######## block 1 ########
Figure 1. Placed cells, one colour a class (block 1).
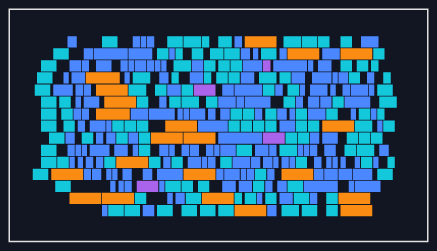
Figure 2. The clock network (block 1).
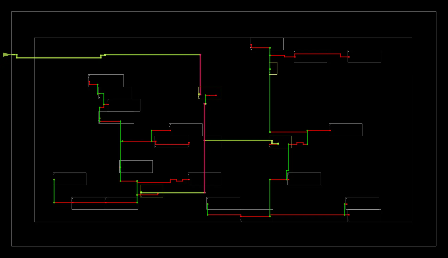
File: src/rtl/set_bit_iterator_pkg.sv
// rtl/set_bit_iterator_pkg.sv - shared types and helpers for the set-bit iterator
package set_bit_iterator_pkg;

  typedef enum logic {IDLE, EMIT} iter_state_t;

  // The encoder works on a fixed maximum width; callers zero-extend and keep the low bits.
  localparam int ENC_W  = 64;
  localparam int ENC_IW = 6;

  // OR-reduction encoder: each set position contributes its index, so a one-hot
  // input yields its binary position and an all-zero input yields 0.
  function automatic logic [ENC_IW-1:0] onehot_to_idx(input logic [ENC_W-1:0] onehot);
    logic [ENC_IW-1:0] idx;
    idx = '0;
    for (int i = 0; i < ENC_W; i++) begin
      if (onehot[i]) idx = idx | ENC_IW'(i);
    end
    return idx;
  endfunction

endpackage

File: src/rtl/set_bit_iterator_find_first_set.sv
// rtl/set_bit_iterator_find_first_set.sv - combinational lowest-set-bit selector
module find_first_set #(
  parameter int WIDTH = 16
) (
  input  logic [WIDTH-1:0] req_i,
  output logic [WIDTH-1:0] gnt_o
);

  // Two's-complement trick isolates the lowest set bit; bit 0 wins.
  assign gnt_o = req_i & (~req_i + WIDTH'(1));

endmodule

File: src/rtl/set_bit_iterator.sv
// rtl/set_bit_iterator.sv - enumerates set bits of a vector one beat per cycle, LSB first
module set_bit_iterator
  import set_bit_iterator_pkg::*;
#(
  parameter  int WIDTH = 16,
  localparam int IDXW  = $clog2(WIDTH)
) (
  input  logic             clk,
  input  logic             reset_n,
  input  logic             vec_valid_i,
  input  logic [WIDTH-1:0] vec_i,
  output logic             vec_ready_o,
  output logic             bit_valid_o,
  input  logic             bit_ready_i,
  output logic [WIDTH-1:0] bit_onehot_o,
  output logic [IDXW-1:0]  bit_idx_o,
  output logic [IDXW-1:0]  bit_seq_o,
  output logic             bit_last_o
);

  iter_state_t      state_q, state_d;
  logic [WIDTH-1:0] pending_q, pending_d;
  logic [IDXW-1:0]  seq_q, seq_d;

  logic [WIDTH-1:0]  gnt;
  logic [ENC_W-1:0]  gnt_ext;
  logic [ENC_IW-1:0] idx_full;
  logic              last;
  logic              unused_idx_bits;

  find_first_set #(.WIDTH(WIDTH)) u_ffs (
    .req_i (pending_q),
    .gnt_o (gnt)
  );

  // Widen the grant to the shared encoder's input width.
  always_comb begin
    gnt_ext = '0;
    gnt_ext[WIDTH-1:0] = gnt;
  end

  assign idx_full        = onehot_to_idx(gnt_ext);
  assign unused_idx_bits = ^idx_full;
  assign last            = ((pending_q & ~gnt) == '0);

  // Outputs come from registered state only; pending is zero whenever IDLE.
  assign vec_ready_o  = (state_q == IDLE);
  assign bit_valid_o  = (state_q == EMIT);
  assign bit_onehot_o = gnt;
  assign bit_idx_o    = idx_full[IDXW-1:0];
  assign bit_seq_o    = seq_q;
  assign bit_last_o   = last;

  // Next-state: load a non-zero vector in IDLE, retire one bit per accepted beat in EMIT.
  always_comb begin
    state_d   = state_q;
    pending_d = pending_q;
    seq_d     = seq_q;
    case (state_q)
      IDLE: begin
        if (vec_valid_i && (vec_i != '0)) begin
          pending_d = vec_i;
          seq_d     = '0;
          state_d   = EMIT;
        end
      end
      EMIT: begin
        if (bit_ready_i) begin
          pending_d = pending_q & ~gnt;
          seq_d     = seq_q + IDXW'(1);
          if (last) state_d = IDLE;
        end
      end
      default: state_d = IDLE;
    endcase
  end

  // State registers with synchronous active-low reset.
  always_ff @(posedge clk) begin
    if (!reset_n) begin
      state_q   <= IDLE;
      pending_q <= '0;
      seq_q     <= '0;
    end else begin
      state_q   <= state_d;
      pending_q <= pending_d;
      seq_q     <= seq_d;
    end
  end

endmodule

File: config.mk
export PLATFORM = sky130hd
export DESIGN_NAME = set_bit_iterator
export DESIGN_NICKNAME = d
export VERILOG_FILES = /design/src/rtl/set_bit_iterator_pkg.sv /design/src/rtl/set_bit_iterator_find_first_set.sv /design/src/rtl/set_bit_iterator.sv
export SDC_FILE = /design/constraint.sdc
export NUM_CORES = 1
export LEC_CHECK = 0
export CAP_MARGIN = 20
export CORE_ASPECT_RATIO = 0.5
export CORE_MARGIN = 5
export CORE_UTILIZATION = 42
export DETAILED_ROUTE_END_ITERATION = 10
export PLACE_DENSITY_LB_ADDON = 0.12
export SLEW_MARGIN = 20
export SYNTH_ARGS = -nofsm -noshare
export SYNTH_HDL_FRONTEND = slang
export SYNTH_SLANG_ARGS = --single-unit
File: constraint.sdc
create_clock -name clk -period 2.3 [get_ports clk]
set_input_delay 0.46 -clock clk [delete_from_list [all_inputs] [get_ports clk]]
set_output_delay 0.46 -clock clk [all_outputs]
set_load 0.005 [all_outputs]
==> flow_metrics.env <==
# implementation run metrics
export IMPL_status="finished, violations left"
export IMPL_violations="negative setup slack"
export IMPL_setup_slack_ps=-381
export IMPL_nonClkBufAreaFrac_pct=37.6
export IMPL_drc=0
export IMPL_setup_violations=11
export IMPL_finalWeightedCongestion=0.937
export IMPL_met3_usage_pct=8.53
export IMPL_required_ps=1840
export IMPL_io_buffer_count=46
export IMPL_grt_first_pass_wirelength_um=9920
export IMPL_cp_endpoint="bit_last_o"
export IMPL_ys_warnings_count=0
export IMPL_critical_path_arrival_ps=2220
export IMPL_power_net_switching_mw=0.517
export IMPL_synthArstFlopShare_pct=0
export IMPL_pre_cts_slack_ps=-411
export IMPL_p_leak_nw=1.15
export IMPL_p_per_area_nw_per_um2=524
export IMPL_final_cell_count_no_fill=363
About Figure 1:
cyan -> remaining buffers and delay cells  # cells 122, share of their area 38%
orange -> registers  # cells 21, share of their area 16%
purple -> clock drivers and dummy loads  # cells 4, share of their area 1.7%
blue -> remaining logic cells  # cells 165, share of their area 44%
sequential share of cell area: 15.6%
Rows: 15
Core Box Area: 3420 sq um
Final Core Density: 79.3%
post-layout instance area: 2710 sq um

About Figure 2:
number of clock buffers in the layout: 3
FFs & Latches: 21
CTS sink cnt: 21
Clk power: 0.263 mW

[cells by family (layout without fill, tap and decap cells)]
kind of cell             after synthesis  after routing  share of synthesized area (%)
buffers and inverters                 23            133                           7.32
flip-flops                            21             21                           28.3
multiplexers                           1              1                          0.673
AND-OR/OR-AND                         56             56                           25.1
adder cells (fa/ha/maj)                3              3                           2.19
AND/OR/NAND/NOR                       98             98                           36.4
[repair_timing]
action	in CTS	in global routing
setup buffers	18	3
pin swaps	12	6
endpoints found under the setup margin	30	31
hold endpoints to repair	0	0
cloned	0	0
resized	84	20

######## block 2 ########
$ cat config.mk
export PLATFORM = sky130hd
export DESIGN_NAME = alu_operand_issue
export DESIGN_NICKNAME = d
export VERILOG_FILES = /design/src/rtl/alu_operand_issue.sv
export SDC_FILE = /design/constraint.sdc
export NUM_CORES = 1
export LEC_CHECK = 0
export ABC_AREA = 1
export CORE_UTILIZATION = 43
export DETAILED_ROUTE_END_ITERATION = 6
export PLACE_DENSITY = 0.86
export SYNTH_ARGS = -nofsm -noshare
export SYNTH_HDL_FRONTEND = slang
export SYNTH_SLANG_ARGS = --single-unit
$ cat constraint.sdc
create_clock -name clk -period 1.3 [get_ports clk]
set_input_delay 0.325 -clock clk [delete_from_list [all_inputs] [get_ports clk]]
set_output_delay 0.325 -clock clk [all_outputs]
set_load 0.02 [all_outputs]
$ cat src/rtl/alu_operand_issue.sv
// ---------------------------------------------------------------------------
// alu_operand_issue
//
// Issue buffer sitting directly in front of the 32-bit ALU. Decoded
// instructions arrive over a valid/ready handshake and are held in a
// 2-entry skid buffer. Operands are resolved against the EX/MEM and MEM/WB
// result buses when captured. While they wait, held entries keep snooping
// those buses. Entries leave in program order and drive the ALU's A/B/op
// inputs together with the rd/write-enable sideband.
//
// Build option:
//   ALU_FWD_EN  defined   -> forwarding at capture plus snooping of held entries
//               undefined -> operands are the register-file data as captured;
//                            the exmem_*/memwb_* ports are present but ignored
//
// Ports:
//   clk, rst_n           clock (rising edge), synchronous active-low reset
//   in_valid/in_ready    upstream handshake (in_ready is registered)
//   in_rs1_data/idx      source 1 register-file data and index
//   in_rs2_data/idx      source 2 register-file data and index
//   in_rd_idx, in_wr_en  destination sideband
//   in_imm, in_use_imm   sign-extended immediate and B-operand select
//   in_aluop             ALU opcode
//   flush                drop every buffered and incoming instruction
//   exmem_wr/rd/data     EX/MEM result bus
//   memwb_wr/rd/data     MEM/WB result bus
//   out_valid/out_ready  downstream handshake
//   alu_a, alu_b, alu_op ALU operands and opcode
//   out_rd_idx/out_wr_en destination sideband, passed through
//   out_illegal          opcode is 100, 110 or 111
// ---------------------------------------------------------------------------
module alu_operand_issue #(
  parameter int DW  = 32,
  parameter int RW  = 5,
  parameter int OPW = 3
) (
  input  logic           clk,
  input  logic           rst_n,
  input  logic           in_valid,
  output logic           in_ready,
  input  logic [DW-1:0]  in_rs1_data,
  input  logic [DW-1:0]  in_rs2_data,
  input  logic [RW-1:0]  in_rs1_idx,
  input  logic [RW-1:0]  in_rs2_idx,
  input  logic [RW-1:0]  in_rd_idx,
  input  logic [DW-1:0]  in_imm,
  input  logic           in_use_imm,
  input  logic [OPW-1:0] in_aluop,
  input  logic           in_wr_en,
  input  logic           flush,
  input  logic           exmem_wr,
  input  logic [RW-1:0]  exmem_rd,
  input  logic [DW-1:0]  exmem_data,
  input  logic           memwb_wr,
  input  logic [RW-1:0]  memwb_rd,
  input  logic [DW-1:0]  memwb_data,
  output logic           out_valid,
  input  logic           out_ready,
  output logic [DW-1:0]  alu_a,
  output logic [DW-1:0]  alu_b,
  output logic [OPW-1:0] alu_op,
  output logic [RW-1:0]  out_rd_idx,
  output logic           out_wr_en,
  output logic           out_illegal
);

  // Number of entries held
  localparam logic [1:0] ST_EMPTY = 2'd0;
  localparam logic [1:0] ST_ONE   = 2'd1;
  localparam logic [1:0] ST_TWO   = 2'd2;

  // One buffered instruction. The source indices and use_imm are kept so
  // the entry can keep matching result buses while it waits.
  typedef struct packed {
    logic [RW-1:0]  rs1;
    logic [RW-1:0]  rs2;
    logic           use_imm;
    logic [DW-1:0]  a;
    logic [DW-1:0]  b;
    logic [OPW-1:0] op;
    logic [RW-1:0]  rd;
    logic           wr;
    logic           ill;
  } entry_t;

  logic [1:0]       state_reg;
  logic [1:0]       state_next;
  logic             in_ready_reg;
  entry_t [1:0]     ent_reg;     // slot 0 is the head
  entry_t [1:0]     ent_next;
  entry_t [1:0]     held;        // each slot with its operands refreshed from the buses
  entry_t           cap;         // incoming instruction as it would be captured

  logic             in_xfer;
  logic             out_xfer;
  logic             load0_cap;
  logic             load1_cap;
  logic             shift_up;

  // Resolve one source operand. Index 0 is the zero register and always
  // yields 0; EX/MEM is newer than MEM/WB, so it wins when both match.
  function automatic logic [DW-1:0] fwd(input logic [RW-1:0] idx,
                                        input logic [DW-1:0] cur);
    logic [DW-1:0] r;
    r = cur;
    if (idx == '0)
      r = '0;
`ifdef ALU_FWD_EN
    else if (exmem_wr && (exmem_rd == idx))
      r = exmem_data;
    else if (memwb_wr && (memwb_rd == idx))
      r = memwb_data;
`endif
    return r;
  endfunction

`ifndef ALU_FWD_EN
  // Result buses are not consulted in this build.
  logic unused_bus;
  assign unused_bus = ^{exmem_wr, exmem_rd, exmem_data,
                        memwb_wr, memwb_rd, memwb_data};
`endif

  // Re-evaluate a held entry against the buses. The immediate is never
  // forwarded, so B only snoops when it came from rs2.
  function automatic entry_t snoop(input entry_t e);
    entry_t r;
    r   = e;
    r.a = fwd(e.rs1, e.a);
    if (!e.use_imm)
      r.b = fwd(e.rs2, e.b);
    return r;
  endfunction

  assign in_xfer  = in_valid & in_ready_reg;
  assign out_xfer = (state_reg != ST_EMPTY) & out_ready;

  always_comb begin
    cap         = '0;
    cap.rs1     = in_rs1_idx;
    cap.rs2     = in_rs2_idx;
    cap.use_imm = in_use_imm;
    cap.a       = fwd(in_rs1_idx, in_rs1_data);
    cap.b       = in_use_imm ? in_imm : fwd(in_rs2_idx, in_rs2_data);
    cap.op      = in_aluop;
    cap.rd      = in_rd_idx;
    cap.wr      = in_wr_en;
    cap.ill     = (in_aluop == OPW'(3'b100)) || (in_aluop == OPW'(3'b110)) ||
                  (in_aluop == OPW'(3'b111));
  end

  for (genvar gi = 0; gi < 2; gi++) begin : g_slot
    assign held[gi] = snoop(ent_reg[gi]);
  end

  always_comb begin
    state_next = state_reg;
    if (flush) begin
      state_next = ST_EMPTY;
    end else begin
      case (state_reg)
        ST_EMPTY: if (in_xfer) state_next = ST_ONE;
        ST_ONE: begin
          if (out_xfer && !in_xfer)
            state_next = ST_EMPTY;
          else if (in_xfer && !out_xfer)
            state_next = ST_TWO;
        end
        ST_TWO:   if (out_xfer) state_next = ST_ONE;
        default:  state_next = ST_EMPTY;
      endcase
    end
  end

  // New instruction goes to the head when the buffer is empty or the head is
  // leaving this cycle; otherwise it lands behind the head. When the head
  // leaves with two held, the second entry moves up.
  assign load0_cap = !flush && in_xfer &&
                     ((state_reg == ST_EMPTY) || ((state_reg == ST_ONE) && out_xfer));
  assign load1_cap = !flush && in_xfer && (state_reg == ST_ONE) && !out_xfer;
  assign shift_up  = !flush && out_xfer && (state_reg == ST_TWO);

  always_comb begin
    ent_next[0] = held[0];
    ent_next[1] = held[1];
    if (load0_cap)
      ent_next[0] = cap;
    else if (shift_up)
      ent_next[0] = held[1];
    if (load1_cap)
      ent_next[1] = cap;
  end

  always_ff @(posedge clk) begin
    if (!rst_n) begin
      state_reg    <= ST_EMPTY;
      in_ready_reg <= 1'b0;
      ent_reg      <= '0;
    end else begin
      state_reg    <= state_next;
      in_ready_reg <= (state_next != ST_TWO);
      ent_reg      <= ent_next;
    end
  end

  assign in_ready    = in_ready_reg;
  assign out_valid   = (state_reg != ST_EMPTY);
  assign alu_a       = ent_reg[0].a;
  assign alu_b       = ent_reg[0].b;
  assign alu_op      = ent_reg[0].op;
  assign out_rd_idx  = ent_reg[0].rd;
  assign out_wr_en   = ent_reg[0].wr;
  assign out_illegal = ent_reg[0].ill;

endmodule

Figure 3. Wire density map (block 2).
29 x 29 tiles, from dark blue (low) to red (high), scaled to the fullest tile. Values are wire area over tile area, all layers added.
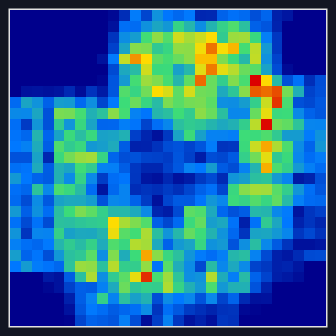
emptiest ninth of the die = north-west
fullest tile = 0.78
tiles over half the peak = 17%

Figure 4. Clock distribution (block 2).
The bar under the picture is 50 um long.
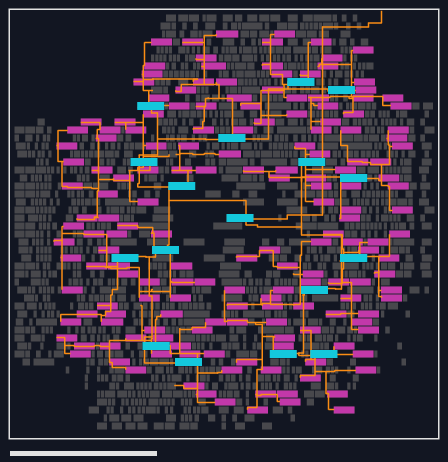
cyan -> clock-net drivers  # count 17
orange -> clock wires  # length 2000 um
magenta -> flip-flops  # count 173
flops lie = spread over the die
Clk power: 4.98 mW
Clock Skew: 12.1 ps

==> flow_metrics.env <==
# implementation run metrics
export IMPL_swShare_pct=27.8
export IMPL_power_leader="sequential cells"
export IMPL_comb_cells=914
export IMPL_synthArstFlopShare_pct=0
export IMPL_cts_sinks=173
export IMPL_largest_cell_class="combinational gates"
export IMPL_wl_um=27700
export IMPL_setup_slack_ps=-176
export IMPL_grtUsageTotal_pct=24.3
export IMPL_htree_levels=4
export IMPL_status="finished, violations left"
export IMPL_numSynthFlops=173
export IMPL_synth_simple_gate_area_share_pct=39.2
export IMPL_grt_first_pass_wirelength_um=41800
export IMPL_setup_violations=170
export IMPL_violations="negative setup slack"
export IMPL_grt_max_degree=65
export IMPL_first_pass_iters=6
export IMPL_comb_cell_share_pct=36.9
-- Yosys cell counts, types with 2 or more instances --
| cell | instances |
|---|---|
| buf_2 | 33 |
| nand3b_1 | 32 |
| inv_2 | 4 |
| nor3_1 | 2 |
| dfxtp_1 | 173 |
| nand4_1 | 34 |
| nand2_1 | 355 |
| a31oi_1 | 18 |
| clkinv_1 | 2 |
| nand3_1 | 196 |
| inv_1 | 78 |
| a21oi_1 | 73 |
| nand2_2 | 2 |
| o21ai_0 | 21 |
| buf_4 | 80 |
| nor2_1 | 174 |
| clkbuf_1 | 49 |
| buf_1 | 11 |

######## block 3 ########
==> config.mk <==
export PLATFORM = sky130hd
export DESIGN_NAME = a_rom_ctrl
export DESIGN_NICKNAME = d
export VERILOG_FILES = /design/src/rtl/a_rom_ctrl.sv
export SDC_FILE = /design/constraint.sdc
export NUM_CORES = 1
export LEC_CHECK = 0
export CAP_MARGIN = 5
export CORE_MARGIN = 5
export CORE_UTILIZATION = 45
export DETAILED_ROUTE_END_ITERATION = 10
export HOLD_SLACK_MARGIN = 0.12
export MAX_ROUTING_LAYER = met4
export PLACE_DENSITY = 0.86
export SLEW_MARGIN = 10
export SYNTH_ARGS = -nofsm -noshare
export SYNTH_HDL_FRONTEND = slang
export SYNTH_SLANG_ARGS = --single-unit
==> constraint.sdc <==
create_clock -name clk -period 1.7 [get_ports clk]
set_input_delay 0.51 -clock clk [delete_from_list [all_inputs] [get_ports clk]]
set_output_delay 0.51 -clock clk [all_outputs]
set_load 0.02 [all_outputs]
==> src/rtl/a_rom_ctrl.sv <==
// a_rom_ctrl -- coefficient memory controller.
//
// Loads DEPTH coefficient words from an upstream valid/ready source into an
// external coefficient memory. Then, on request, sweeps the memory read
// address row by row, NVEC times: once per input vector.
//
// Ports
//   clk, rst        single clock, synchronous active-high reset
//   load_start      pulse: reload all DEPTH words (accepted in IDLE only)
//   in_valid/in_data/in_ready
//                   upstream coefficient stream; in_ready is the only
//                   combinational output
//   w_en/w_addr/dataROM
//                   memory write port, registered one cycle after a transfer
//   start           pulse: start a compute run (accepted in IDLE with loaded=1)
//   rom_addr        memory read address; memory read is combinational
//   rd_valid        rom_addr selects a live coefficient this cycle
//   row_first       current coefficient is column 0 (clear the accumulator)
//   row_last        current coefficient is column COLS-1 (row result done)
//   vec_idx         input vector currently being processed
//   loaded          all DEPTH words written since the last reset or reload
//   busy            controller is in LOAD or RUN
//   done            one-cycle pulse after the final read of a run
module a_rom_ctrl #(
  parameter  int WIDTH = 14,
  parameter  int DEPTH = 16,
  parameter  int COLS  = 4,
  parameter  int NVEC  = 4,
  localparam int AW    = (DEPTH > 1) ? $clog2(DEPTH) : 1,
  localparam int VW    = (NVEC  > 1) ? $clog2(NVEC)  : 1
) (
  input  logic             clk,
  input  logic             rst,
  // load side
  input  logic             load_start,
  input  logic             in_valid,
  input  logic [WIDTH-1:0] in_data,
  output logic             in_ready,
  output logic             w_en,
  output logic [AW-1:0]    w_addr,
  output logic [WIDTH-1:0] dataROM,
  // run side
  input  logic             start,
  output logic [AW-1:0]    rom_addr,
  output logic             rd_valid,
  output logic             row_first,
  output logic             row_last,
  output logic [VW-1:0]    vec_idx,
  // status
  output logic             loaded,
  output logic             busy,
  output logic             done
);

  localparam int ROWS = DEPTH / COLS;
  localparam int CW   = (COLS > 1) ? $clog2(COLS) : 1;
  localparam int RW   = (ROWS > 1) ? $clog2(ROWS) : 1;

  typedef enum logic [1:0] {
    S_IDLE = 2'd0,
    S_LOAD = 2'd1,
    S_RUN  = 2'd2
  } state_e;

  // ---------------------------------------------------------------------
  // State and counters
  // ---------------------------------------------------------------------
  state_e           state_q, state_d;
  logic [AW-1:0]    wcnt_q, wcnt_d;     // next memory word to write
  logic [CW-1:0]    col_q, col_d;       // position of the coefficient
  logic [RW-1:0]    row_q, row_d;       //   currently presented on
  logic [VW-1:0]    vec_q, vec_d;       //   rom_addr

  // Registered outputs
  logic             w_en_q, w_en_d;
  logic [AW-1:0]    w_addr_q, w_addr_d;
  logic [WIDTH-1:0] data_q, data_d;
  logic [AW-1:0]    rom_addr_q, rom_addr_d;
  logic             rd_valid_q, rd_valid_d;
  logic             row_first_q, row_first_d;
  logic             row_last_q, row_last_d;
  logic [VW-1:0]    vec_idx_q, vec_idx_d;
  logic             loaded_q, loaded_d;
  logic             busy_q, busy_d;
  logic             done_q, done_d;

  // Position flags of the coefficient presented this cycle
  logic col_end, row_end, vec_end, run_end;

  assign col_end = (col_q == CW'(COLS - 1));
  assign row_end = (row_q == RW'(ROWS - 1));
  assign vec_end = (vec_q == VW'(NVEC - 1));
  assign run_end = col_end && row_end && vec_end;

  // Ready depends only on the current state so the upstream sees it in the
  // same cycle it must decide whether to hold its word.
  assign in_ready = (state_q == S_LOAD);

  // ---------------------------------------------------------------------
  // Next-state / output logic
  // ---------------------------------------------------------------------
  always_comb begin
    state_d     = state_q;
    wcnt_d      = wcnt_q;
    col_d       = col_q;
    row_d       = row_q;
    vec_d       = vec_q;
    loaded_d    = loaded_q;
    w_en_d      = 1'b0;
    w_addr_d    = w_addr_q;
    data_d      = data_q;
    rd_valid_d  = 1'b0;
    rom_addr_d  = rom_addr_q;
    row_first_d = 1'b0;
    row_last_d  = 1'b0;
    vec_idx_d   = vec_idx_q;
    done_d      = 1'b0;

    unique case (state_q)
      S_IDLE: begin
        // Load has priority: a simultaneous start is dropped.
        if (load_start) begin
          state_d  = S_LOAD;
          loaded_d = 1'b0;
          wcnt_d   = '0;
        end else if (start && loaded_q) begin
          state_d = S_RUN;
          col_d   = '0;
          row_d   = '0;
          vec_d   = '0;
        end
      end

      S_LOAD: begin
        // in_ready is 1 throughout LOAD, so in_valid alone is a transfer.
        if (in_valid) begin
          w_en_d   = 1'b1;
          w_addr_d = wcnt_q;
          data_d   = in_data;
          wcnt_d   = wcnt_q + AW'(1);
          if (wcnt_q == AW'(DEPTH - 1)) begin
            state_d  = S_IDLE;
            loaded_d = 1'b1;
          end
        end
      end

      S_RUN: begin
        if (run_end) begin
          state_d = S_IDLE;
          done_d  = 1'b1;
        end else if (col_end) begin
          col_d = '0;
          if (row_end) begin
            row_d = '0;
            vec_d = vec_q + VW'(1);
          end else begin
            row_d = row_q + RW'(1);
          end
        end else begin
          col_d = col_q + CW'(1);
        end
      end

      default: state_d = S_IDLE;
    endcase

    // The read-side outputs describe the position the counters will hold
    // next cycle, so entering RUN presents coefficient 0 on the first
    // cycle after start is sampled.
    if (state_d == S_RUN) begin
      rd_valid_d  = 1'b1;
      rom_addr_d  = AW'(int'(row_d) * COLS + int'(col_d));
      row_first_d = (col_d == '0);
      row_last_d  = (col_d == CW'(COLS - 1));
      vec_idx_d   = vec_d;
    end

    busy_d = (state_d != S_IDLE);
  end

  // ---------------------------------------------------------------------
  // Registers
  // ---------------------------------------------------------------------
  always_ff @(posedge clk) begin
    if (rst) begin
      state_q     <= S_IDLE;
      wcnt_q      <= '0;
      col_q       <= '0;
      row_q       <= '0;
      vec_q       <= '0;
      w_en_q      <= 1'b0;
      w_addr_q    <= '0;
      data_q      <= '0;
      rom_addr_q  <= '0;
      rd_valid_q  <= 1'b0;
      row_first_q <= 1'b0;
      row_last_q  <= 1'b0;
      vec_idx_q   <= '0;
      loaded_q    <= 1'b0;
      busy_q      <= 1'b0;
      done_q      <= 1'b0;
    end else begin
      state_q     <= state_d;
      wcnt_q      <= wcnt_d;
      col_q       <= col_d;
      row_q       <= row_d;
      vec_q       <= vec_d;
      w_en_q      <= w_en_d;
      w_addr_q    <= w_addr_d;
      data_q      <= data_d;
      rom_addr_q  <= rom_addr_d;
      rd_valid_q  <= rd_valid_d;
      row_first_q <= row_first_d;
      row_last_q  <= row_last_d;
      vec_idx_q   <= vec_idx_d;
      loaded_q    <= loaded_d;
      busy_q      <= busy_d;
      done_q      <= done_d;
    end
  end

  assign w_en      = w_en_q;
  assign w_addr    = w_addr_q;
  assign dataROM   = data_q;
  assign rom_addr  = rom_addr_q;
  assign rd_valid  = rd_valid_q;
  assign row_first = row_first_q;
  assign row_last  = row_last_q;
  assign vec_idx   = vec_idx_q;
  assign loaded    = loaded_q;
  assign busy      = busy_q;
  assign done      = done_q;

endmodule
Figure 5. Clock distribution (block 3).
The bar under the picture is 20 um long.
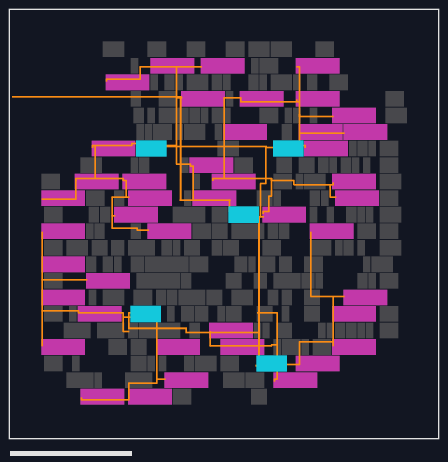
orange -> clock wires  # length 469 um
magenta -> flip-flops  # count 43
cyan -> clock-net drivers  # count 5
routed clock nets = 6

Figure 6. Sequential cells coloured by netlist name (block 3).
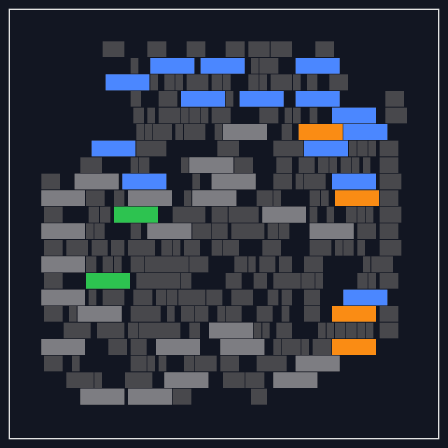
green -> col_q  # sequential cells 2
blue -> dataROM  # sequential cells 14
orange -> w_addr  # sequential cells 4

Figure 7. Placed cells, one colour a class (block 3).
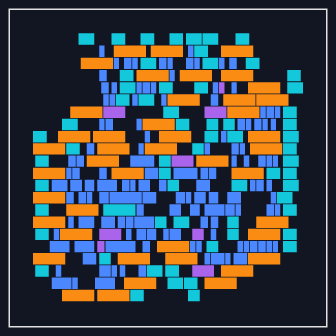
orange -> registers  # cells 43, share of their area 38%
blue -> remaining logic cells  # cells 130, share of their area 33%
purple -> clock drivers and dummy loads  # cells 8, share of their area 3.8%
cyan -> remaining buffers and delay cells  # cells 63, share of their area 25%
sequential share of cell area: 37.1%
Rows: 22
Core Box Area: 3610 sq um

==> flow_metrics.env <==
# implementation run metrics
export IMPL_ys_warnings_count=0
export IMPL_synthMuxAreaShare_pct=0.610
export IMPL_nets=266
export IMPL_grt_first_pass_wirelength_um=6050
export IMPL_finalWeightedCongestion=0.849
export IMPL_hold_path_startpoint="dataROM[11]"
export IMPL_ctsHoldBuffers=0
export IMPL_syn_to_final_growth_pct=41.5
export IMPL_comb_cell_share_pct=31.9
export IMPL_slew_violations=0
export IMPL_max_vdd_ir_drop_mv=0.518
export IMPL_syn_cell_area_sq_um=1640
export IMPL_die_h_um=70.4
export IMPL_dpl_cell_area_sq_um=2270
export IMPL_status="completed"
export IMPL_seq_power_mw=1.04
export IMPL_syn_inst=181
export IMPL_r2r_slack_ps=210
export IMPL_grtUsageTotal_pct=15.6
export IMPL_required_ps=1190
export IMPL_cp_cell_sequence="and2b_1 > clkdlybuf4s15_1"
per-layer routing:
| metal | wire length, um | GRT usage [%] |
|---|---|---|
| met5 | 0 | - |
| met2 | 1790 | 25.6 |
| met4 | 41 | 5.32 |
| met1 | 1530 | 17.6 |
| met3 | 186 | 5.32 |
synthesized netlist by cell type, types with 2 or more instances:
cell / number
ha_1: 4
xor2_1: 2
a211oi_2: 2
nor2_1: 15
nand4_1: 2
nand2b_1: 3
dfxtp_1: 43
xnor2_1: 2
buf_2: 5
a22oi_1: 2
nand3b_1: 2
clkbuf_1: 2
a21oi_1: 29
nand2_1: 43
nor3_1: 2
nand3_1: 5

######## block 4 ########
Figure 8. Wire density map (block 4).
18 x 18 tiles, from dark blue (low) to red (high), scaled to the fullest tile. Values are wire area over tile area, all layers added.
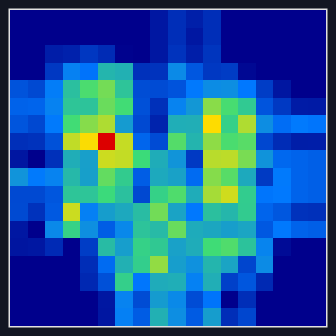
`src/rtl/cpu_types_pkg.sv`:
```
// Shared types for the pipeline control slice: hazard FSM states,
// register-number type, and the bundle of latch enable/flush controls.
package cpu_types_pkg;

  // Register-file index (MIPS has 32 architectural registers)
  typedef logic [4:0] regbits_t;

  // Hazard controller states: normal run, waiting on the dcache, frozen by halt
  typedef enum logic [1:0] {
    HZ_RUN   = 2'b00,
    HZ_DWAIT = 2'b01,
    HZ_HALT  = 2'b10
  } hz_state_t;

  // One load-enable / bubble-insert pair per pipeline latch, PC has enable only
  typedef struct packed {
    logic pc_en;
    logic ifid_en;
    logic ifid_flush;
    logic idex_en;
    logic idex_flush;
    logic exmem_en;
    logic exmem_flush;
    logic memwb_en;
    logic memwb_flush;
  } hz_ctrl_t;

  // Everything advances, nothing is squashed
  localparam hz_ctrl_t HZ_CTRL_ADVANCE = '{
    pc_en: 1'b1, ifid_en: 1'b1, ifid_flush: 1'b0,
    idex_en: 1'b1, idex_flush: 1'b0,
    exmem_en: 1'b1, exmem_flush: 1'b0,
    memwb_en: 1'b1, memwb_flush: 1'b0
  };

  // Whole pipeline frozen
  localparam hz_ctrl_t HZ_CTRL_FREEZE = '{
    pc_en: 1'b0, ifid_en: 1'b0, ifid_flush: 1'b0,
    idex_en: 1'b0, idex_flush: 1'b0,
    exmem_en: 1'b0, exmem_flush: 1'b0,
    memwb_en: 1'b0, memwb_flush: 1'b0
  };

  // Dcache miss: front of the pipe holds, MEM/WB takes a bubble so the
  // instruction already in WB is not written back a second time
  localparam hz_ctrl_t HZ_CTRL_DSTALL = '{
    pc_en: 1'b0, ifid_en: 1'b0, ifid_flush: 1'b0,
    idex_en: 1'b0, idex_flush: 1'b0,
    exmem_en: 1'b0, exmem_flush: 1'b0,
    memwb_en: 1'b1, memwb_flush: 1'b1
  };

  // Redirect resolved in MEM: PC takes the target, the three younger
  // latches are squashed, the redirecting instruction moves on to WB
  localparam hz_ctrl_t HZ_CTRL_REDIRECT = '{
    pc_en: 1'b1, ifid_en: 1'b1, ifid_flush: 1'b1,
    idex_en: 1'b1, idex_flush: 1'b1,
    exmem_en: 1'b1, exmem_flush: 1'b1,
    memwb_en: 1'b1, memwb_flush: 1'b0
  };

  // Load-use: consumer waits one cycle in IF/ID, a bubble goes into EX
  localparam hz_ctrl_t HZ_CTRL_LOADUSE = '{
    pc_en: 1'b0, ifid_en: 1'b0, ifid_flush: 1'b0,
    idex_en: 1'b1, idex_flush: 1'b1,
    exmem_en: 1'b1, exmem_flush: 1'b0,
    memwb_en: 1'b1, memwb_flush: 1'b0
  };

  // Icache miss: PC retries the fetch, a bubble goes into decode
  localparam hz_ctrl_t HZ_CTRL_IMISS = '{
    pc_en: 1'b0, ifid_en: 1'b1, ifid_flush: 1'b1,
    idex_en: 1'b1, idex_flush: 1'b0,
    exmem_en: 1'b1, exmem_flush: 1'b0,
    memwb_en: 1'b1, memwb_flush: 1'b0
  };

  // A load in EX whose destination feeds the instruction in decode.
  // Register 0 is hard-wired, so a "write" to it never creates a hazard.
  function automatic logic hz_load_use(input logic     idex_dren,
                                       input regbits_t idex_rt,
                                       input regbits_t ifid_rs,
                                       input regbits_t ifid_rt);
    return idex_dren && (idex_rt != '0) &&
           ((idex_rt == ifid_rs) || (idex_rt == ifid_rt));
  endfunction

endpackage

```
`src/rtl/hazard_unit_sat_counter.sv`:
```
// Saturating up-counter used for the pipeline performance counters.
// Sticks at all-ones instead of wrapping so a long run never reads as short.
module sat_counter #(
  parameter int W = 16
) (
  input  logic         CLK,
  input  logic         nRST,
  input  logic         i_inc,
  input  logic         i_clr,
  output logic [W-1:0] o_count
);

  logic [W-1:0] r_count;
  logic         w_at_max;

  assign w_at_max = (r_count == {W{1'b1}});

  // Count enabled events, clear has priority, hold once saturated
  always_ff @(posedge CLK or negedge nRST) begin
    if (!nRST) begin
      r_count <= '0;
    end else if (i_clr) begin
      r_count <= '0;
    end else if (i_inc && !w_at_max) begin
      r_count <= r_count + 1'b1;
    end
  end

  assign o_count = r_count;

endmodule

```
`src/rtl/hazard_unit.sv`:
```
// Central stall/flush controller for the 5-stage pipeline. Decides, each
// cycle, which latches load and which take a bubble, from cache handshakes,
// load-use hazards, MEM-stage redirects and halt reaching writeback.
module hazard_unit
  import cpu_types_pkg::*;
#(
  parameter int CNT_W = 16
) (
  input  logic             CLK,
  input  logic             nRST,
  input  logic             ihit,
  input  logic             dhit,
  input  logic             exmem_dREN,
  input  logic             exmem_dWEN,
  input  logic             exmem_redirect,
  input  logic             idex_dREN,
  input  regbits_t         idex_rt,
  input  regbits_t         ifid_rs,
  input  regbits_t         ifid_rt,
  input  logic             memwb_halt,
  output logic             pc_en,
  output logic             ifid_en,
  output logic             ifid_flush,
  output logic             idex_en,
  output logic             idex_flush,
  output logic             exmem_en,
  output logic             exmem_flush,
  output logic             memwb_en,
  output logic             memwb_flush,
  output logic             halted,
  output logic [CNT_W-1:0] stall_cnt,
  output logic [CNT_W-1:0] flush_cnt
);

  hz_state_t r_state;
  hz_state_t w_state_next;

  logic     w_mem_req;
  logic     w_mem_stall;
  logic     w_load_use;
  logic     w_redirect_fire;
  logic     w_halted;
  logic     w_stall_inc;
  hz_ctrl_t w_ctrl;

  assign w_mem_req   = exmem_dREN | exmem_dWEN;
  assign w_mem_stall = w_mem_req & ~dhit;
  assign w_load_use  = hz_load_use(idex_dREN, idex_rt, ifid_rs, ifid_rt);

  // Next state: enter DWAIT on an outstanding data access, leave on dhit;
  // halt in writeback overrides everything and only reset leaves HALT
  always_comb begin
    w_state_next = r_state;
    unique case (r_state)
      HZ_RUN:   if (w_mem_stall) w_state_next = HZ_DWAIT;
      HZ_DWAIT: if (dhit)        w_state_next = HZ_RUN;
      HZ_HALT:                   w_state_next = HZ_HALT;
      default:                   w_state_next = HZ_RUN;
    endcase
    if (memwb_halt) begin
      w_state_next = HZ_HALT;
    end
  end

  // State register, asynchronously returned to RUN by reset
  always_ff @(posedge CLK or negedge nRST) begin
    if (!nRST) begin
      r_state <= HZ_RUN;
    end else begin
      r_state <= w_state_next;
    end
  end

  // Priority decode of the latch controls; depends only on inputs and state
  always_comb begin
    w_ctrl          = HZ_CTRL_ADVANCE;
    w_halted        = 1'b0;
    w_redirect_fire = 1'b0;
    if (r_state == HZ_HALT) begin
      w_ctrl   = HZ_CTRL_FREEZE;
      w_halted = 1'b1;
    end else if (w_mem_stall) begin
      w_ctrl = HZ_CTRL_DSTALL;
    end else if (exmem_redirect) begin
      w_ctrl          = HZ_CTRL_REDIRECT;
      w_redirect_fire = 1'b1;
    end else if (w_load_use) begin
      w_ctrl = HZ_CTRL_LOADUSE;
    end else if (!ihit) begin
      w_ctrl = HZ_CTRL_IMISS;
    end
  end

  assign pc_en       = w_ctrl.pc_en;
  assign ifid_en     = w_ctrl.ifid_en;
  assign ifid_flush  = w_ctrl.ifid_flush;
  assign idex_en     = w_ctrl.idex_en;
  assign idex_flush  = w_ctrl.idex_flush;
  assign exmem_en    = w_ctrl.exmem_en;
  assign exmem_flush = w_ctrl.exmem_flush;
  assign memwb_en    = w_ctrl.memwb_en;
  assign memwb_flush = w_ctrl.memwb_flush;
  assign halted      = w_halted;

  // Halt freezes the PC on purpose, so it is not counted as a stall
  assign w_stall_inc = ~w_ctrl.pc_en & (r_state != HZ_HALT);

  sat_counter #(.W(CNT_W)) u_stall_cnt (
    .CLK     (CLK),
    .nRST    (nRST),
    .i_inc   (w_stall_inc),
    .i_clr   (1'b0),
    .o_count (stall_cnt)
  );

  sat_counter #(.W(CNT_W)) u_flush_cnt (
    .CLK     (CLK),
    .nRST    (nRST),
    .i_inc   (w_redirect_fire),
    .i_clr   (1'b0),
    .o_count (flush_cnt)
  );

endmodule

```
`config.mk`:
```
export PLATFORM = sky130hd
export DESIGN_NAME = hazard_unit
export DESIGN_NICKNAME = d
export VERILOG_FILES = /design/src/rtl/cpu_types_pkg.sv /design/src/rtl/hazard_unit_sat_counter.sv /design/src/rtl/hazard_unit.sv
export SDC_FILE = /design/constraint.sdc
export NUM_CORES = 1
export LEC_CHECK = 0
export ABC_AREA = 1
export CAP_MARGIN = 20
export CORE_MARGIN = 10
export CORE_UTILIZATION = 48
export CTS_CLUSTER_DIAMETER = 80
export DETAILED_ROUTE_END_ITERATION = 8
export GPL_TIMING_DRIVEN = 0
export PLACE_DENSITY = 0.81
export REMOVE_ABC_BUFFERS = 1
export SYNTH_ARGS = -nofsm -noshare
export SYNTH_HDL_FRONTEND = slang
export SYNTH_SLANG_ARGS = --single-unit
```
`constraint.sdc`:
```
create_clock -name CLK -period 2 [get_ports CLK]
set_input_delay 0.5 -clock CLK [delete_from_list [all_inputs] [get_ports CLK]]
set_output_delay 0.5 -clock CLK [all_outputs]
set_load 0.05 [all_outputs]
```
==> flow_metrics.env <==
# implementation run metrics
export IMPL_status="finished, violations left"
export IMPL_violations="negative setup slack"
export IMPL_setup_slack_ps=-8.59
export IMPL_clk_latency_ps=290
export IMPL_ctsHoldBuffers=0
export IMPL_edf_count=0
export IMPL_dieArea_sq_um=7780
export IMPL_first_pass_iters=4
export IMPL_setup_violations=1
export IMPL_clockBufferCount=6
export IMPL_largest_cell_class="combinational gates"
export IMPL_ys_seq_share_pct=38.1
export IMPL_met1_length_um=2420
export IMPL_yosysUniqueCellTypes=29
export IMPL_met3_usage_pct=5.06
export IMPL_pre_cts_slack_ps=-1480
export IMPL_critical_path_buf_inv_count=3
export IMPL_cp_endpoint="idex_flush"
export IMPL_met2_usage_pct=29.9
export IMPL_r2r_end="u_flush_cnt.o_count[1]"
Notes on Figure 8 above:
fullest tile = 0.59
emptiest ninth of the die = north-east
mean over tiles = 0.13
final wirelength: 6310 um
GRT Resource Usage Total: 16.4%
vias after detailed routing: 2263
WL per Instance: 14.4 um

## logic make-up after synthesis
kind of cell / share of synthesized area (%)
adders and majority gates: 1.12
and+or+nand+nor: 38.0
AOI/OAI and AO/OA: 4.65
DFF: 38.1
xor gates and xnor gates: 8.24
buffers and inverters: 9.86
## repair_timing
action	CTS	global route
pin swaps	21	23
setup buffers	3	3
endpoints found under the setup margin	56	33
resized	162	58
gates cloned	1	0
## power by group
part	total, mW	internal, mW	leakage [nW]	switching, mW
clock network	0.510	0.265	0.0431	0.245
registers	0.772	0.726	0.448	0.0468
logic	0.425	0.139	1.19	0.286

######## block 5 ########
Figure 9. Clock distribution (block 5).
The bar under the picture is 20 um long.
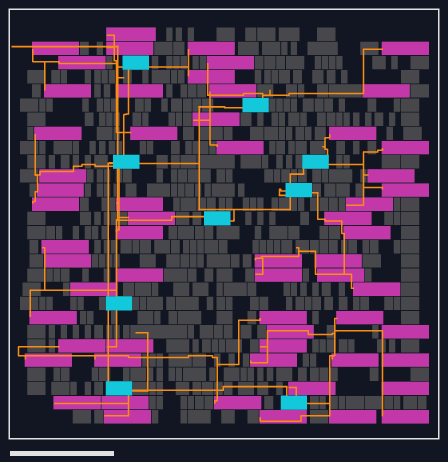
File: src/rtl/coax_transaction_sequencer_pkg.sv
// Shared definitions for the coax transaction sequencer: FSM state encoding
// and the status codes reported on the status output. The SPI command
// decoder imports this package to interpret status.
package coax_transaction_sequencer_pkg;

   typedef enum logic [2:0] {
      ST_IDLE,
      ST_START,
      ST_TX_WAIT,
      ST_TX_RUN,
      ST_TURNAROUND,
      ST_RX_WAIT,
      ST_RX_RUN,
      ST_DONE
   } seq_state_t;

   localparam logic [2:0] STATUS_OK       = 3'd0;
   localparam logic [2:0] STATUS_TIMEOUT  = 3'd1;
   localparam logic [2:0] STATUS_RX_ERROR = 3'd2;
   localparam logic [2:0] STATUS_ABORTED  = 3'd3;
   localparam logic [2:0] STATUS_TX_EMPTY = 3'd4;
   localparam logic [2:0] STATUS_TX_STALL = 3'd5;

   // States in which the transmitter owns the line.
   function automatic logic is_tx_phase(input seq_state_t s);
      return (s == ST_START) || (s == ST_TX_WAIT) || (s == ST_TX_RUN);
   endfunction

endpackage

File: src/rtl/sequencer_timer.sv
// Loadable saturating up/down counter with a terminal flag.
// Ports:
//   clk, reset_n   clock, asynchronous active-low reset
//   load           load load_value (has priority over counting)
//   load_value     value loaded on load
//   enable         count this cycle
//   count_up       1 = increment (saturate at all-ones), 0 = decrement (stop at 0)
//   count          current counter value
//   terminal       count is at the saturation point for the current direction
module sequencer_timer #(
   parameter int unsigned WIDTH = 16
) (
   input  logic             clk,
   input  logic             reset_n,
   input  logic             load,
   input  logic [WIDTH-1:0] load_value,
   input  logic             enable,
   input  logic             count_up,
   output logic [WIDTH-1:0] count,
   output logic             terminal
);

   always_ff @(posedge clk or negedge reset_n) begin
      if (!reset_n) begin
         count <= '0;
      end else if (load) begin
         count <= load_value;
      end else if (enable) begin
         if (count_up) begin
            if (count != '1) count <= count + 1'b1;
         end else begin
            if (count != '0) count <= count - 1'b1;
         end
      end
   end

   assign terminal = count_up ? (count == '1) : (count == '0);

endmodule

File: src/rtl/coax_transaction_sequencer.sv
// Sequences one half-duplex coax transaction: kick the transmitter, wait for
// TX end, hold a line turnaround with the receiver gated off, then wait for
// the response under an optional timeout.
// Ports:
//   clk, reset_n                  clock, asynchronous active-low reset
//   start_strobe, abort_strobe    transaction control from the command decoder
//   expect_response               0 = TX only (sampled with start_strobe)
//   response_timeout              RX wait limit, 0 = forever (sampled with start)
//   tx_active, tx_empty           transmitter busy / TX FIFO empty
//   tx_start_strobe, tx_reset     one-cycle transmitter controls
//   rx_active, rx_error           receiver busy / error
//   rx_enable                     receiver gate
//   busy, done_strobe             transaction in progress / finished
//   status, response_latency      result code and measured RX latency
module coax_transaction_sequencer
   import coax_transaction_sequencer_pkg::*;
#(
   parameter int unsigned TIMEOUT_WIDTH     = 16,
   parameter int unsigned TURNAROUND_CYCLES = 16,
   parameter int unsigned TX_START_LIMIT    = 8
) (
   input  logic                     clk,
   input  logic                     reset_n,
   input  logic                     start_strobe,
   input  logic                     abort_strobe,
   input  logic                     expect_response,
   input  logic [TIMEOUT_WIDTH-1:0] response_timeout,
   input  logic                     tx_active,
   input  logic                     tx_empty,
   output logic                     tx_start_strobe,
   output logic                     tx_reset,
   input  logic                     rx_active,
   input  logic                     rx_error,
   output logic                     rx_enable,
   output logic                     busy,
   output logic                     done_strobe,
   output logic [2:0]               status,
   output logic [TIMEOUT_WIDTH-1:0] response_latency
);

   localparam logic [TIMEOUT_WIDTH-1:0] TX_WAIT_LOAD = TIMEOUT_WIDTH'(TX_START_LIMIT - 1);
   localparam logic [TIMEOUT_WIDTH-1:0] TURN_LOAD    = TIMEOUT_WIDTH'(TURNAROUND_CYCLES - 1);

   seq_state_t               state, state_next;
   logic                     expect_q, expect_next;
   logic [TIMEOUT_WIDTH-1:0] timeout_q, timeout_next;
   logic [2:0]               status_next;
   logic [TIMEOUT_WIDTH-1:0] latency_next;
   logic                     tx_reset_next;
   logic                     timer_load, timer_enable, timer_count_up, timer_terminal;
   logic [TIMEOUT_WIDTH-1:0] timer_load_value, timer_count;
   logic                     timeout_hit;

   // One timer serves all three waits. The latency count is cleared on the
   // TURNAROUND->RX_WAIT transition rather than on TURNAROUND entry because
   // the same counter is busy timing the turnaround; the RX_WAIT view is identical.
   sequencer_timer #(.WIDTH(TIMEOUT_WIDTH)) u_timer (
      .clk        (clk),
      .reset_n    (reset_n),
      .load       (timer_load),
      .load_value (timer_load_value),
      .enable     (timer_enable),
      .count_up   (timer_count_up),
      .count      (timer_count),
      .terminal   (timer_terminal)
   );

   assign timeout_hit = (timeout_q != '0) && (timer_count == timeout_q);

   always_comb begin
      state_next    = state;
      expect_next   = expect_q;
      timeout_next  = timeout_q;
      status_next   = status;
      latency_next  = response_latency;
      tx_reset_next = 1'b0;

      case (state)
         ST_IDLE: begin
            if (start_strobe) begin
               latency_next = '0;
               if (tx_empty) begin
                  state_next  = ST_DONE;
                  status_next = STATUS_TX_EMPTY;
               end else begin
                  state_next   = ST_START;
                  status_next  = STATUS_OK;
                  expect_next  = expect_response;
                  timeout_next = response_timeout;
               end
            end
         end
         ST_START: state_next = ST_TX_WAIT;
         ST_TX_WAIT: begin
            if (tx_active) begin
               state_next = ST_TX_RUN;
            end else if (timer_terminal) begin
               state_next  = ST_DONE;
               status_next = STATUS_TX_STALL;
            end
         end
         ST_TX_RUN: begin
            if (!tx_active) begin
               if (expect_q) begin
                  state_next = ST_TURNAROUND;
               end else begin
                  state_next  = ST_DONE;
                  status_next = STATUS_OK;
               end
            end
         end
         ST_TURNAROUND: begin
            if (timer_terminal) state_next = ST_RX_WAIT;
         end
         ST_RX_WAIT: begin
            // rx_active is tested first so it wins a same-cycle timeout hit.
            if (rx_active) begin
               state_next   = ST_RX_RUN;
               latency_next = timer_count;
            end else if (timeout_hit) begin
               state_next   = ST_DONE;
               status_next  = STATUS_TIMEOUT;
               latency_next = '1;
            end
         end
         ST_RX_RUN: begin
            if (rx_error || !rx_active) begin
               state_next  = ST_DONE;
               status_next = rx_error ? STATUS_RX_ERROR : STATUS_OK;
            end
         end
         ST_DONE: state_next = ST_IDLE;
         default: state_next = ST_IDLE;
      endcase

      // Abort overrides whatever the state logic decided this cycle.
      if (abort_strobe && (state != ST_IDLE) && (state != ST_DONE)) begin
         state_next    = ST_DONE;
         status_next   = STATUS_ABORTED;
         latency_next  = response_latency;
         tx_reset_next = is_tx_phase(state);
      end

      timer_enable   = (state == ST_TX_WAIT) || (state == ST_TURNAROUND) || (state == ST_RX_WAIT);
      timer_count_up = (state == ST_RX_WAIT);
      timer_load     = 1'b0;
      timer_load_value = '0;
      if (state_next != state) begin
         case (state_next)
            ST_TX_WAIT:    begin timer_load = 1'b1; timer_load_value = TX_WAIT_LOAD; end
            ST_TURNAROUND: begin timer_load = 1'b1; timer_load_value = TURN_LOAD;    end
            ST_RX_WAIT:    begin timer_load = 1'b1; timer_load_value = '0;           end
            default:       timer_load = 1'b0;
         endcase
      end
   end

   // Outputs are registered from the next state so they line up with the state.
   always_ff @(posedge clk or negedge reset_n) begin
      if (!reset_n) begin
         state            <= ST_IDLE;
         expect_q         <= 1'b0;
         timeout_q        <= '0;
         status           <= STATUS_OK;
         response_latency <= '0;
         tx_start_strobe  <= 1'b0;
         tx_reset         <= 1'b0;
         rx_enable        <= 1'b1;
         busy             <= 1'b0;
         done_strobe      <= 1'b0;
      end else begin
         state            <= state_next;
         expect_q         <= expect_next;
         timeout_q        <= timeout_next;
         status           <= status_next;
         response_latency <= latency_next;
         tx_start_strobe  <= (state_next == ST_START);
         tx_reset         <= tx_reset_next;
         rx_enable        <= !(is_tx_phase(state_next) || (state_next == ST_TURNAROUND));
         busy             <= (state_next != ST_IDLE);
         done_strobe      <= (state_next == ST_DONE);
      end
   end

endmodule

File: config.mk
export PLATFORM = sky130hd
export DESIGN_NAME = coax_transaction_sequencer
export DESIGN_NICKNAME = d
export VERILOG_FILES = /design/src/rtl/coax_transaction_sequencer_pkg.sv /design/src/rtl/sequencer_timer.sv /design/src/rtl/coax_transaction_sequencer.sv
export SDC_FILE = /design/constraint.sdc
export NUM_CORES = 1
export LEC_CHECK = 0
export ABC_AREA = 1
export CORE_MARGIN = 1.5
export CORE_UTILIZATION = 60
export CTS_CLUSTER_DIAMETER = 120
export DETAILED_ROUTE_END_ITERATION = 12
export PLACE_DENSITY = 0.82
export SLEW_MARGIN = 5
export SYNTH_ARGS = -nofsm -noshare
export SYNTH_HDL_FRONTEND = slang
export SYNTH_SLANG_ARGS = --single-unit
File: constraint.sdc
create_clock -name clk -period 4.43 [get_ports clk]
set_input_delay 0.443 -clock clk [delete_from_list [all_inputs] [get_ports clk]]
set_output_delay 0.443 -clock clk [all_outputs]
set_load 0.05 [all_outputs]
==> flow_metrics.env <==
# implementation run metrics
export IMPL_cp_slowest_cell="dfrtp_1"
export IMPL_grtUsageMet1_pct=36.7
export IMPL_clockBufferCount=9
export IMPL_critical_path_top_delay_family="simple AND/OR/NAND/NOR gates"
export IMPL_drc=0
export IMPL_synthXorXnorAreaFrac_pct=4.66
export IMPL_r2r_cells=16
export IMPL_cts_buffers=9
export IMPL_setup_violations=0
export IMPL_first_pass_iters=5
export IMPL_largest_cell_class="combinational gates"
export IMPL_highest_layer="met4"
export IMPL_fin_area_sq_um=4490
export IMPL_status="completed"
export IMPL_syn_inst=508
export IMPL_cp_depth=16
export IMPL_crit_reg2reg_launch="state[0]"
export IMPL_critical_path_arrival_ps=3410
export IMPL_cp_endpoint="u_timer.count[14]"
export IMPL_warning_count=26
export IMPL_met3_usage_pct=8.13
export IMPL_flop_cell="dfrtp_1"
export IMPL_cts_resized=0
## Picture notes: Figure 9
orange -> clock wires  # length 828 um
cyan -> clock-net drivers  # count 9
magenta -> flip-flops  # count 60
routed clock nets = 10
flops lie = spread over the die
Clock Skew: 13.9 ps
clk ins delay skew pair: 360 ps

-- registers in the layout, indices dropped and copies added, names as in the netlist --
register,count
timeout_q,16
rx_enable,1
tx_start_strobe,1
tx_reset,1
u_timer.count,16
state,3
status,3
expect_q,1
busy,1
response_latency,16
done_strobe,1

######## block 6 ########
File: config.mk
export PLATFORM = sky130hd
export DESIGN_NAME = axi4_lite_reg_slave
export DESIGN_NICKNAME = d
export VERILOG_FILES = /design/src/rtl/axi4_lite_pkg.sv /design/src/rtl/axi4_lite_wr_ctrl.sv /design/src/rtl/axi4_lite_reg_slave.sv
export SDC_FILE = /design/constraint.sdc
export NUM_CORES = 1
export LEC_CHECK = 0
export ABC_AREA = 1
export CELL_PAD_IN_SITES_DETAIL_PLACEMENT = 1
export CELL_PAD_IN_SITES_GLOBAL_PLACEMENT = 2
export CORE_UTILIZATION = 32
export DETAILED_ROUTE_END_ITERATION = 16
export GPL_ROUTABILITY_DRIVEN = 0
export HOLD_SLACK_MARGIN = 0.12
export PLACE_DENSITY = 0.87
export SLEW_MARGIN = 15
export SYNTH_ARGS = -nofsm -noshare
export SYNTH_HDL_FRONTEND = slang
export SYNTH_SLANG_ARGS = --single-unit
export TNS_END_PERCENT = 10
File: constraint.sdc
create_clock -name aclk -period 5.26 [get_ports aclk]
set_input_delay 0.789 -clock aclk [delete_from_list [all_inputs] [get_ports aclk]]
set_output_delay 0.789 -clock aclk [all_outputs]
set_load 0.1 [all_outputs]
File: src/rtl/axi4_lite_pkg.sv
// Shared AXI4-Lite types: response codes and the write/read channel state encodings.
package axi4_lite_pkg;

  typedef enum logic [1:0] {
    OKAY   = 2'b00,
    EXOKAY = 2'b01,
    SLVERR = 2'b10,
    DECERR = 2'b11
  } resp_t;

  typedef enum logic {
    WR_IDLE = 1'b0,
    WR_RESP = 1'b1
  } wr_state_t;

  typedef enum logic {
    RD_IDLE = 1'b0,
    RD_DATA = 1'b1
  } rd_state_t;

endpackage

File: src/rtl/axi4_lite_wr_ctrl.sv
// AXI4-Lite write channel: independent AW/W capture, commit strobe and B response FSM.
module axi4_lite_wr_ctrl
  import axi4_lite_pkg::*;
#(
  parameter int AW = 32,
  parameter int DW = 32,
  parameter int SW = 4
) (
  input  logic          aclk,
  input  logic          aresetn,
  input  logic          awvalid,
  output logic          awready,
  input  logic [AW-1:0] awaddr,
  input  logic          wvalid,
  output logic          wready,
  input  logic [DW-1:0] wdata,
  input  logic [SW-1:0] wstrb,
  output logic          bvalid,
  input  logic          bready,
  output resp_t         bresp,
  input  resp_t         wr_resp,
  output logic          commit,
  output logic [AW-1:0] commit_addr,
  output logic [DW-1:0] commit_data,
  output logic [SW-1:0] commit_strb
);

  wr_state_t     state;
  logic          aw_held, w_held;
  logic          aw_take, w_take, aw_have, w_have;
  logic [AW-1:0] addr_q;
  logic [DW-1:0] data_q;
  logic [SW-1:0] strb_q;

  // Commit is visible on the same edge as the last handshake, so a same-cycle
  // AW+W pair writes without first parking in the holding registers.
  always_comb begin
    aw_take     = awvalid && awready;
    w_take      = wvalid && wready;
    aw_have     = aw_held || aw_take;
    w_have      = w_held || w_take;
    commit      = (state == WR_IDLE) && aw_have && w_have;
    commit_addr = aw_held ? addr_q : awaddr;
    commit_data = w_held ? data_q : wdata;
    commit_strb = w_held ? strb_q : wstrb;
  end

  // NOTE: sequential state uses non-blocking assignments only, so every branch
  // below sees the pre-edge values of state, flags and ready outputs.
  always_ff @(posedge aclk or negedge aresetn) begin
    if (!aresetn) begin
      state   <= WR_IDLE;
      aw_held <= 1'b0;
      w_held  <= 1'b0;
      addr_q  <= '0;
      data_q  <= '0;
      strb_q  <= '0;
      awready <= 1'b0;
      wready  <= 1'b0;
      bvalid  <= 1'b0;
      bresp   <= OKAY;
    end else begin
      case (state)
        WR_IDLE: begin
          if (aw_take) addr_q <= awaddr;
          if (w_take) begin
            data_q <= wdata;
            strb_q <= wstrb;
          end
          aw_held <= aw_have;
          w_held  <= w_have;
          if (commit) begin
            state   <= WR_RESP;
            bvalid  <= 1'b1;
            bresp   <= wr_resp;
            awready <= 1'b0;
            wready  <= 1'b0;
          end else begin
            awready <= !aw_have;
            wready  <= !w_have;
          end
        end
        WR_RESP: begin
          if (bready) begin
            state   <= WR_IDLE;
            aw_held <= 1'b0;
            w_held  <= 1'b0;
            bvalid  <= 1'b0;
            awready <= 1'b1;
            wready  <= 1'b1;
          end
        end
        default: state <= WR_IDLE;
      endcase
    end
  end

endmodule

File: src/rtl/axi4_lite_reg_slave.sv
// AXI4-Lite register file slave with address decode, byte-strobed storage and read channel.
// Define AXI4_LITE_REG_SLAVE_SLVERR_EN to answer out-of-range accesses with SLVERR.
module axi4_lite_reg_slave
  import axi4_lite_pkg::*;
#(
  parameter int DATA_BYTES = 4,
  parameter int ADDR_BYTES = 4,
  parameter int NUM_REGS   = 16
) (
  input  logic                            aclk,
  input  logic                            aresetn,
  input  logic                            awvalid,
  output logic                            awready,
  input  logic [ADDR_BYTES*8-1:0]         awaddr,
  input  logic                            wvalid,
  output logic                            wready,
  input  logic [DATA_BYTES*8-1:0]         wdata,
  input  logic [DATA_BYTES-1:0]           wstrb,
  output logic                            bvalid,
  input  logic                            bready,
  output resp_t                           bresp,
  input  logic                            arvalid,
  output logic                            arready,
  input  logic [ADDR_BYTES*8-1:0]         araddr,
  output logic                            rvalid,
  input  logic                            rready,
  output logic [DATA_BYTES*8-1:0]         rdata,
  output resp_t                           rresp,
  output logic [NUM_REGS*DATA_BYTES*8-1:0] reg_q,
  output logic [NUM_REGS-1:0]             reg_wstb
);

  localparam int DW      = DATA_BYTES * 8;
  localparam int AW      = ADDR_BYTES * 8;
  localparam int IDX_LSB = $clog2(DATA_BYTES);
  localparam int IDX_W   = $clog2(NUM_REGS);
  localparam int HI_LSB  = IDX_LSB + IDX_W;

  logic [DW-1:0]         regs [NUM_REGS];
  logic                  wr_commit, wr_oor, rd_oor;
  logic [AW-1:0]         wr_addr;
  logic [DW-1:0]         wr_data;
  logic [DATA_BYTES-1:0] wr_strb;
  logic [IDX_W-1:0]      wr_idx, rd_idx;
  resp_t                 wr_resp, rd_resp;
  rd_state_t             rd_state;

  axi4_lite_wr_ctrl #(.AW(AW), .DW(DW), .SW(DATA_BYTES)) u_wr_ctrl (
    .aclk        (aclk),
    .aresetn     (aresetn),
    .awvalid     (awvalid),
    .awready     (awready),
    .awaddr      (awaddr),
    .wvalid      (wvalid),
    .wready      (wready),
    .wdata       (wdata),
    .wstrb       (wstrb),
    .bvalid      (bvalid),
    .bready      (bready),
    .bresp       (bresp),
    .wr_resp     (wr_resp),
    .commit      (wr_commit),
    .commit_addr (wr_addr),
    .commit_data (wr_data),
    .commit_strb (wr_strb)
  );

  // Any address bit above the index field puts the access out of range.
  always_comb begin
    wr_idx  = wr_addr[IDX_LSB +: IDX_W];
    rd_idx  = araddr[IDX_LSB +: IDX_W];
    wr_oor  = |(wr_addr >> HI_LSB);
    rd_oor  = |(araddr >> HI_LSB);
    wr_resp = OKAY;
    rd_resp = OKAY;
`ifdef AXI4_LITE_REG_SLAVE_SLVERR_EN
    if (wr_oor) wr_resp = SLVERR;
    if (rd_oor) rd_resp = SLVERR;
`endif
  end

  // NOTE: the register array is reset explicitly because reg_q must read zero
  // during reset; this forces flops rather than a RAM macro, which is intended.
  always_ff @(posedge aclk or negedge aresetn) begin
    if (!aresetn) begin
      for (int i = 0; i < NUM_REGS; i++) regs[i] <= '0;
      reg_wstb <= '0;
    end else begin
      reg_wstb <= '0;
      if (wr_commit && !wr_oor && (|wr_strb)) begin
        reg_wstb[wr_idx] <= 1'b1;
        for (int b = 0; b < DATA_BYTES; b++)
          if (wr_strb[b]) regs[wr_idx][b*8 +: 8] <= wr_data[b*8 +: 8];
      end
    end
  end

  for (genvar g = 0; g < NUM_REGS; g++) begin : g_reg_q
    assign reg_q[g*DW +: DW] = regs[g];
  end

  // Read data is sampled from the pre-edge register value, so a same-edge
  // write to the same register is not visible to this read.
  always_ff @(posedge aclk or negedge aresetn) begin
    if (!aresetn) begin
      rd_state <= RD_IDLE;
      arready  <= 1'b0;
      rvalid   <= 1'b0;
      rdata    <= '0;
      rresp    <= OKAY;
    end else begin
      case (rd_state)
        RD_IDLE: begin
          if (arvalid && arready) begin
            rd_state <= RD_DATA;
            arready  <= 1'b0;
            rvalid   <= 1'b1;
            rdata    <= rd_oor ? '0 : regs[rd_idx];
            rresp    <= rd_resp;
          end else begin
            arready <= 1'b1;
          end
        end
        RD_DATA: begin
          if (rready) begin
            rd_state <= RD_IDLE;
            rvalid   <= 1'b0;
            arready  <= 1'b1;
          end
        end
        default: rd_state <= RD_IDLE;
      endcase
    end
  end

endmodule

Figure 10. Metal 4 (block 6).
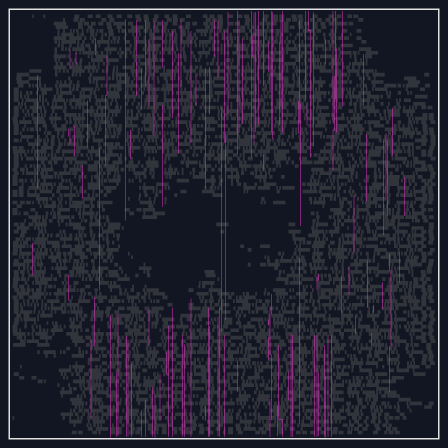
longest straight run = 167 um
share of all routed wire = 4.7%
nets with wire on the layer = 107
wire length on this layer = 7220 um
main direction = vertical
vias after detailed routing: 32680
final wirelength: 155000 um

==> flow_metrics.env <==
# implementation run metrics
export IMPL_inv_count=102
export IMPL_numSynthFlops=635
export IMPL_swShare_pct=39.7
export IMPL_power_leader="clock"
export IMPL_power_total_mw=15.5
export IMPL_layout_cells_most_common="nand2_1"
export IMPL_syn_inst=3983
export IMPL_r2r_end="reg_q[289]"
export IMPL_status="completed"
export IMPL_cts_sinks=635
export IMPL_io_pins=676
export IMPL_ant_nets=0
export IMPL_top_area_share_pct=49.5
export IMPL_comb_cells=2919
export IMPL_cts_root_buffer="clkbuf_16"
export IMPL_cp_slowest_cell="dfrtp_1"
export IMPL_path_max_fanout=23
Figure 11. Wire density map (block 6).
32 x 32 tiles, from dark blue (low) to red (high), scaled to the fullest tile. Values are wire area over tile area, all layers added.
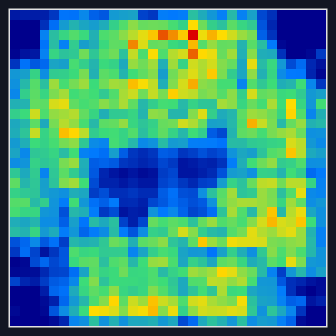
nearly empty tiles = 5.5%
fullest tile = 0.63
densest ninth of the die = north
tiles over half the peak = 36%
emptiest ninth of the die = centre
mean over tiles = 0.25
GRT Resource Usage Total: 29.9%
WL per Instance: 26.4 um

[worst min-delay path by stage]
stage / cells after the start / end / start
finish: 1 / rvalid / aresetn
detailed placement: 1 / rvalid / rd_state
global route: 1 / rvalid / aresetn
global placement: 1 / rvalid / rd_state
floorplan: 1 / rvalid / rd_state
CTS: 1 / rvalid / aresetn
[kinds of logic after synthesis]
| family | Yosys count | synth area share, % |
|---|---|---|
| flip-flops | 635 | 49.5 |
| AND/OR/NAND/NOR | 2323 | 33.9 |
| AND-OR/OR-AND | 580 | 10.0 |
| multiplexers | 12 | 0.421 |
| buffers and inverters | 432 | 6.22 |
| other | 1 | 0.0117 |

######## block 7 ########
==> src/rtl/fifo_byte_packer.sv <==
// Byte FIFO read-side packer: pops bytes, packs LANES of them per word, presents
// words on a valid/ready master port. Optional partial-word flush: PACKER_FLUSH_EN.
module fifo_byte_packer #(
    parameter int D_WIDTH      = 8,
    parameter int LANES        = 2,
    parameter int FLUSH_CYCLES = 16
) (
    input  logic                       clk,
    input  logic                       rst_n,
    input  logic                       fifo_empty,
    output logic                       fifo_pop,
    input  logic [D_WIDTH-1:0]         fifo_rdata,
    output logic                       m_valid,
    output logic [D_WIDTH*LANES-1:0]   m_data,
    output logic [LANES-1:0]           m_keep,
    input  logic                       m_ready
);

    localparam int CNT_W = $clog2(LANES + 1);

    if (LANES < 2 || FLUSH_CYCLES < 1) begin : g_param_check
        $error("fifo_byte_packer: LANES must be >= 2 and FLUSH_CYCLES >= 1");
    end

    typedef enum logic [1:0] {
        ST_FILL  = 2'd0,
        ST_HOLD  = 2'd1,
        ST_FLUSH = 2'd2
    } state_t;

    state_t                 r_state;
    state_t                 w_state_nxt;
    logic [D_WIDTH-1:0]     r_acc [LANES];
    logic [CNT_W-1:0]       r_acc_cnt;
    logic                   r_rd_pending;

    logic                   w_out_free;
    logic                   w_full;
    logic                   w_xfer;
    logic [CNT_W-1:0]       w_base_cnt;
    logic [CNT_W-1:0]       w_acc_cnt_nxt;
    logic                   w_pop_ok;
    logic                   w_m_valid_nxt;
    logic [D_WIDTH*LANES-1:0] w_out_data;
    logic [LANES-1:0]       w_out_keep;

`ifdef PACKER_FLUSH_EN
    localparam int IDLE_W = $clog2(FLUSH_CYCLES + 1);
    logic [IDLE_W-1:0]      r_idle_cnt;
    logic                   w_idle_run;
    logic                   w_flush_go;
`endif

    always_comb begin
        w_out_free = !m_valid || m_ready;
        w_full     = (r_acc_cnt == CNT_W'(LANES));
`ifdef PACKER_FLUSH_EN
        w_xfer = w_out_free && (w_full || (r_state == ST_FLUSH && r_acc_cnt != '0));
`else
        w_xfer = w_out_free && w_full;
`endif
        // A slot freed by this cycle's transfer may be refilled immediately, so no bubble.
        w_base_cnt    = w_xfer ? '0 : r_acc_cnt;
        w_pop_ok      = ({1'b0, w_base_cnt} + (CNT_W+1)'(r_rd_pending)) < (CNT_W+1)'(LANES);
        w_acc_cnt_nxt = w_base_cnt + CNT_W'(r_rd_pending);
        w_m_valid_nxt = w_xfer || (m_valid && !m_ready);
        fifo_pop      = rst_n && !fifo_empty && w_pop_ok;
`ifdef PACKER_FLUSH_EN
        if (r_state == ST_FLUSH) begin
            fifo_pop = 1'b0;
        end
`endif
    end

    always_comb begin
        w_out_data = '0;
        w_out_keep = '0;
        for (int i = 0; i < LANES; i++) begin
`ifdef PACKER_FLUSH_EN
            if (CNT_W'(i) < r_acc_cnt) begin
                w_out_data[i*D_WIDTH +: D_WIDTH] = r_acc[i];
                w_out_keep[i]                    = 1'b1;
            end
`else
            w_out_data[i*D_WIDTH +: D_WIDTH] = r_acc[i];
            w_out_keep[i]                    = 1'b1;
`endif
        end
    end

`ifdef PACKER_FLUSH_EN
    always_comb begin
        w_idle_run = (r_state == ST_FILL) && (r_acc_cnt != '0) && !w_full
                     && !fifo_pop && !r_rd_pending;
        w_flush_go = w_idle_run && (r_idle_cnt == IDLE_W'(FLUSH_CYCLES));
    end

    always_ff @(posedge clk or negedge rst_n) begin
        if (!rst_n) begin
            r_idle_cnt <= '0;
        end else if (!w_idle_run || w_flush_go) begin
            r_idle_cnt <= '0;
        end else begin
            r_idle_cnt <= r_idle_cnt + IDLE_W'(1);
        end
    end
`endif

    always_comb begin
        w_state_nxt = r_state;
        case (r_state)
            ST_FLUSH: begin
                if (w_xfer) begin
                    w_state_nxt = ST_FILL;
                end
            end
            default: begin
                if (w_acc_cnt_nxt == CNT_W'(LANES) && w_m_valid_nxt) begin
                    w_state_nxt = ST_HOLD;
                end else begin
                    w_state_nxt = ST_FILL;
                end
`ifdef PACKER_FLUSH_EN
                if (w_flush_go) begin
                    w_state_nxt = ST_FLUSH;
                end
`endif
            end
        endcase
    end

    // NOTE: accumulator lanes carry no reset; r_acc_cnt alone says which lanes are live.
    always_ff @(posedge clk) begin
        for (int i = 0; i < LANES; i++) begin
            if (r_rd_pending && w_base_cnt == CNT_W'(i)) begin
                r_acc[i] <= fifo_rdata;
            end
        end
    end

    always_ff @(posedge clk or negedge rst_n) begin
        if (!rst_n) begin
            r_state      <= ST_FILL;
            r_acc_cnt    <= '0;
            r_rd_pending <= 1'b0;
            m_valid      <= 1'b0;
            m_data       <= '0;
            m_keep       <= '0;
        end else begin
            r_state      <= w_state_nxt;
            r_acc_cnt    <= w_acc_cnt_nxt;
            r_rd_pending <= fifo_pop;
            m_valid      <= w_m_valid_nxt;
            if (w_xfer) begin
                m_data <= w_out_data;
                m_keep <= w_out_keep;
            end
        end
    end

endmodule

==> config.mk <==
export PLATFORM = sky130hd
export DESIGN_NAME = fifo_byte_packer
export DESIGN_NICKNAME = d
export VERILOG_FILES = /design/src/rtl/fifo_byte_packer.sv
export SDC_FILE = /design/constraint.sdc
export NUM_CORES = 1
export LEC_CHECK = 0
export ABC_AREA = 1
export CAP_MARGIN = 20
export CORE_ASPECT_RATIO = 1.4
export CORE_UTILIZATION = 48
export CTS_CLUSTER_SIZE = 20
export DETAILED_ROUTE_END_ITERATION = 8
export PLACE_DENSITY = 0.77
export SYNTH_ARGS = -nofsm -noshare
export SYNTH_HDL_FRONTEND = slang
export SYNTH_SLANG_ARGS = --single-unit
export TNS_END_PERCENT = 50
==> constraint.sdc <==
create_clock -name clk -period 1.5 [get_ports clk]
set_input_delay 0.15 -clock clk [delete_from_list [all_inputs] [get_ports clk]]
set_output_delay 0.15 -clock clk [all_outputs]
set_load 0.1 [all_outputs]
Figure 12. Wire density map (block 7).
9 x 13 tiles, from dark blue (low) to red (high), scaled to the fullest tile. Values are wire area over tile area, all layers added.
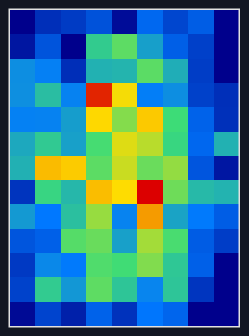
tiles over half the peak = 27%
densest ninth of the die = centre
emptiest ninth of the die = north-east
mean over tiles = 0.16
fullest tile = 0.46
nearly empty tiles = 7.7%

Figure 13. The clock network (block 7).
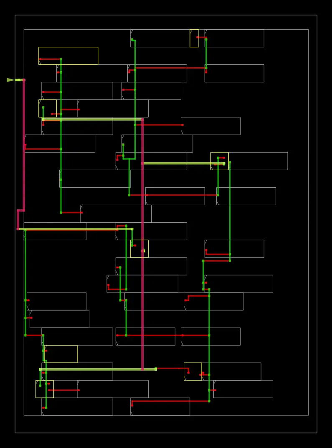
Clock Skew: 17.6 ps
CTS buffer count: 5
number of clock buffers in the layout: 8

==> flow_metrics.env <==
# implementation run metrics
export IMPL_area_leaders="dfrtp_1 (39%), edfxtp_1 (36%), nand2_1 (10%)"
export IMPL_cp_cell_sequence="ha_1 > inv_2 > ha_4 > nand2_4 > nor2_4 > buf_12"
export IMPL_met3_usage_pct=7.52
export IMPL_num_fill_cells=162
export IMPL_violations="negative setup slack"
export IMPL_top_cells_by_count="nand2_1 (36), dfrtp_1 (21), edfxtp_1 (16), nand3_1 (16), inv_1 (4)"
export IMPL_syn_cell_area_sq_um=1350
export IMPL_status="finished, violations left"
export IMPL_setup_slack_ps=-199
export IMPL_drive_gt1_share_pct=33.3
export IMPL_cp_end_kind="primary output"
export IMPL_fin_crit_ps=1700
export IMPL_setup_violations=1
export IMPL_ant_nets=0
export IMPL_slew_violations=0
export IMPL_numSynthFlops=37
export IMPL_crit_reg2reg_launch="m_valid"
export IMPL_grt_max_degree=22
export IMPL_comb_cell_share_pct=16.0
export IMPL_ys_warnings_count=0
export IMPL_clk_latency_ps=350
export IMPL_clkTransAtPathRegs_ps=120
export IMPL_io_buffer_count=31
export IMPL_cp_depth=6
export IMPL_clkCellAreaFrac_pct=3.82
export IMPL_hp_class="in2async"
export IMPL_required_ps=1350
## cell families after synthesis
| logic type | after synthesis | synth area share [%] |
|---|---|---|
| adders and majority gates | 2 | 1.85 |
| and+or+nand+nor | 58 | 18.9 |
| buffers and inverters | 10 | 3.98 |
| AOI/OAI and AO/OA | 2 | 0.925 |
| DFF | 37 | 74.4 |
## sequential cells by signal, summed over array words and instances, names as in the netlist
signal,flops
m_data,16
r_acc,16
r_acc_cnt,2
m_keep,1
m_valid,1
r_rd_pending,1

######## block 8 ########
Figure 14. Clock distribution (block 8).
The bar under the picture is 20 um long.
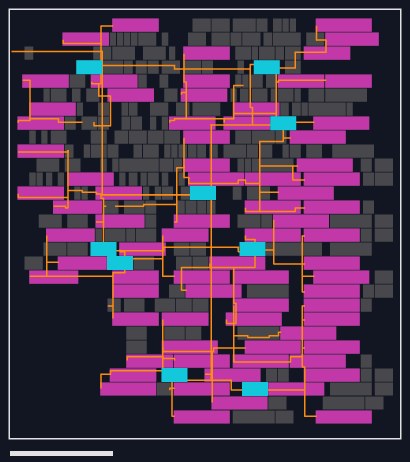
Figure 15. Placed cells, one colour a class (block 8).
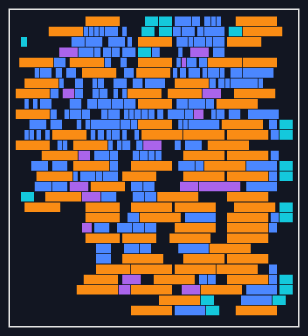
--- config.mk ---
export PLATFORM = sky130hd
export DESIGN_NAME = uart_rx_fifo
export DESIGN_NICKNAME = d
export VERILOG_FILES = /design/src/rtl/uart_rx_fifo.sv
export SDC_FILE = /design/constraint.sdc
export NUM_CORES = 1
export LEC_CHECK = 0
export CORE_ASPECT_RATIO = 1.1
export CORE_UTILIZATION = 59
export CTS_CLUSTER_DIAMETER = 100
export DETAILED_ROUTE_END_ITERATION = 10
export GPL_TIMING_DRIVEN = 0
export PLACE_DENSITY = 0.86
export REMOVE_ABC_BUFFERS = 1
export SETUP_SLACK_MARGIN = 0.02
export SYNTH_ARGS = -nofsm -noshare
export SYNTH_HDL_FRONTEND = slang
export SYNTH_SLANG_ARGS = --single-unit
export TNS_END_PERCENT = 30
--- constraint.sdc ---
create_clock -name clock -period 2.9 [get_ports clock]
set_input_delay 0.58 -clock clock [delete_from_list [all_inputs] [get_ports clock]]
set_output_delay 0.58 -clock clock [all_outputs]
set_load 0.01 [all_outputs]
--- src/rtl/uart_rx_fifo.sv ---
// uart_rx_fifo
//   UART receiver with a small receive FIFO. Frames are oversampled at
//   CLOCKS_PER_BIT clocks per bit. Each bit is decided by a 3-sample majority
//   vote around the bit centre. Parity and stop-bit errors are tagged on the
//   entry rather than dropping the frame.
//
// Ports
//   clock      in   rising-edge system clock
//   reset_n    in   asynchronous active-low reset
//   uart_data  in   serial line, idle high, asynchronous to clock
//   rx_data    out  head-of-FIFO data (0 while rx_valid = 0)
//   rx_perr    out  head entry had a parity error
//   rx_ferr    out  head entry had a framing (stop-bit) error
//   rx_valid   out  FIFO not empty
//   rx_ready   in   consumer accepts the head entry
//   overrun    out  sticky: a frame was dropped because the FIFO was full
//   clear_ovr  in   synchronous clear of overrun (a same-cycle set wins)
//   dbg_state  out  current receiver FSM state (state_t encoding)
//
// Handshake: the head entry transfers on every rising clock edge where
// rx_valid && rx_ready. rx_valid does not depend on rx_ready. The head
// entry stays stable until it is transferred.

module uart_rx_fifo #(
    parameter int CLOCKS_PER_BIT = 40,
    parameter int DATA_BITS      = 8,
    parameter int PARITY         = 0,
    parameter int STOP_BITS      = 1,
    parameter int FIFO_DEPTH     = 4
) (
    input  logic                 clock,
    input  logic                 reset_n,
    input  logic                 uart_data,
    output logic [DATA_BITS-1:0] rx_data,
    output logic                 rx_perr,
    output logic                 rx_ferr,
    output logic                 rx_valid,
    input  logic                 rx_ready,
    output logic                 overrun,
    input  logic                 clear_ovr,
    output logic [2:0]           dbg_state
);

    localparam int CNT_W   = $clog2(CLOCKS_PER_BIT);
    localparam int MID     = (CLOCKS_PER_BIT - 1) / 2;
    localparam int IDX_W   = $clog2(DATA_BITS);
    localparam int PTR_W   = $clog2(FIFO_DEPTH);
    localparam int CNTF_W  = PTR_W + 1;
    localparam int ENTRY_W = DATA_BITS + 2;

    localparam logic [CNT_W-1:0] SAMP_A   = CNT_W'(MID - 1);
    localparam logic [CNT_W-1:0] SAMP_B   = CNT_W'(MID);
    localparam logic [CNT_W-1:0] SAMP_C   = CNT_W'(MID + 1);
    localparam logic [CNT_W-1:0] CNT_LAST = CNT_W'(CLOCKS_PER_BIT - 1);
    localparam logic [IDX_W-1:0] IDX_LAST = IDX_W'(DATA_BITS - 1);
    localparam logic             ODD_PAR  = (PARITY == 1);
    localparam logic             STOP_LAST = (STOP_BITS == 2) ? 1'b1 : 1'b0;
    localparam logic [CNTF_W-1:0] FIFO_FULL = CNTF_W'(FIFO_DEPTH);

    typedef enum logic [2:0] {
        ST_IDLE      = 3'd0,
        ST_START     = 3'd1,
        ST_DATA      = 3'd2,
        ST_PARITY    = 3'd3,
        ST_STOP      = 3'd4,
        ST_WAIT_HIGH = 3'd5
    } state_t;

    // ------------------------------------------------------------------
    // Input synchroniser and edge detect
    // ------------------------------------------------------------------
    logic sync_1, sync_2, line_q;
    logic line;

    assign line = sync_2;

    always_ff @(posedge clock or negedge reset_n) begin
        if (!reset_n) begin
            sync_1 <= 1'b1;
            sync_2 <= 1'b1;
            line_q <= 1'b1;
        end else begin
            sync_1 <= uart_data;
            sync_2 <= sync_1;
            line_q <= sync_2;
        end
    end

    // ------------------------------------------------------------------
    // Receiver FSM
    // ------------------------------------------------------------------
    state_t               state, state_n;
    logic [CNT_W-1:0]     bit_cnt, cnt_n;
    logic [IDX_W-1:0]     bit_idx, idx_n;
    logic                 stop_idx, stop_n;
    logic [DATA_BITS-1:0] shreg, shreg_n;
    logic                 frame_perr, perr_n;
    logic                 frame_ferr, ferr_n;
    logic                 samp_a, samp_b;
    logic                 maj;
    logic                 at_samp, at_last;
    logic                 push, push_ferr;

    // The first two votes are registered; the third is the live line at
    // MID+1, so the decision is available in the same cycle as the last vote.
    assign maj     = (samp_a & samp_b) | (samp_a & line) | (samp_b & line);
    assign at_samp = (bit_cnt == SAMP_C);
    assign at_last = (bit_cnt == CNT_LAST);

    always_ff @(posedge clock or negedge reset_n) begin
        if (!reset_n) begin
            state      <= ST_IDLE;
            bit_cnt    <= '0;
            bit_idx    <= '0;
            stop_idx   <= 1'b0;
            shreg      <= '0;
            frame_perr <= 1'b0;
            frame_ferr <= 1'b0;
            samp_a     <= 1'b1;
            samp_b     <= 1'b1;
        end else begin
            state      <= state_n;
            bit_cnt    <= cnt_n;
            bit_idx    <= idx_n;
            stop_idx   <= stop_n;
            shreg      <= shreg_n;
            frame_perr <= perr_n;
            frame_ferr <= ferr_n;
            if (bit_cnt == SAMP_A) samp_a <= line;
            if (bit_cnt == SAMP_B) samp_b <= line;
        end
    end

    always_comb begin
        state_n   = state;
        cnt_n     = at_last ? '0 : bit_cnt + 1'b1;
        idx_n     = bit_idx;
        stop_n    = stop_idx;
        shreg_n   = shreg;
        perr_n    = frame_perr;
        ferr_n    = frame_ferr;
        push      = 1'b0;
        push_ferr = 1'b0;

        case (state)
            ST_IDLE: begin
                cnt_n = '0;
                if (line_q && !line) begin
                    state_n = ST_START;
                    idx_n   = '0;
                    stop_n  = 1'b0;
                    perr_n  = 1'b0;
                    ferr_n  = 1'b0;
                end
            end
            ST_START: begin
                // A start bit that votes high at its centre was a glitch.
                if (at_samp && maj) begin
                    state_n = ST_IDLE;
                    cnt_n   = '0;
                end else if (at_last) begin
                    state_n = ST_DATA;
                    idx_n   = '0;
                end
            end
            ST_DATA: begin
                // LSB first: shift in from the top so the first bit ends at bit 0.
                if (at_samp) shreg_n = {maj, shreg[DATA_BITS-1:1]};
                if (at_last) begin
                    if (bit_idx == IDX_LAST) begin
                        state_n = (PARITY != 0) ? ST_PARITY : ST_STOP;
                    end else begin
                        idx_n = bit_idx + 1'b1;
                    end
                end
            end
            ST_PARITY: begin
                if (at_samp) perr_n = ((^shreg) ^ maj) != ODD_PAR;
                if (at_last) state_n = ST_STOP;
            end
            ST_STOP: begin
                if (at_samp) begin
                    if (!maj) ferr_n = 1'b1;
                    // Push at the centre of the last stop bit so a start bit
                    // immediately following is still caught from IDLE.
                    if (stop_idx == STOP_LAST) begin
                        push      = 1'b1;
                        push_ferr = frame_ferr | ~maj;
                        state_n   = push_ferr ? ST_WAIT_HIGH : ST_IDLE;
                        cnt_n     = '0;
                    end
                end else if (at_last) begin
                    stop_n = 1'b1;
                end
            end
            ST_WAIT_HIGH: begin
                // Line held low (break): wait for idle before hunting a start.
                cnt_n = '0;
                if (line) state_n = ST_IDLE;
            end
            default: begin
                state_n = ST_IDLE;
                cnt_n   = '0;
            end
        endcase
    end

    assign dbg_state = state;

    // ------------------------------------------------------------------
    // Receive FIFO (first-word-fall-through)
    // ------------------------------------------------------------------
    logic [ENTRY_W-1:0] mem [FIFO_DEPTH];
    logic [PTR_W-1:0]   wr_ptr, rd_ptr;
    logic [CNTF_W-1:0]  fifo_cnt;
    logic               full, pop, wr_en;
    logic [ENTRY_W-1:0] head;

    assign full  = (fifo_cnt == FIFO_FULL);
    assign pop   = rx_valid & rx_ready;
    // A pop on the same edge frees the slot, so a full FIFO still accepts.
    assign wr_en = push & (~full | pop);

    always_ff @(posedge clock) begin
        if (wr_en) mem[wr_ptr] <= {shreg, frame_perr, push_ferr};
    end

    always_ff @(posedge clock or negedge reset_n) begin
        if (!reset_n) begin
            wr_ptr   <= '0;
            rd_ptr   <= '0;
            fifo_cnt <= '0;
            overrun  <= 1'b0;
        end else begin
            if (wr_en) wr_ptr <= wr_ptr + 1'b1;
            if (pop)   rd_ptr <= rd_ptr + 1'b1;
            case ({wr_en, pop})
                2'b10:   fifo_cnt <= fifo_cnt + 1'b1;
                2'b01:   fifo_cnt <= fifo_cnt - 1'b1;
                default: fifo_cnt <= fifo_cnt;
            endcase
            if (push && full && !pop) overrun <= 1'b1;
            else if (clear_ovr)       overrun <= 1'b0;
        end
    end

    assign rx_valid = (fifo_cnt != '0);
    assign head     = mem[rd_ptr];
    assign rx_data  = rx_valid ? head[ENTRY_W-1:2] : '0;
    assign rx_perr  = rx_valid & head[1];
    assign rx_ferr  = rx_valid & head[0];

endmodule
==> flow_metrics.env <==
# implementation run metrics
export IMPL_status="completed"
export IMPL_drt_iter0_drc=136
export IMPL_r2r_cells=4
export IMPL_num_fill_cells=381
export IMPL_flops=76
export IMPL_rsz0062_at_grt="false"
export IMPL_overflow=0
export IMPL_fp_util_pct=61.3
export IMPL_path_max_fanout=12
export IMPL_inv_count=11
export IMPL_met1_length_um=2520
export IMPL_worst_setup_path_type="reg2out"
export IMPL_flop_cell="edfxtp_1"
export IMPL_die_h_um=83.2
export IMPL_nets=295
export IMPL_fin_crit_ps=2690
export IMPL_met3_usage_pct=6.55
export IMPL_yosysUniqueCellTypes=47
export IMPL_area_leaders="edfxtp_1 (34%), dfrtp_1 (22%), mux4_2 (6.4%)"
export IMPL_seq_power_mw=1.42
export IMPL_pre_cts_slack_ps=100
## Picture notes: Figure 14
magenta -> flip-flops  # count 76
cyan -> clock-net drivers  # count 9
orange -> clock wires  # length 825 um
flops lie = spread over the die
routed clock nets = 10
Clk power: 0.801 mW
Clock Skew: 8.22 ps
clock share of power: 27.0%
clk ins delay skew pair: 340 ps

## Picture notes: Figure 15
purple -> clock drivers and dummy loads  # cells 16, share of their area 5.1%
orange -> registers  # cells 76, share of their area 55%
cyan -> remaining buffers and delay cells  # cells 19, share of their area 4.8%
blue -> remaining logic cells  # cells 174, share of their area 35%

-- cells in the final DEF, fill, tap and decap left out, types with 2 or more instances in the layout --
master	count
xnor2_1	14
mux4_2	10
and2_1	16
inv_6	2
inv_1	11
clkdlybuf4s50_1	18
clkbuf_8	9
nand3_1	7
nand2_1	13
nor3_1	6
mux2_2	11
and3_1	2
edfxtp_1	40
dfrtp_1	30
nor2b_1	3
o31ai_1	2
xor2_1	3
a21oi_1	4
o21ai_0	9
nand2b_1	4
a2bb2oi_1	2
or3_1	3
ha_1	9
clkinvlp_4	2
nor2_1	20
mux2i_1	3
dfstp_2	5
a41o_1	2

######## block 9 ########
Figure 16. Clock distribution (block 9).
The bar under the picture is 20 um long.
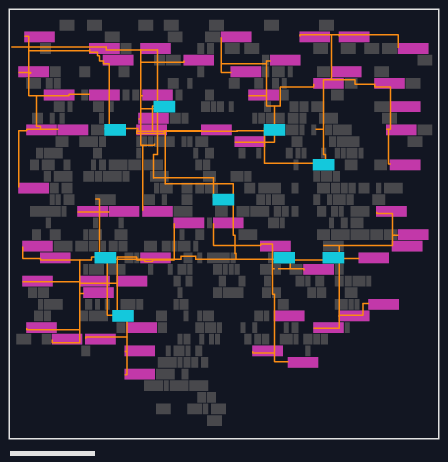
Figure 17. Wire density map (block 9).
20 x 20 tiles, from dark blue (low) to red (high), scaled to the fullest tile. Values are wire area over tile area, all layers added.
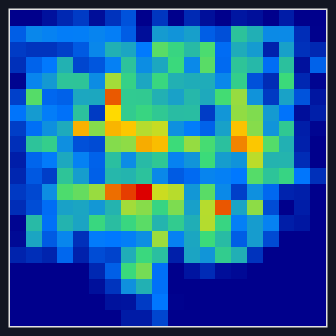
Figure 18. Sequential cells coloured by netlist name (block 9).
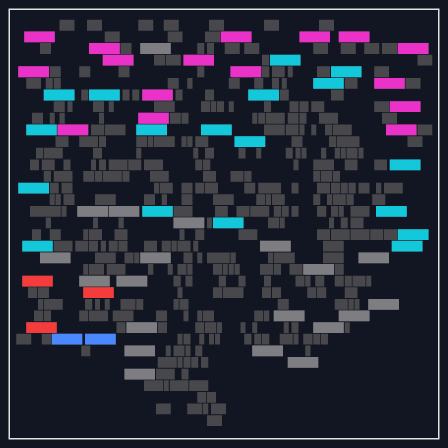
==> src/rtl/pixel_readout_pkg.sv <==
// Shared types and helpers for the pixel readout path.
//   meter_state_t  : measurement FSM states
//   timeout_count  : saturation value of a COUNT_BITS-wide period counter
package pixel_readout_pkg;

    typedef enum logic [1:0] {
        IDLE,
        ARM,
        MEASURE,
        DONE
    } meter_state_t;

    // All-ones value of a bits-wide counter (bits < 32).
    function automatic int unsigned timeout_count(input int unsigned bits);
        return (32'd1 << bits) - 32'd1;
    endfunction

endpackage

==> src/rtl/pixel_period_meter_edge_sync_detect.sv <==
// Synchroniser plus rising-edge detector for an asynchronous square wave.
//   CLK       in  system clock
//   RST_N     in  synchronous, active-low reset
//   async_in  in  asynchronous input
//   level     out synchronised level
//   rise      out 1-cycle pulse on each synchronised rising edge
module edge_sync_detect #(
    parameter int unsigned SYNC_STAGES = 2
) (
    input  logic CLK,
    input  logic RST_N,
    input  logic async_in,
    output logic level,
    output logic rise
);

    logic [SYNC_STAGES-1:0] sync_q;
    logic                   prev_q;

    always_ff @(posedge CLK) begin
        if (!RST_N) begin
            sync_q <= '0;
            prev_q <= 1'b0;
        end else begin
            sync_q <= {sync_q[SYNC_STAGES-2:0], async_in};
            prev_q <= sync_q[SYNC_STAGES-1];
        end
    end

    assign level = sync_q[SYNC_STAGES-1];
    assign rise  = level & ~prev_q;

endmodule

==> src/rtl/pixel_period_meter.sv <==
// Measures the period of FREQ_IN in CLK cycles, averaged over 2**AVG_LOG2
// consecutive rising-edge periods, started by START and returned on a
// VALID/READY handshake. No edge within 2**COUNT_BITS-1 cycles ends the
// measurement with TIMEOUT=1 and PERIOD_OUT all ones.
//   CLK, RST_N       clock, synchronous active-low reset
//   FREQ_IN          asynchronous pixel square wave
//   START            1-cycle request, honoured only in IDLE
//   BUSY             high in ARM, MEASURE and DONE
//   VALID / READY    result handshake
//   PERIOD_OUT       averaged period (held until the next result)
//   TIMEOUT          no edge within the timeout window
module pixel_period_meter
    import pixel_readout_pkg::*;
#(
    parameter int unsigned COUNT_BITS  = 16,
    parameter int unsigned AVG_LOG2    = 2,
    parameter int unsigned SYNC_STAGES = 2
) (
    input  logic                  CLK,
    input  logic                  RST_N,
    input  logic                  FREQ_IN,
    input  logic                  START,
    output logic                  BUSY,
    output logic                  VALID,
    input  logic                  READY,
    output logic [COUNT_BITS-1:0] PERIOD_OUT,
    output logic                  TIMEOUT
);

    localparam int unsigned ACC_BITS = COUNT_BITS + AVG_LOG2;
    localparam int unsigned N_BITS   = AVG_LOG2 + 1;
    localparam logic [COUNT_BITS-1:0] CNT_MAX = COUNT_BITS'(timeout_count(COUNT_BITS));
    localparam logic [COUNT_BITS-1:0] CNT_ONE = COUNT_BITS'(1);
    localparam logic [N_BITS-1:0]     N_LAST  = N_BITS'((1 << AVG_LOG2) - 1);

    meter_state_t          state_q, state_d;
    logic [COUNT_BITS-1:0] cnt_q, cnt_d;
    logic [ACC_BITS-1:0]   acc_q, acc_d, acc_sum;
    logic [N_BITS-1:0]     n_q, n_d;
    logic [COUNT_BITS-1:0] period_q, period_d;
    logic                  timeout_q, timeout_d;
    logic                  cnt_sat;
    logic                  rise;
    logic                  sync_level_unused;

    edge_sync_detect #(
        .SYNC_STAGES(SYNC_STAGES)
    ) u_sync (
        .CLK      (CLK),
        .RST_N    (RST_N),
        .async_in (FREQ_IN),
        .level    (sync_level_unused),
        .rise     (rise)
    );

    always_ff @(posedge CLK) begin
        if (!RST_N) begin
            state_q   <= IDLE;
            cnt_q     <= '0;
            acc_q     <= '0;
            n_q       <= '0;
            period_q  <= '0;
            timeout_q <= 1'b0;
        end else begin
            state_q   <= state_d;
            cnt_q     <= cnt_d;
            acc_q     <= acc_d;
            n_q       <= n_d;
            period_q  <= period_d;
            timeout_q <= timeout_d;
        end
    end

    // The counter restarts at 1 on the cycle after each rise, so at the
    // next rise it holds exactly the number of cycles between the two.
    // START uses the same restart value, giving a timeout window of
    // CNT_MAX cycles in ARM as well.
    always_comb begin
        state_d   = state_q;
        cnt_d     = cnt_q;
        acc_d     = acc_q;
        n_d       = n_q;
        period_d  = period_q;
        timeout_d = timeout_q;
        cnt_sat   = (cnt_q == CNT_MAX);
        acc_sum   = acc_q + ACC_BITS'(cnt_q);

        case (state_q)
            IDLE: begin
                if (START) begin
                    state_d = ARM;
                    cnt_d   = CNT_ONE;
                end
            end
            ARM: begin
                if (rise) begin
                    state_d = MEASURE;
                    cnt_d   = CNT_ONE;
                    acc_d   = '0;
                    n_d     = '0;
                end else if (cnt_sat) begin
                    state_d   = DONE;
                    period_d  = '1;
                    timeout_d = 1'b1;
                end else begin
                    cnt_d = cnt_q + CNT_ONE;
                end
            end
            MEASURE: begin
                // A rise in the saturating cycle is still a valid period.
                if (rise) begin
                    cnt_d = CNT_ONE;
                    acc_d = acc_sum;
                    n_d   = n_q + N_BITS'(1);
                    if (n_q == N_LAST) begin
                        state_d   = DONE;
                        period_d  = acc_sum[AVG_LOG2 +: COUNT_BITS];
                        timeout_d = 1'b0;
                    end
                end else if (cnt_sat) begin
                    state_d   = DONE;
                    period_d  = '1;
                    timeout_d = 1'b1;
                end else begin
                    cnt_d = cnt_q + CNT_ONE;
                end
            end
            DONE: begin
                if (READY) begin
                    state_d = IDLE;
                end
            end
            default: state_d = IDLE;
        endcase
    end

    assign BUSY       = (state_q != IDLE);
    assign VALID      = (state_q == DONE);
    assign PERIOD_OUT = period_q;
    assign TIMEOUT    = timeout_q;

endmodule

==> config.mk <==
export PLATFORM = sky130hd
export DESIGN_NAME = pixel_period_meter
export DESIGN_NICKNAME = d
export VERILOG_FILES = /design/src/rtl/pixel_readout_pkg.sv /design/src/rtl/pixel_period_meter_edge_sync_detect.sv /design/src/rtl/pixel_period_meter.sv
export SDC_FILE = /design/constraint.sdc
export NUM_CORES = 1
export LEC_CHECK = 0
export ABC_CLOCK_PERIOD_IN_PS = 3600
export CAP_MARGIN = 0
export CORE_UTILIZATION = 33
export DETAILED_ROUTE_END_ITERATION = 8
export GPL_TIMING_DRIVEN = 0
export PLACE_DENSITY = 0.48
export SLEW_MARGIN = 20
export SYNTH_ARGS = -nofsm -noshare
export SYNTH_HDL_FRONTEND = slang
export SYNTH_SLANG_ARGS = --single-unit
==> constraint.sdc <==
create_clock -name CLK -period 3.6 [get_ports CLK]
set_clock_uncertainty 0.2 [all_clocks]
set_input_delay 0.54 -clock CLK [delete_from_list [all_inputs] [get_ports CLK]]
set_output_delay 0.54 -clock CLK [all_outputs]
set_load 0.1 [all_outputs]
==> flow_metrics.env <==
# implementation run metrics
export IMPL_cts_resized=0
export IMPL_power_total_mw=1.36
export IMPL_cts_sinks=59
export IMPL_cp_endpoint="PERIOD_OUT[10]"
export IMPL_status="completed"
export IMPL_r2r_cells=10
export IMPL_largest_reg_flops=18
export IMPL_met3_usage_pct=4.81
export IMPL_antenna_found_initial=0
export IMPL_hold_violations=0
export IMPL_io_buffer_count=23
export IMPL_core_rowCount=35
export IMPL_max_vdd_ir_drop_mv=0.213
export IMPL_synthAoiAreaFrac_pct=24.4
export IMPL_ctsHoldBuffers=0
export IMPL_lay_top_cells="dfxtp_1 (59), nand2_1 (39), a21oi_1 (32), nor2_1 (24), ha_1 (24)"
export IMPL_slew_violations=0
export IMPL_dpl_cell_area_sq_um=3570
export IMPL_wl_met2_um=3630
export IMPL_grt_max_degree=11
export IMPL_dr_wl_met3_um=279
export IMPL_clk_latency_ps=340
export IMPL_die_h_um=100
Notes on Figure 16 above:
orange -> clock wires  # length 924 um
magenta -> flip-flops  # count 59
cyan -> clock-net drivers  # count 9
routed clock nets = 10

Notes on Figure 17 above:
emptiest ninth of the die = south-east
nearly empty tiles = 22%
mean over tiles = 0.12
tiles over half the peak = 12%
fullest tile = 0.47
densest ninth of the die = centre
final wirelength: 7730 um
GRT Resource Usage Total: 17.0%
vias after detailed routing: 2673
WL per Instance: 14.6 um

Notes on Figure 18 above:
red -> n_q  # sequential cells 3
blue -> u_sync.sync_q  # sequential cells 2
cyan -> acc_q  # sequential cells 18
magenta -> PERIOD_OUT  # sequential cells 16
not coloured = 20
Final Core Density: 40.4%
sequential share of cell area: 31.5%
Power Sequential: 0.668 mW
Sequential Area: 1180 sq um

## area by class of cell
| class | instances | share of cell area (%) |
|---|---|---|
| Multi-Input combinational cell | 283 | 51.1 |
| Clock buffer | 13 | 4.51 |
| Sequential cell | 59 | 31.5 |
| Inverter | 12 | 1.20 |
| Clock inverter | 2 | 0.267 |
| Tap cell | 129 | 4.31 |
| Buffer | 10 | 1.00 |
| Timing Repair Buffer | 23 | 6.14 |
## critical path, delay by kind of cell, from the launching register on
family	cells	cell delay [ps]
compound gates	4	1080
buf+inv	1	70
xor+xnor	1	170
simple gates	2	320
fa+ha+maj	2	610
flops	1	430

######## block 10 ########
**config.mk**
```make
export PLATFORM = sky130hd
export DESIGN_NAME = morse_code_decoder_flat
export DESIGN_NICKNAME = d
export VERILOG_FILES = /design/src/rtl/morse_pkg.sv /design/src/rtl/morse_code_decoder_if.sv /design/src/rtl/morse_lookup.sv /design/src/rtl/morse_code_decoder.sv /design/src/flat_wrapper.sv
export SDC_FILE = /design/constraint.sdc
export NUM_CORES = 1
export LEC_CHECK = 0
export ABC_AREA = 1
export ABC_CLOCK_PERIOD_IN_PS = 5590
export CAP_MARGIN = 20
export CORE_MARGIN = 2
export CORE_UTILIZATION = 28
export CTS_CLUSTER_DIAMETER = 150
export DETAILED_ROUTE_END_ITERATION = 12
export GPL_TIMING_DRIVEN = 0
export SYNTH_ARGS = -nofsm -noshare
export SYNTH_HDL_FRONTEND = slang
export SYNTH_SLANG_ARGS = --single-unit
```
**constraint.sdc**
```tcl
create_clock -name clk -period 5.59 [get_ports clk]
set_input_delay 1.3975 -clock clk [delete_from_list [all_inputs] [get_ports clk]]
set_output_delay 1.3975 -clock clk [all_outputs]
set_load 0.01 [all_outputs]
```
**src/rtl/morse_pkg.sv**
```systemverilog
// Shared Morse definitions: letter indices, symbol values and the A..Z pattern table.
// Patterns hold the first symbol in bit num, the last symbol in bit 0, upper bits 0.
package morse_pkg;

   localparam logic [4:0] LTR_A = 5'd1,  LTR_B = 5'd2,  LTR_C = 5'd3,  LTR_D = 5'd4;
   localparam logic [4:0] LTR_E = 5'd5,  LTR_F = 5'd6,  LTR_G = 5'd7,  LTR_H = 5'd8;
   localparam logic [4:0] LTR_I = 5'd9,  LTR_J = 5'd10, LTR_K = 5'd11, LTR_L = 5'd12;
   localparam logic [4:0] LTR_M = 5'd13, LTR_N = 5'd14, LTR_O = 5'd15, LTR_P = 5'd16;
   localparam logic [4:0] LTR_Q = 5'd17, LTR_R = 5'd18, LTR_S = 5'd19, LTR_T = 5'd20;
   localparam logic [4:0] LTR_U = 5'd21, LTR_V = 5'd22, LTR_W = 5'd23, LTR_X = 5'd24;
   localparam logic [4:0] LTR_Y = 5'd25, LTR_Z = 5'd26;

   localparam int NUM_LETTERS = 26;

   localparam logic SYM_DOT  = 1'b0;
   localparam logic SYM_DASH = 1'b1;

   typedef struct packed {
      logic [3:0] code;
      logic [1:0] num;
   } pattern_t;

   typedef enum logic [1:0] {
      ST_IDLE,
      ST_MARK,
      ST_SPACE,
      ST_EMIT
   } state_t;

   function automatic pattern_t pattern_of(input logic [4:0] ltr);
      case (ltr)
         LTR_A:   pattern_of = '{code: 4'b0001, num: 2'd1};
         LTR_B:   pattern_of = '{code: 4'b1000, num: 2'd3};
         LTR_C:   pattern_of = '{code: 4'b1010, num: 2'd3};
         LTR_D:   pattern_of = '{code: 4'b0100, num: 2'd2};
         LTR_E:   pattern_of = '{code: 4'b0000, num: 2'd0};
         LTR_F:   pattern_of = '{code: 4'b0010, num: 2'd3};
         LTR_G:   pattern_of = '{code: 4'b0110, num: 2'd2};
         LTR_H:   pattern_of = '{code: 4'b0000, num: 2'd3};
         LTR_I:   pattern_of = '{code: 4'b0000, num: 2'd1};
         LTR_J:   pattern_of = '{code: 4'b0111, num: 2'd3};
         LTR_K:   pattern_of = '{code: 4'b0101, num: 2'd2};
         LTR_L:   pattern_of = '{code: 4'b0100, num: 2'd3};
         LTR_M:   pattern_of = '{code: 4'b0011, num: 2'd1};
         LTR_N:   pattern_of = '{code: 4'b0010, num: 2'd1};
         LTR_O:   pattern_of = '{code: 4'b0111, num: 2'd2};
         LTR_P:   pattern_of = '{code: 4'b0110, num: 2'd3};
         LTR_Q:   pattern_of = '{code: 4'b1101, num: 2'd3};
         LTR_R:   pattern_of = '{code: 4'b0010, num: 2'd2};
         LTR_S:   pattern_of = '{code: 4'b0000, num: 2'd2};
         LTR_T:   pattern_of = '{code: 4'b0001, num: 2'd0};
         LTR_U:   pattern_of = '{code: 4'b0001, num: 2'd2};
         LTR_V:   pattern_of = '{code: 4'b0001, num: 2'd3};
         LTR_W:   pattern_of = '{code: 4'b0011, num: 2'd2};
         LTR_X:   pattern_of = '{code: 4'b1001, num: 2'd3};
         LTR_Y:   pattern_of = '{code: 4'b1011, num: 2'd3};
         LTR_Z:   pattern_of = '{code: 4'b1100, num: 2'd3};
         default: pattern_of = '{code: 4'b1111, num: 2'd3};
      endcase
   endfunction

endpackage

```
**src/rtl/morse_code_decoder_if.sv**
```systemverilog
// Key line and decoded-letter bundle between a Morse source and the decoder.
interface morse_code_decoder_if;
   logic       key_in;
   logic [4:0] alpha_out;
   logic [1:0] num_out;
   logic [3:0] code_out;
   logic       valid_out;
   logic       err_out;

   modport master (
      output key_in,
      input  alpha_out, num_out, code_out, valid_out, err_out
   );

   modport slave (
      input  key_in,
      output alpha_out, num_out, code_out, valid_out, err_out
   );
endinterface

```
**src/rtl/morse_lookup.sv**
```systemverilog
// Combinational reverse lookup of a dot/dash pattern to its letter index.
// hit=0 (alpha=0) when the pattern is not one of A..Z.
module morse_lookup
   import morse_pkg::*;
(
   input  logic [3:0] code,
   input  logic [1:0] num,
   output logic [4:0] alpha,
   output logic       hit
);

   pattern_t key;
   assign key = '{code: code, num: num};

   always_comb begin
      alpha = '0;
      hit   = 1'b0;
      for (int i = 1; i <= NUM_LETTERS; i++) begin
         if (pattern_of(5'(i)) == key) begin
            alpha = 5'(i);
            hit   = 1'b1;
         end
      end
   end

endmodule

```
**src/rtl/morse_code_decoder.sv**
```systemverilog
// Morse receiver: synchronizes the key line, times marks/spaces, collects up to
// four symbols per letter and emits the letter index once a letter gap elapses.
module morse_code_decoder
   import morse_pkg::*;
#(
   parameter int CNT_W      = 8,
   parameter int DOT_MAX    = 3,
   parameter int LETTER_GAP = 8
) (
   input  logic                 clk,
   input  logic                 rst,
   morse_code_decoder_if.slave  bus
);

   localparam logic [CNT_W-1:0] CNT_MAX = '1;
   localparam logic [CNT_W-1:0] DOT_LIM = CNT_W'(DOT_MAX);
   localparam logic [CNT_W-1:0] GAP_LEN = CNT_W'(LETTER_GAP);

   logic             key_p0, key_p1;
   logic             key_s;
   state_t           state;
   logic [CNT_W-1:0] cnt;
   logic [CNT_W-1:0] cnt_inc;
   logic [3:0]       shift_reg;
   logic [2:0]       sym_cnt;
   logic             overflow;
   logic             sym_bit;
   logic [1:0]       num_now;
   logic [4:0]       lk_alpha;
   logic             lk_hit;

   logic [4:0]       alpha_r;
   logic [1:0]       num_r;
   logic [3:0]       code_r;
   logic             valid_r;
   logic             err_r;

   // stage p0/p1: two-flop synchronizer on the asynchronous key line
   always_ff @(posedge clk or posedge rst) begin
      if (rst) begin
         key_p0 <= 1'b0;
         key_p1 <= 1'b0;
      end else begin
         key_p0 <= bus.key_in;
         key_p1 <= key_p0;
      end
   end

   assign key_s    = key_p1;
   assign cnt_inc  = cnt + 1'b1;
   assign overflow = (sym_cnt == 3'd5);
   assign sym_bit  = (cnt > DOT_LIM) ? SYM_DASH : SYM_DOT;
   // Overflowed letters report the four symbols that were kept.
   assign num_now  = overflow ? 2'd3 : 2'(sym_cnt - 3'd1);

   morse_lookup u_lookup (
      .code  (shift_reg),
      .num   (num_now),
      .alpha (lk_alpha),
      .hit   (lk_hit)
   );

   // stage p2: timing FSM with registered letter outputs
   always_ff @(posedge clk or posedge rst) begin
      if (rst) begin
         state     <= ST_IDLE;
         cnt       <= '0;
         shift_reg <= '0;
         sym_cnt   <= '0;
         alpha_r   <= '0;
         num_r     <= '0;
         code_r    <= '0;
         valid_r   <= 1'b0;
         err_r     <= 1'b0;
      end else begin
         valid_r <= 1'b0;
         case (state)
            ST_IDLE: begin
               if (key_s) begin
                  state     <= ST_MARK;
                  cnt       <= CNT_W'(1);
                  sym_cnt   <= '0;
                  shift_reg <= '0;
               end
            end
            ST_MARK: begin
               if (key_s) begin
                  if (cnt != CNT_MAX) cnt <= cnt_inc;
               end else begin
                  if (sym_cnt < 3'd4) shift_reg <= {shift_reg[2:0], sym_bit};
                  if (!overflow)      sym_cnt   <= sym_cnt + 3'd1;
                  cnt   <= CNT_W'(1);
                  state <= ST_SPACE;
               end
            end
            ST_SPACE: begin
               // A returning mark takes priority over reaching the gap length.
               if (key_s) begin
                  cnt   <= CNT_W'(1);
                  state <= ST_MARK;
               end else if (cnt_inc == GAP_LEN) begin
                  state   <= ST_EMIT;
                  valid_r <= 1'b1;
                  err_r   <= overflow | ~lk_hit;
                  alpha_r <= (overflow | ~lk_hit) ? 5'd0 : lk_alpha;
                  num_r   <= num_now;
                  code_r  <= shift_reg;
               end else begin
                  cnt <= cnt_inc;
               end
            end
            ST_EMIT: state <= ST_IDLE;
            default: state <= ST_IDLE;
         endcase
      end
   end

   assign bus.alpha_out = alpha_r;
   assign bus.num_out   = num_r;
   assign bus.code_out  = code_r;
   assign bus.valid_out = valid_r;
   assign bus.err_out   = err_r;

endmodule

```
**src/flat_wrapper.sv**
```systemverilog
// flat-port wrapper written by rule: the top's interface ports become plain ports
module morse_code_decoder_flat import morse_pkg::*;
#(
   parameter int CNT_W      = 8,
   parameter int DOT_MAX    = 3,
   parameter int LETTER_GAP = 8
)
  (clk, rst, bus_key_in, bus_alpha_out, bus_num_out, bus_code_out, bus_valid_out, bus_err_out);
  morse_code_decoder_if bus_i ();
  input  logic clk;
  input  logic rst;
  input wire logic [$bits(bus_i.key_in)-1:0] bus_key_in;
  output wire logic [$bits(bus_i.alpha_out)-1:0] bus_alpha_out;
  output wire logic [$bits(bus_i.num_out)-1:0] bus_num_out;
  output wire logic [$bits(bus_i.code_out)-1:0] bus_code_out;
  output wire logic [$bits(bus_i.valid_out)-1:0] bus_valid_out;
  output wire logic [$bits(bus_i.err_out)-1:0] bus_err_out;
  assign bus_i.key_in = bus_key_in;
  assign bus_alpha_out = bus_i.alpha_out;
  assign bus_num_out = bus_i.num_out;
  assign bus_code_out = bus_i.code_out;
  assign bus_valid_out = bus_i.valid_out;
  assign bus_err_out = bus_i.err_out;
  morse_code_decoder #(.CNT_W(CNT_W), .DOT_MAX(DOT_MAX), .LETTER_GAP(LETTER_GAP)) u_core (.clk(clk), .rst(rst), .bus(bus_i));
endmodule
```
Figure 19. Placed cells, one colour a class (block 10).
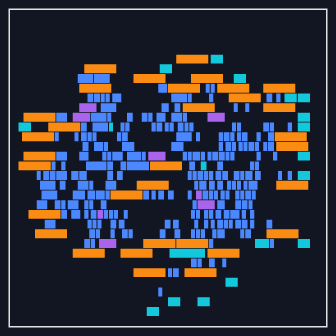
cyan -> remaining buffers and delay cells  # cells 19, share of their area 8.7%
purple -> clock drivers and dummy loads  # cells 8, share of their area 4.1%
orange -> registers  # cells 32, share of their area 35%
blue -> remaining logic cells  # cells 229, share of their area 52%

==> flow_metrics.env <==
# implementation run metrics
export IMPL_hold_violations=0
export IMPL_hp_class="reg2reg"
export IMPL_r2r_slack_ps=3300
export IMPL_die_h_um=88.6
export IMPL_num_fill_cells=728
export IMPL_syn_inst=264
export IMPL_top_area_share_pct=40.0
export IMPL_power_leader="combinational logic"
export IMPL_cp_endpoint="bus_code_out[3]"
export IMPL_yosysUniqueCellTypes=34
export IMPL_flops=32
export IMPL_dpl_cell_area_sq_um=2300
export IMPL_flop_cell="dfrtp_1"
export IMPL_most_common_cell="nand2_1"
export IMPL_power_total_mw=1.00
export IMPL_nets=299
export IMPL_rsz0062_at_grt="false"
export IMPL_status="completed"
Figure 20. Clock distribution (block 10).
The bar under the picture is 20 um long.
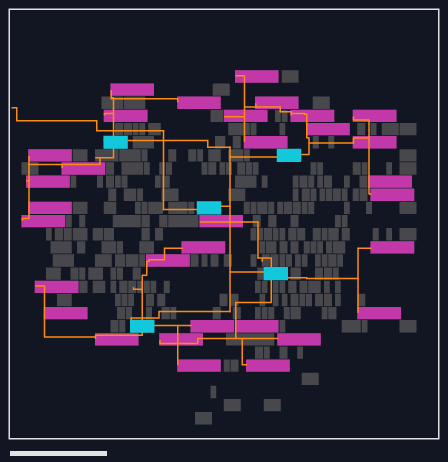
cyan -> clock-net drivers  # count 5
orange -> clock wires  # length 507 um
magenta -> flip-flops  # count 32
routed clock nets = 6

cell families after synthesis:
kind of cell             after synthesis  share of synthesized area, %
buffers and inverters                 40                          8.19
adder cells (fa/ha/maj)                9                          5.63
AND-OR/OR-AND                         43                          12.4
XOR/XNOR                               4                          1.75
flip-flops                            32                          40.0
AND/OR/NAND/NOR                      136                          32.0
routing by layer:
| layer | wire length [um] | global-route usage, % | vias up |
|---|---|---|---|
| li1 | - | - | 922 |
| met1 | 2060 | 15.6 | 853 |
| met2 | 2090 | 21.5 | 42 |
| met3 | 244 | 4.29 | 11 |
| met4 | 88 | 4.55 | 0 |
| met5 | 0 | 0 | - |

######## block 11 ########
--- src/rtl/muldiv_unit.sv ---
`default_nettype none
// ============================================================================
// Module      : muldiv_unit
// Description : Iterative RV32M multiply/divide unit, one bit per cycle on
//               operand magnitudes, single-cycle done/write-enable pulse.
// Revision    : 1.0 - initial release
// ============================================================================
module muldiv_unit #(
    parameter int DATA_WIDTH     = 32,
    parameter int REG_ADDR_WIDTH = 5
) (
    input  logic                      i_clk,
    input  logic                      i_rst,
    input  logic                      i_start,
    input  logic                      i_flush,
    input  logic [2:0]                i_funct3,
    input  logic [DATA_WIDTH-1:0]     i_rs1,
    input  logic [DATA_WIDTH-1:0]     i_rs2,
    input  logic [REG_ADDR_WIDTH-1:0] i_rd_addr,
    output logic                      o_busy,
    output logic                      o_done,
    output logic                      o_we,
    output logic [REG_ADDR_WIDTH-1:0] o_rd_addr,
    output logic [DATA_WIDTH-1:0]     o_result
);

    localparam int W  = DATA_WIDTH;
    localparam int CW = $clog2(W + 1);

    localparam logic [1:0]    c_st_idle  = 2'd0;
    localparam logic [1:0]    c_st_calc  = 2'd1;
    localparam logic [1:0]    c_st_done  = 2'd2;
    localparam logic [CW-1:0] c_cnt_load = CW'(W);
    localparam logic [CW-1:0] c_cnt_one  = CW'(1);

    logic [1:0]                r_state;
    logic [1:0]                w_state_next;
    logic [CW-1:0]             r_cnt;
    logic [2:0]                r_funct3;
    logic [REG_ADDR_WIDTH-1:0] r_rd_addr;
    logic [W-1:0]              r_opb;
    logic [W-1:0]              r_rs1;
    logic [2*W-1:0]            r_acc;
    logic                      r_neg_q;
    logic                      r_neg_r;
    logic                      r_div_zero;
    logic                      r_ovf;
    logic [W-1:0]              r_result;

    logic           w_accept;
    logic           w_a_signed;
    logic           w_b_signed;
    logic           w_a_neg;
    logic           w_b_neg;
    logic [W-1:0]   w_a_mag;
    logic [W-1:0]   w_b_mag;
    logic [W:0]     w_mul_sum;
    logic [W:0]     w_shift;
    logic           w_ge;
    logic [W-1:0]   w_sub;
    logic [2*W-1:0] w_acc_next;
    logic [2*W-1:0] w_prod;
    logic [W-1:0]   w_quot;
    logic [W-1:0]   w_rem;
    logic [W-1:0]   w_final;

    assign w_accept   = (r_state == c_st_idle) && i_start && !i_flush;
    assign w_a_signed = i_funct3[2] ? !i_funct3[0] : (i_funct3[1:0] != 2'b11);
    assign w_b_signed = w_a_signed && (i_funct3 != 3'b010);
    assign w_a_neg    = w_a_signed && i_rs1[W-1];
    assign w_b_neg    = w_b_signed && i_rs2[W-1];
    assign w_a_mag    = w_a_neg ? -i_rs1 : i_rs1;
    assign w_b_mag    = w_b_neg ? -i_rs2 : i_rs2;

    // Multiply: accumulate into the upper half, shift multiplier bits out of the lower half.
    assign w_mul_sum = {1'b0, r_acc[2*W-1:W]} + (r_acc[0] ? {1'b0, r_opb} : {(W+1){1'b0}});

    // Divide: upper half is the partial remainder, lower half shifts dividend out / quotient in.
    assign w_shift = {r_acc[2*W-1:W], r_acc[W-1]};
    assign w_ge    = w_shift >= {1'b0, r_opb};
    assign w_sub   = w_shift[W-1:0] - r_opb;

    assign w_acc_next = r_funct3[2]
                      ? {(w_ge ? w_sub : w_shift[W-1:0]), r_acc[W-2:0], w_ge}
                      : {w_mul_sum, r_acc[W-1:1]};

    assign w_prod = r_neg_q ? -w_acc_next : w_acc_next;
    assign w_quot = w_acc_next[W-1:0];
    assign w_rem  = w_acc_next[2*W-1:W];

    always_comb begin
        w_final = w_prod[W-1:0];
        case (r_funct3)
            3'b000: w_final = w_prod[W-1:0];
            3'b001,
            3'b010,
            3'b011: w_final = w_prod[2*W-1:W];
            3'b100,
            3'b101: begin
                if (r_div_zero)   w_final = {W{1'b1}};
                else if (r_ovf)   w_final = {1'b1, {(W-1){1'b0}}};
                else              w_final = r_neg_q ? -w_quot : w_quot;
            end
            default: begin
                if (r_div_zero)   w_final = r_rs1;
                else if (r_ovf)   w_final = {W{1'b0}};
                else              w_final = r_neg_r ? -w_rem : w_rem;
            end
        endcase
    end

    always_ff @(posedge i_clk) begin
        if (i_rst) r_state <= c_st_idle;
        else       r_state <= w_state_next;
    end

    always_comb begin
        w_state_next = r_state;
        if (i_flush) begin
            w_state_next = c_st_idle;
        end else begin
            case (r_state)
                c_st_idle: if (i_start) w_state_next = c_st_calc;
                c_st_calc: if (r_cnt == c_cnt_one) w_state_next = c_st_done;
                c_st_done: w_state_next = c_st_idle;
                default:   w_state_next = c_st_idle;
            endcase
        end
    end

    always_comb begin
        o_busy = (r_state != c_st_idle);
        o_done = (r_state == c_st_done);
        o_we   = o_done && (r_rd_addr != {REG_ADDR_WIDTH{1'b0}});
    end

    always_ff @(posedge i_clk) begin
        if (i_rst) begin
            r_cnt      <= {CW{1'b0}};
            r_funct3   <= 3'b000;
            r_rd_addr  <= {REG_ADDR_WIDTH{1'b0}};
            r_opb      <= {W{1'b0}};
            r_rs1      <= {W{1'b0}};
            r_acc      <= {(2*W){1'b0}};
            r_neg_q    <= 1'b0;
            r_neg_r    <= 1'b0;
            r_div_zero <= 1'b0;
            r_ovf      <= 1'b0;
            r_result   <= {W{1'b0}};
        end else if (w_accept) begin
            r_cnt      <= c_cnt_load;
            r_funct3   <= i_funct3;
            r_rd_addr  <= i_rd_addr;
            r_rs1      <= i_rs1;
            r_neg_q    <= w_a_neg ^ w_b_neg;
            r_neg_r    <= w_a_neg;
            r_div_zero <= (i_rs2 == {W{1'b0}});
            r_ovf      <= w_a_signed && w_b_signed
                          && (i_rs1 == {1'b1, {(W-1){1'b0}}}) && (i_rs2 == {W{1'b1}});
            if (i_funct3[2]) begin
                r_opb <= w_b_mag;
                r_acc <= {{W{1'b0}}, w_a_mag};
            end else begin
                r_opb <= w_a_mag;
                r_acc <= {{W{1'b0}}, w_b_mag};
            end
        end else if (r_state == c_st_calc) begin
            r_acc <= w_acc_next;
            r_cnt <= r_cnt - c_cnt_one;
            // An aborted operation must leave the previous result visible.
            if ((r_cnt == c_cnt_one) && !i_flush) r_result <= w_final;
        end
    end

    assign o_rd_addr = r_rd_addr;
    assign o_result  = r_result;

endmodule
`default_nettype wire

--- config.mk ---
export PLATFORM = sky130hd
export DESIGN_NAME = muldiv_unit
export DESIGN_NICKNAME = d
export VERILOG_FILES = /design/src/rtl/muldiv_unit.sv
export SDC_FILE = /design/constraint.sdc
export NUM_CORES = 1
export LEC_CHECK = 0
export CAP_MARGIN = 20
export CORE_MARGIN = 8
export CORE_UTILIZATION = 36
export DETAILED_ROUTE_END_ITERATION = 12
export PLACE_DENSITY = 0.63
export SETUP_SLACK_MARGIN = 0.02
export SKIP_CTS_REPAIR_TIMING = 1
export SLEW_MARGIN = 20
export SYNTH_ARGS = -nofsm -noshare
export SYNTH_HDL_FRONTEND = slang
export SYNTH_SLANG_ARGS = --single-unit
--- constraint.sdc ---
create_clock -name i_clk -period 7 [get_ports i_clk]
set_input_delay 0.7 -clock i_clk [delete_from_list [all_inputs] [get_ports i_clk]]
set_output_delay 0.7 -clock i_clk [all_outputs]
set_load 0.01 [all_outputs]
Figure 21. Wire density map (block 11).
23 x 23 tiles, from dark blue (low) to red (high), scaled to the fullest tile. Values are wire area over tile area, all layers added.
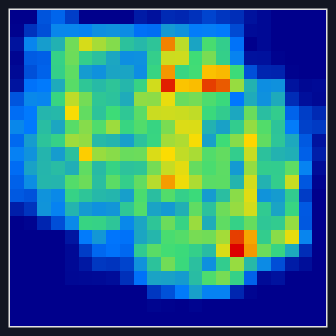
densest ninth of the die = centre
emptiest ninth of the die = south-west
fullest tile = 0.74
nearly empty tiles = 24%
tiles over half the peak = 24%
final wirelength: 74200 um
WL per Instance: 24.8 um
GRT Resource Usage Total: 26.7%

Figure 22. The clock network (block 11).
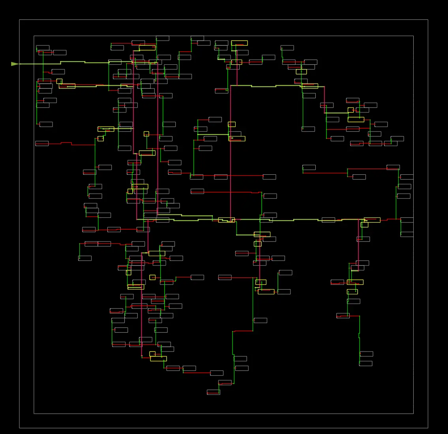
FFs & Latches: 180
number of clock buffers in the layout: 17

power breakdown:
| part | internal, mW | switching [mW] | leakage (nW) |
|---|---|---|---|
| Clock | 0.477 | 0.529 | 0.278 |
| Sequential | 1.07 | 0.0626 | 1.47 |
| Combinational | 0.403 | 0.753 | 5.20 |
final cells by class:
type	instances	area, sq um	share of cell area [%]
antenna	1	2.50	0.0131
timing repair buffer	156	1470	7.73
inverter	70	263	1.38
tap	607	759	3.99
multi-input combinational	1946	12400	64.9
clock inverter	15	165	0.867
clock buffer	17	425	2.23
sequential	180	3610	18.9
==> flow_metrics.env <==
# implementation run metrics
export IMPL_htree_levels=4
export IMPL_tightest_slew_ps=1210
export IMPL_drc=0
export IMPL_grt_first_pass_wirelength_um=110000
export IMPL_p_per_area_nw_per_um2=173
export IMPL_warning_count=29
export IMPL_synthMuxAreaShare_pct=2.58
export IMPL_met2_usage_pct=41.8
export IMPL_dp_cells=2958
export IMPL_fin_util_pct=41.1
export IMPL_grt_pass1_vias=17255
export IMPL_power_total_mw=3.29
export IMPL_crit_path_start_kind="flop"
export IMPL_drt_iter0_drc=2084
export IMPL_wl_met2_um=33000
export IMPL_first_pass_iters=5
export IMPL_largest_reg_flops=64
export IMPL_critical_path_arrival_ps=6340
export IMPL_status="completed"
export IMPL_cts_tree="done"
export IMPL_io_pins=116
export IMPL_area_leaders="dfxtp_1 (21%), a21oi_1 (6.9%), nand2_1 (6.6%)"
export IMPL_hold_violations=0

######## block 12 ########
`config.mk`:
```
export PLATFORM = sky130hd
export DESIGN_NAME = rptr_empty
export DESIGN_NICKNAME = d
export VERILOG_FILES = /design/src/rtl/rptr_empty.sv
export SDC_FILE = /design/constraint.sdc
export NUM_CORES = 1
export LEC_CHECK = 0
export CORE_AREA = 2 2 43 45
export DETAILED_ROUTE_END_ITERATION = 16
export DIE_AREA = 0 0 45 47
export GPL_ROUTABILITY_DRIVEN = 0
export GPL_TIMING_DRIVEN = 0
export HOLD_SLACK_MARGIN = 0.05
export PLACE_DENSITY = 0.78
export RECOVER_POWER = 50
export SKIP_LAST_GASP = 1
export SLEW_MARGIN = 20
export SYNTH_ARGS = -nofsm -noshare
export SYNTH_HDL_FRONTEND = slang
export SYNTH_SLANG_ARGS = --single-unit
```
`constraint.sdc`:
```
create_clock -name clk -period 5.8 [get_ports clk]
set_input_delay 1.16 -clock clk [delete_from_list [all_inputs] [get_ports clk]]
set_output_delay 1.16 -clock clk [all_outputs]
set_load 0.02 [all_outputs]
```
`src/rtl/rptr_empty.sv`:
```
// rptr_empty: read-side pointer and registered empty flag for an async FIFO.
// Brings the write-domain Gray pointer in through a two-flop synchronizer,
// keeps the binary/Gray read pointers and drives the RAM read address.
// Ports:
//   clk           read-domain clock
//   rst           asynchronous reset, active low
//   rinc          read request, honoured only while rempty is low
//   graycode_wptr Gray write pointer from the write domain (asynchronous)
//   raddr         RAM read address
//   graycode_rptr registered Gray read pointer, returned to the write domain
//   rempty        registered empty flag
//   rcount        registered fill level (only when RPTR_RCOUNT_EN is defined)
module rptr_empty #(
    parameter int ADDRSIZE = 4
) (
    input  logic                clk,
    input  logic                rst,
    input  logic                rinc,
    input  logic [ADDRSIZE:0]   graycode_wptr,
    output logic [ADDRSIZE-1:0] raddr,
    output logic [ADDRSIZE:0]   graycode_rptr,
`ifdef RPTR_RCOUNT_EN
    output logic [ADDRSIZE:0]   rcount,
`endif
    output logic                rempty
);
    logic [ADDRSIZE:0] wq1, wq2, rbin, rbinnext, rgraynext;
    assign rbinnext  = rbin + {{ADDRSIZE{1'b0}}, rinc & ~rempty};
    assign rgraynext = (rbinnext >> 1) ^ rbinnext;
    assign raddr     = rbin[ADDRSIZE-1:0];
`ifdef RPTR_RCOUNT_EN
    // each binary bit is the XOR of all Gray bits at or above it
    logic [ADDRSIZE:0] wbin;
    for (genvar g = 0; g <= ADDRSIZE; g++) begin : g_g2b
        assign wbin[g] = ^(wq2 >> g);
    end
`endif
    always_ff @(posedge clk or negedge rst) begin
        if (!rst) begin
            wq1           <= '0;
            wq2           <= '0;
            rbin          <= '0;
            graycode_rptr <= '0;
            rempty        <= 1'b1;
`ifdef RPTR_RCOUNT_EN
            rcount        <= '0;
`endif
        end else begin
            wq1           <= graycode_wptr;
            wq2           <= wq1;
            rbin          <= rbinnext;
            graycode_rptr <= rgraynext;
            // compares against the pre-edge wq2, so the flag only ever clears late
            rempty        <= (rgraynext == wq2);
`ifdef RPTR_RCOUNT_EN
            rcount        <= wbin - rbinnext;
`endif
        end
    end
endmodule

```
Figure 23. Clock distribution (block 12).
The bar under the picture is 10 um long.
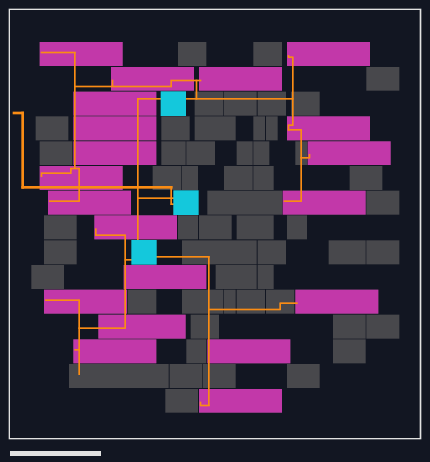
orange -> clock wires  # length 201 um
magenta -> flip-flops  # count 20
cyan -> clock-net drivers  # count 3
routed clock nets = 4
clk ins delay skew pair: 290 ps
clock share of power: 17.4%
Clock Skew: 3.73 ps

Figure 24. Wire density map (block 12).
9 x 9 tiles, from dark blue (low) to red (high), scaled to the fullest tile. Values are wire area over tile area, all layers added.
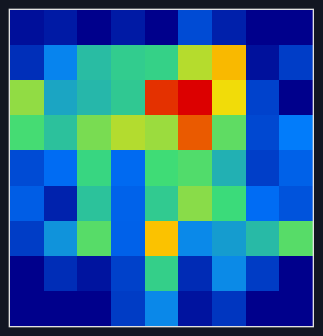
nearly empty tiles = 15%
densest ninth of the die = centre
mean over tiles = 0.084
WL per Instance: 11.9 um
vias after detailed routing: 469
final wirelength: 1110 um
GRT Resource Usage Total: 12.8%

==> flow_metrics.env <==
# implementation run metrics
export IMPL_inv_count=2
export IMPL_first_pass_iters=2
export IMPL_buffers=19
export IMPL_fin_area_sq_um=1050
export IMPL_status="completed"
export IMPL_cp_cell_sequence="dlygate4sd3_1 > nor2b_1 > ha_1 > ha_1 > buf_2 > xnor3_1 > nor3_2 > o211ai_2 > a21oi_2"
export IMPL_swShare_pct=35.0
export IMPL_finalSetupTns_ps=0
export IMPL_top_cells_by_count="dfrtp_1 (19), xnor2_1 (7), xor2_1 (5)"
export IMPL_htree_levels=1
export IMPL_ys_seq_share_pct=62.2
export IMPL_setup_slack_ps=2890
export IMPL_comb_cells=31
export IMPL_power_net_switching_mw=0.222
export IMPL_cts_resized=0
export IMPL_yosysTopAreaCell="dfrtp_1"
export IMPL_cts_buffers=3
export IMPL_path_max_fanout=5
export IMPL_clkCellAreaFrac_pct=5.00
export IMPL_drt_iter0_drc=3
export IMPL_synth_simple_gate_area_share_pct=7.13
export IMPL_synth_nets=65
export IMPL_cts_sinks=20
export IMPL_power_leader="combinational logic"
export IMPL_warning_count=26
export IMPL_powerComb_mw=0.317
Figure 25. Sequential cells coloured by netlist name (block 12).
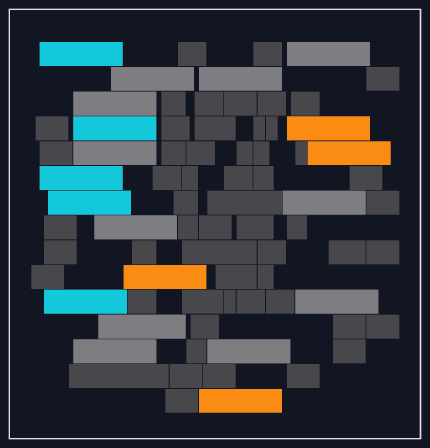
orange -> rbin  # sequential cells 4
cyan -> wq1  # sequential cells 5
not coloured = 11
Power Sequential: 0.209 mW
sequential share of cell area: 47.7%
Sequential Area: 502 sq um
Final Core Density: 63.6%

final timing paths:
kind | from | end | depth (start not counted) | slack [ps]
worst min register to register | wq1[1] | wq2[1] | 0 | 370
max in group asynchronous | rst | rbin[0] | 1 | 3900
worst min-delay path | wq1[1] | wq2[1] | 0 | 370
worst max-delay path | rinc | rempty | 9 | 2890
min in group asynchronous | rst | graycode_rptr[2] | 1 | 1390
worst max register to register | rempty | rempty | 8 | 3830


==> layout pictures side by side <==
Wire density map.
picture 1
14 x 14 tiles, from dark blue (low) to red (high), scaled to the fullest tile. Values are wire area over tile area, all layers added.
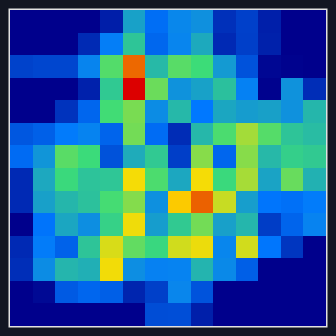
picture 2
16 x 16 tiles, from dark blue (low) to red (high), scaled to the fullest tile. Values are wire area over tile area, all layers added.
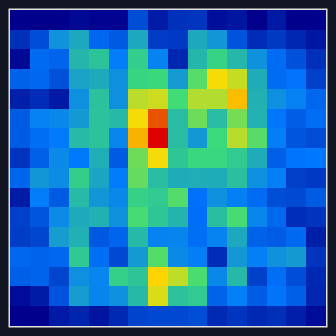
picture 3
19 x 10 tiles, from dark blue (low) to red (high), scaled to the fullest tile. Values are wire area over tile area, all layers added.
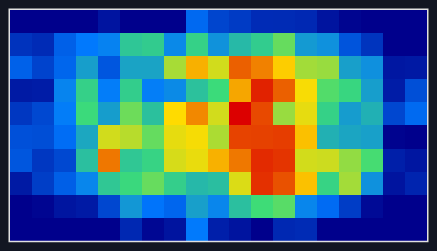
picture 4
18 x 18 tiles, from dark blue (low) to red (high), scaled to the fullest tile. Values are wire area over tile area, all layers added.
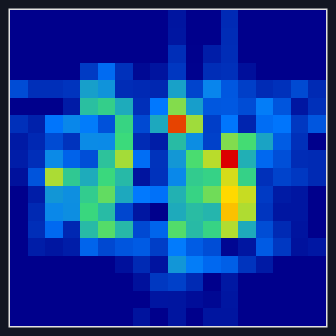
picture 5
15 x 17 tiles, from dark blue (low) to red (high), scaled to the fullest tile. Values are wire area over tile area, all layers added.
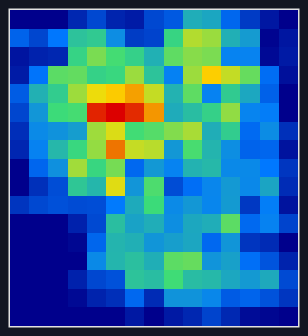
- picture 4 = block 10
- picture 1 = block 3
- picture 3 = block 1
- picture 5 = block 8
- picture 2 = block 5


==> layout pictures side by side <==
Metal 4.
panel A
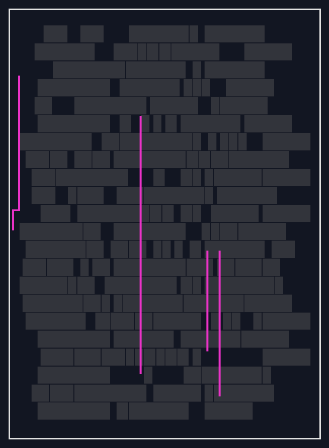
panel B
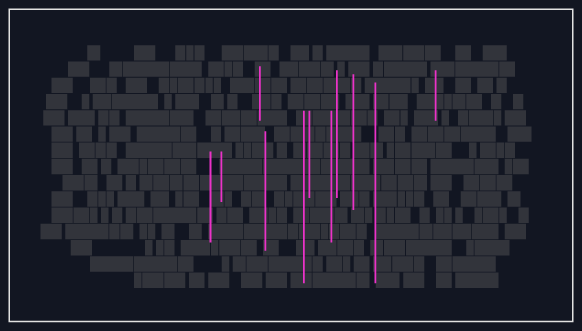
panel C
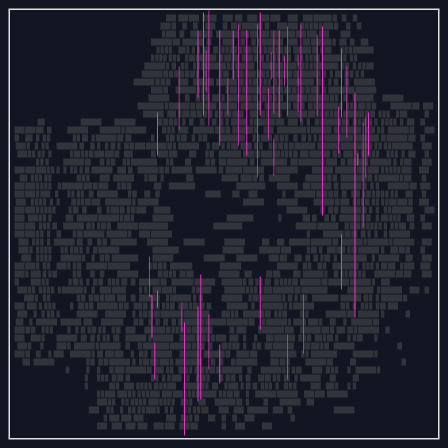
panel D
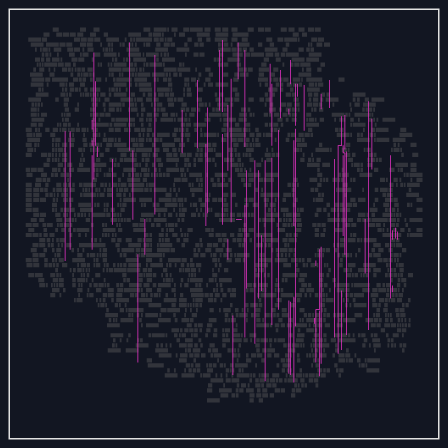
panel E
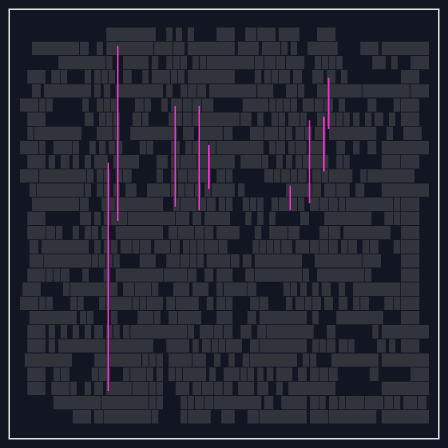
block 2 -> panel C
block 1 -> panel B
block 11 -> panel D
block 7 -> panel A
block 5 -> panel E

Power figures rest on the tool's default switching activity, not on a simulated workload.
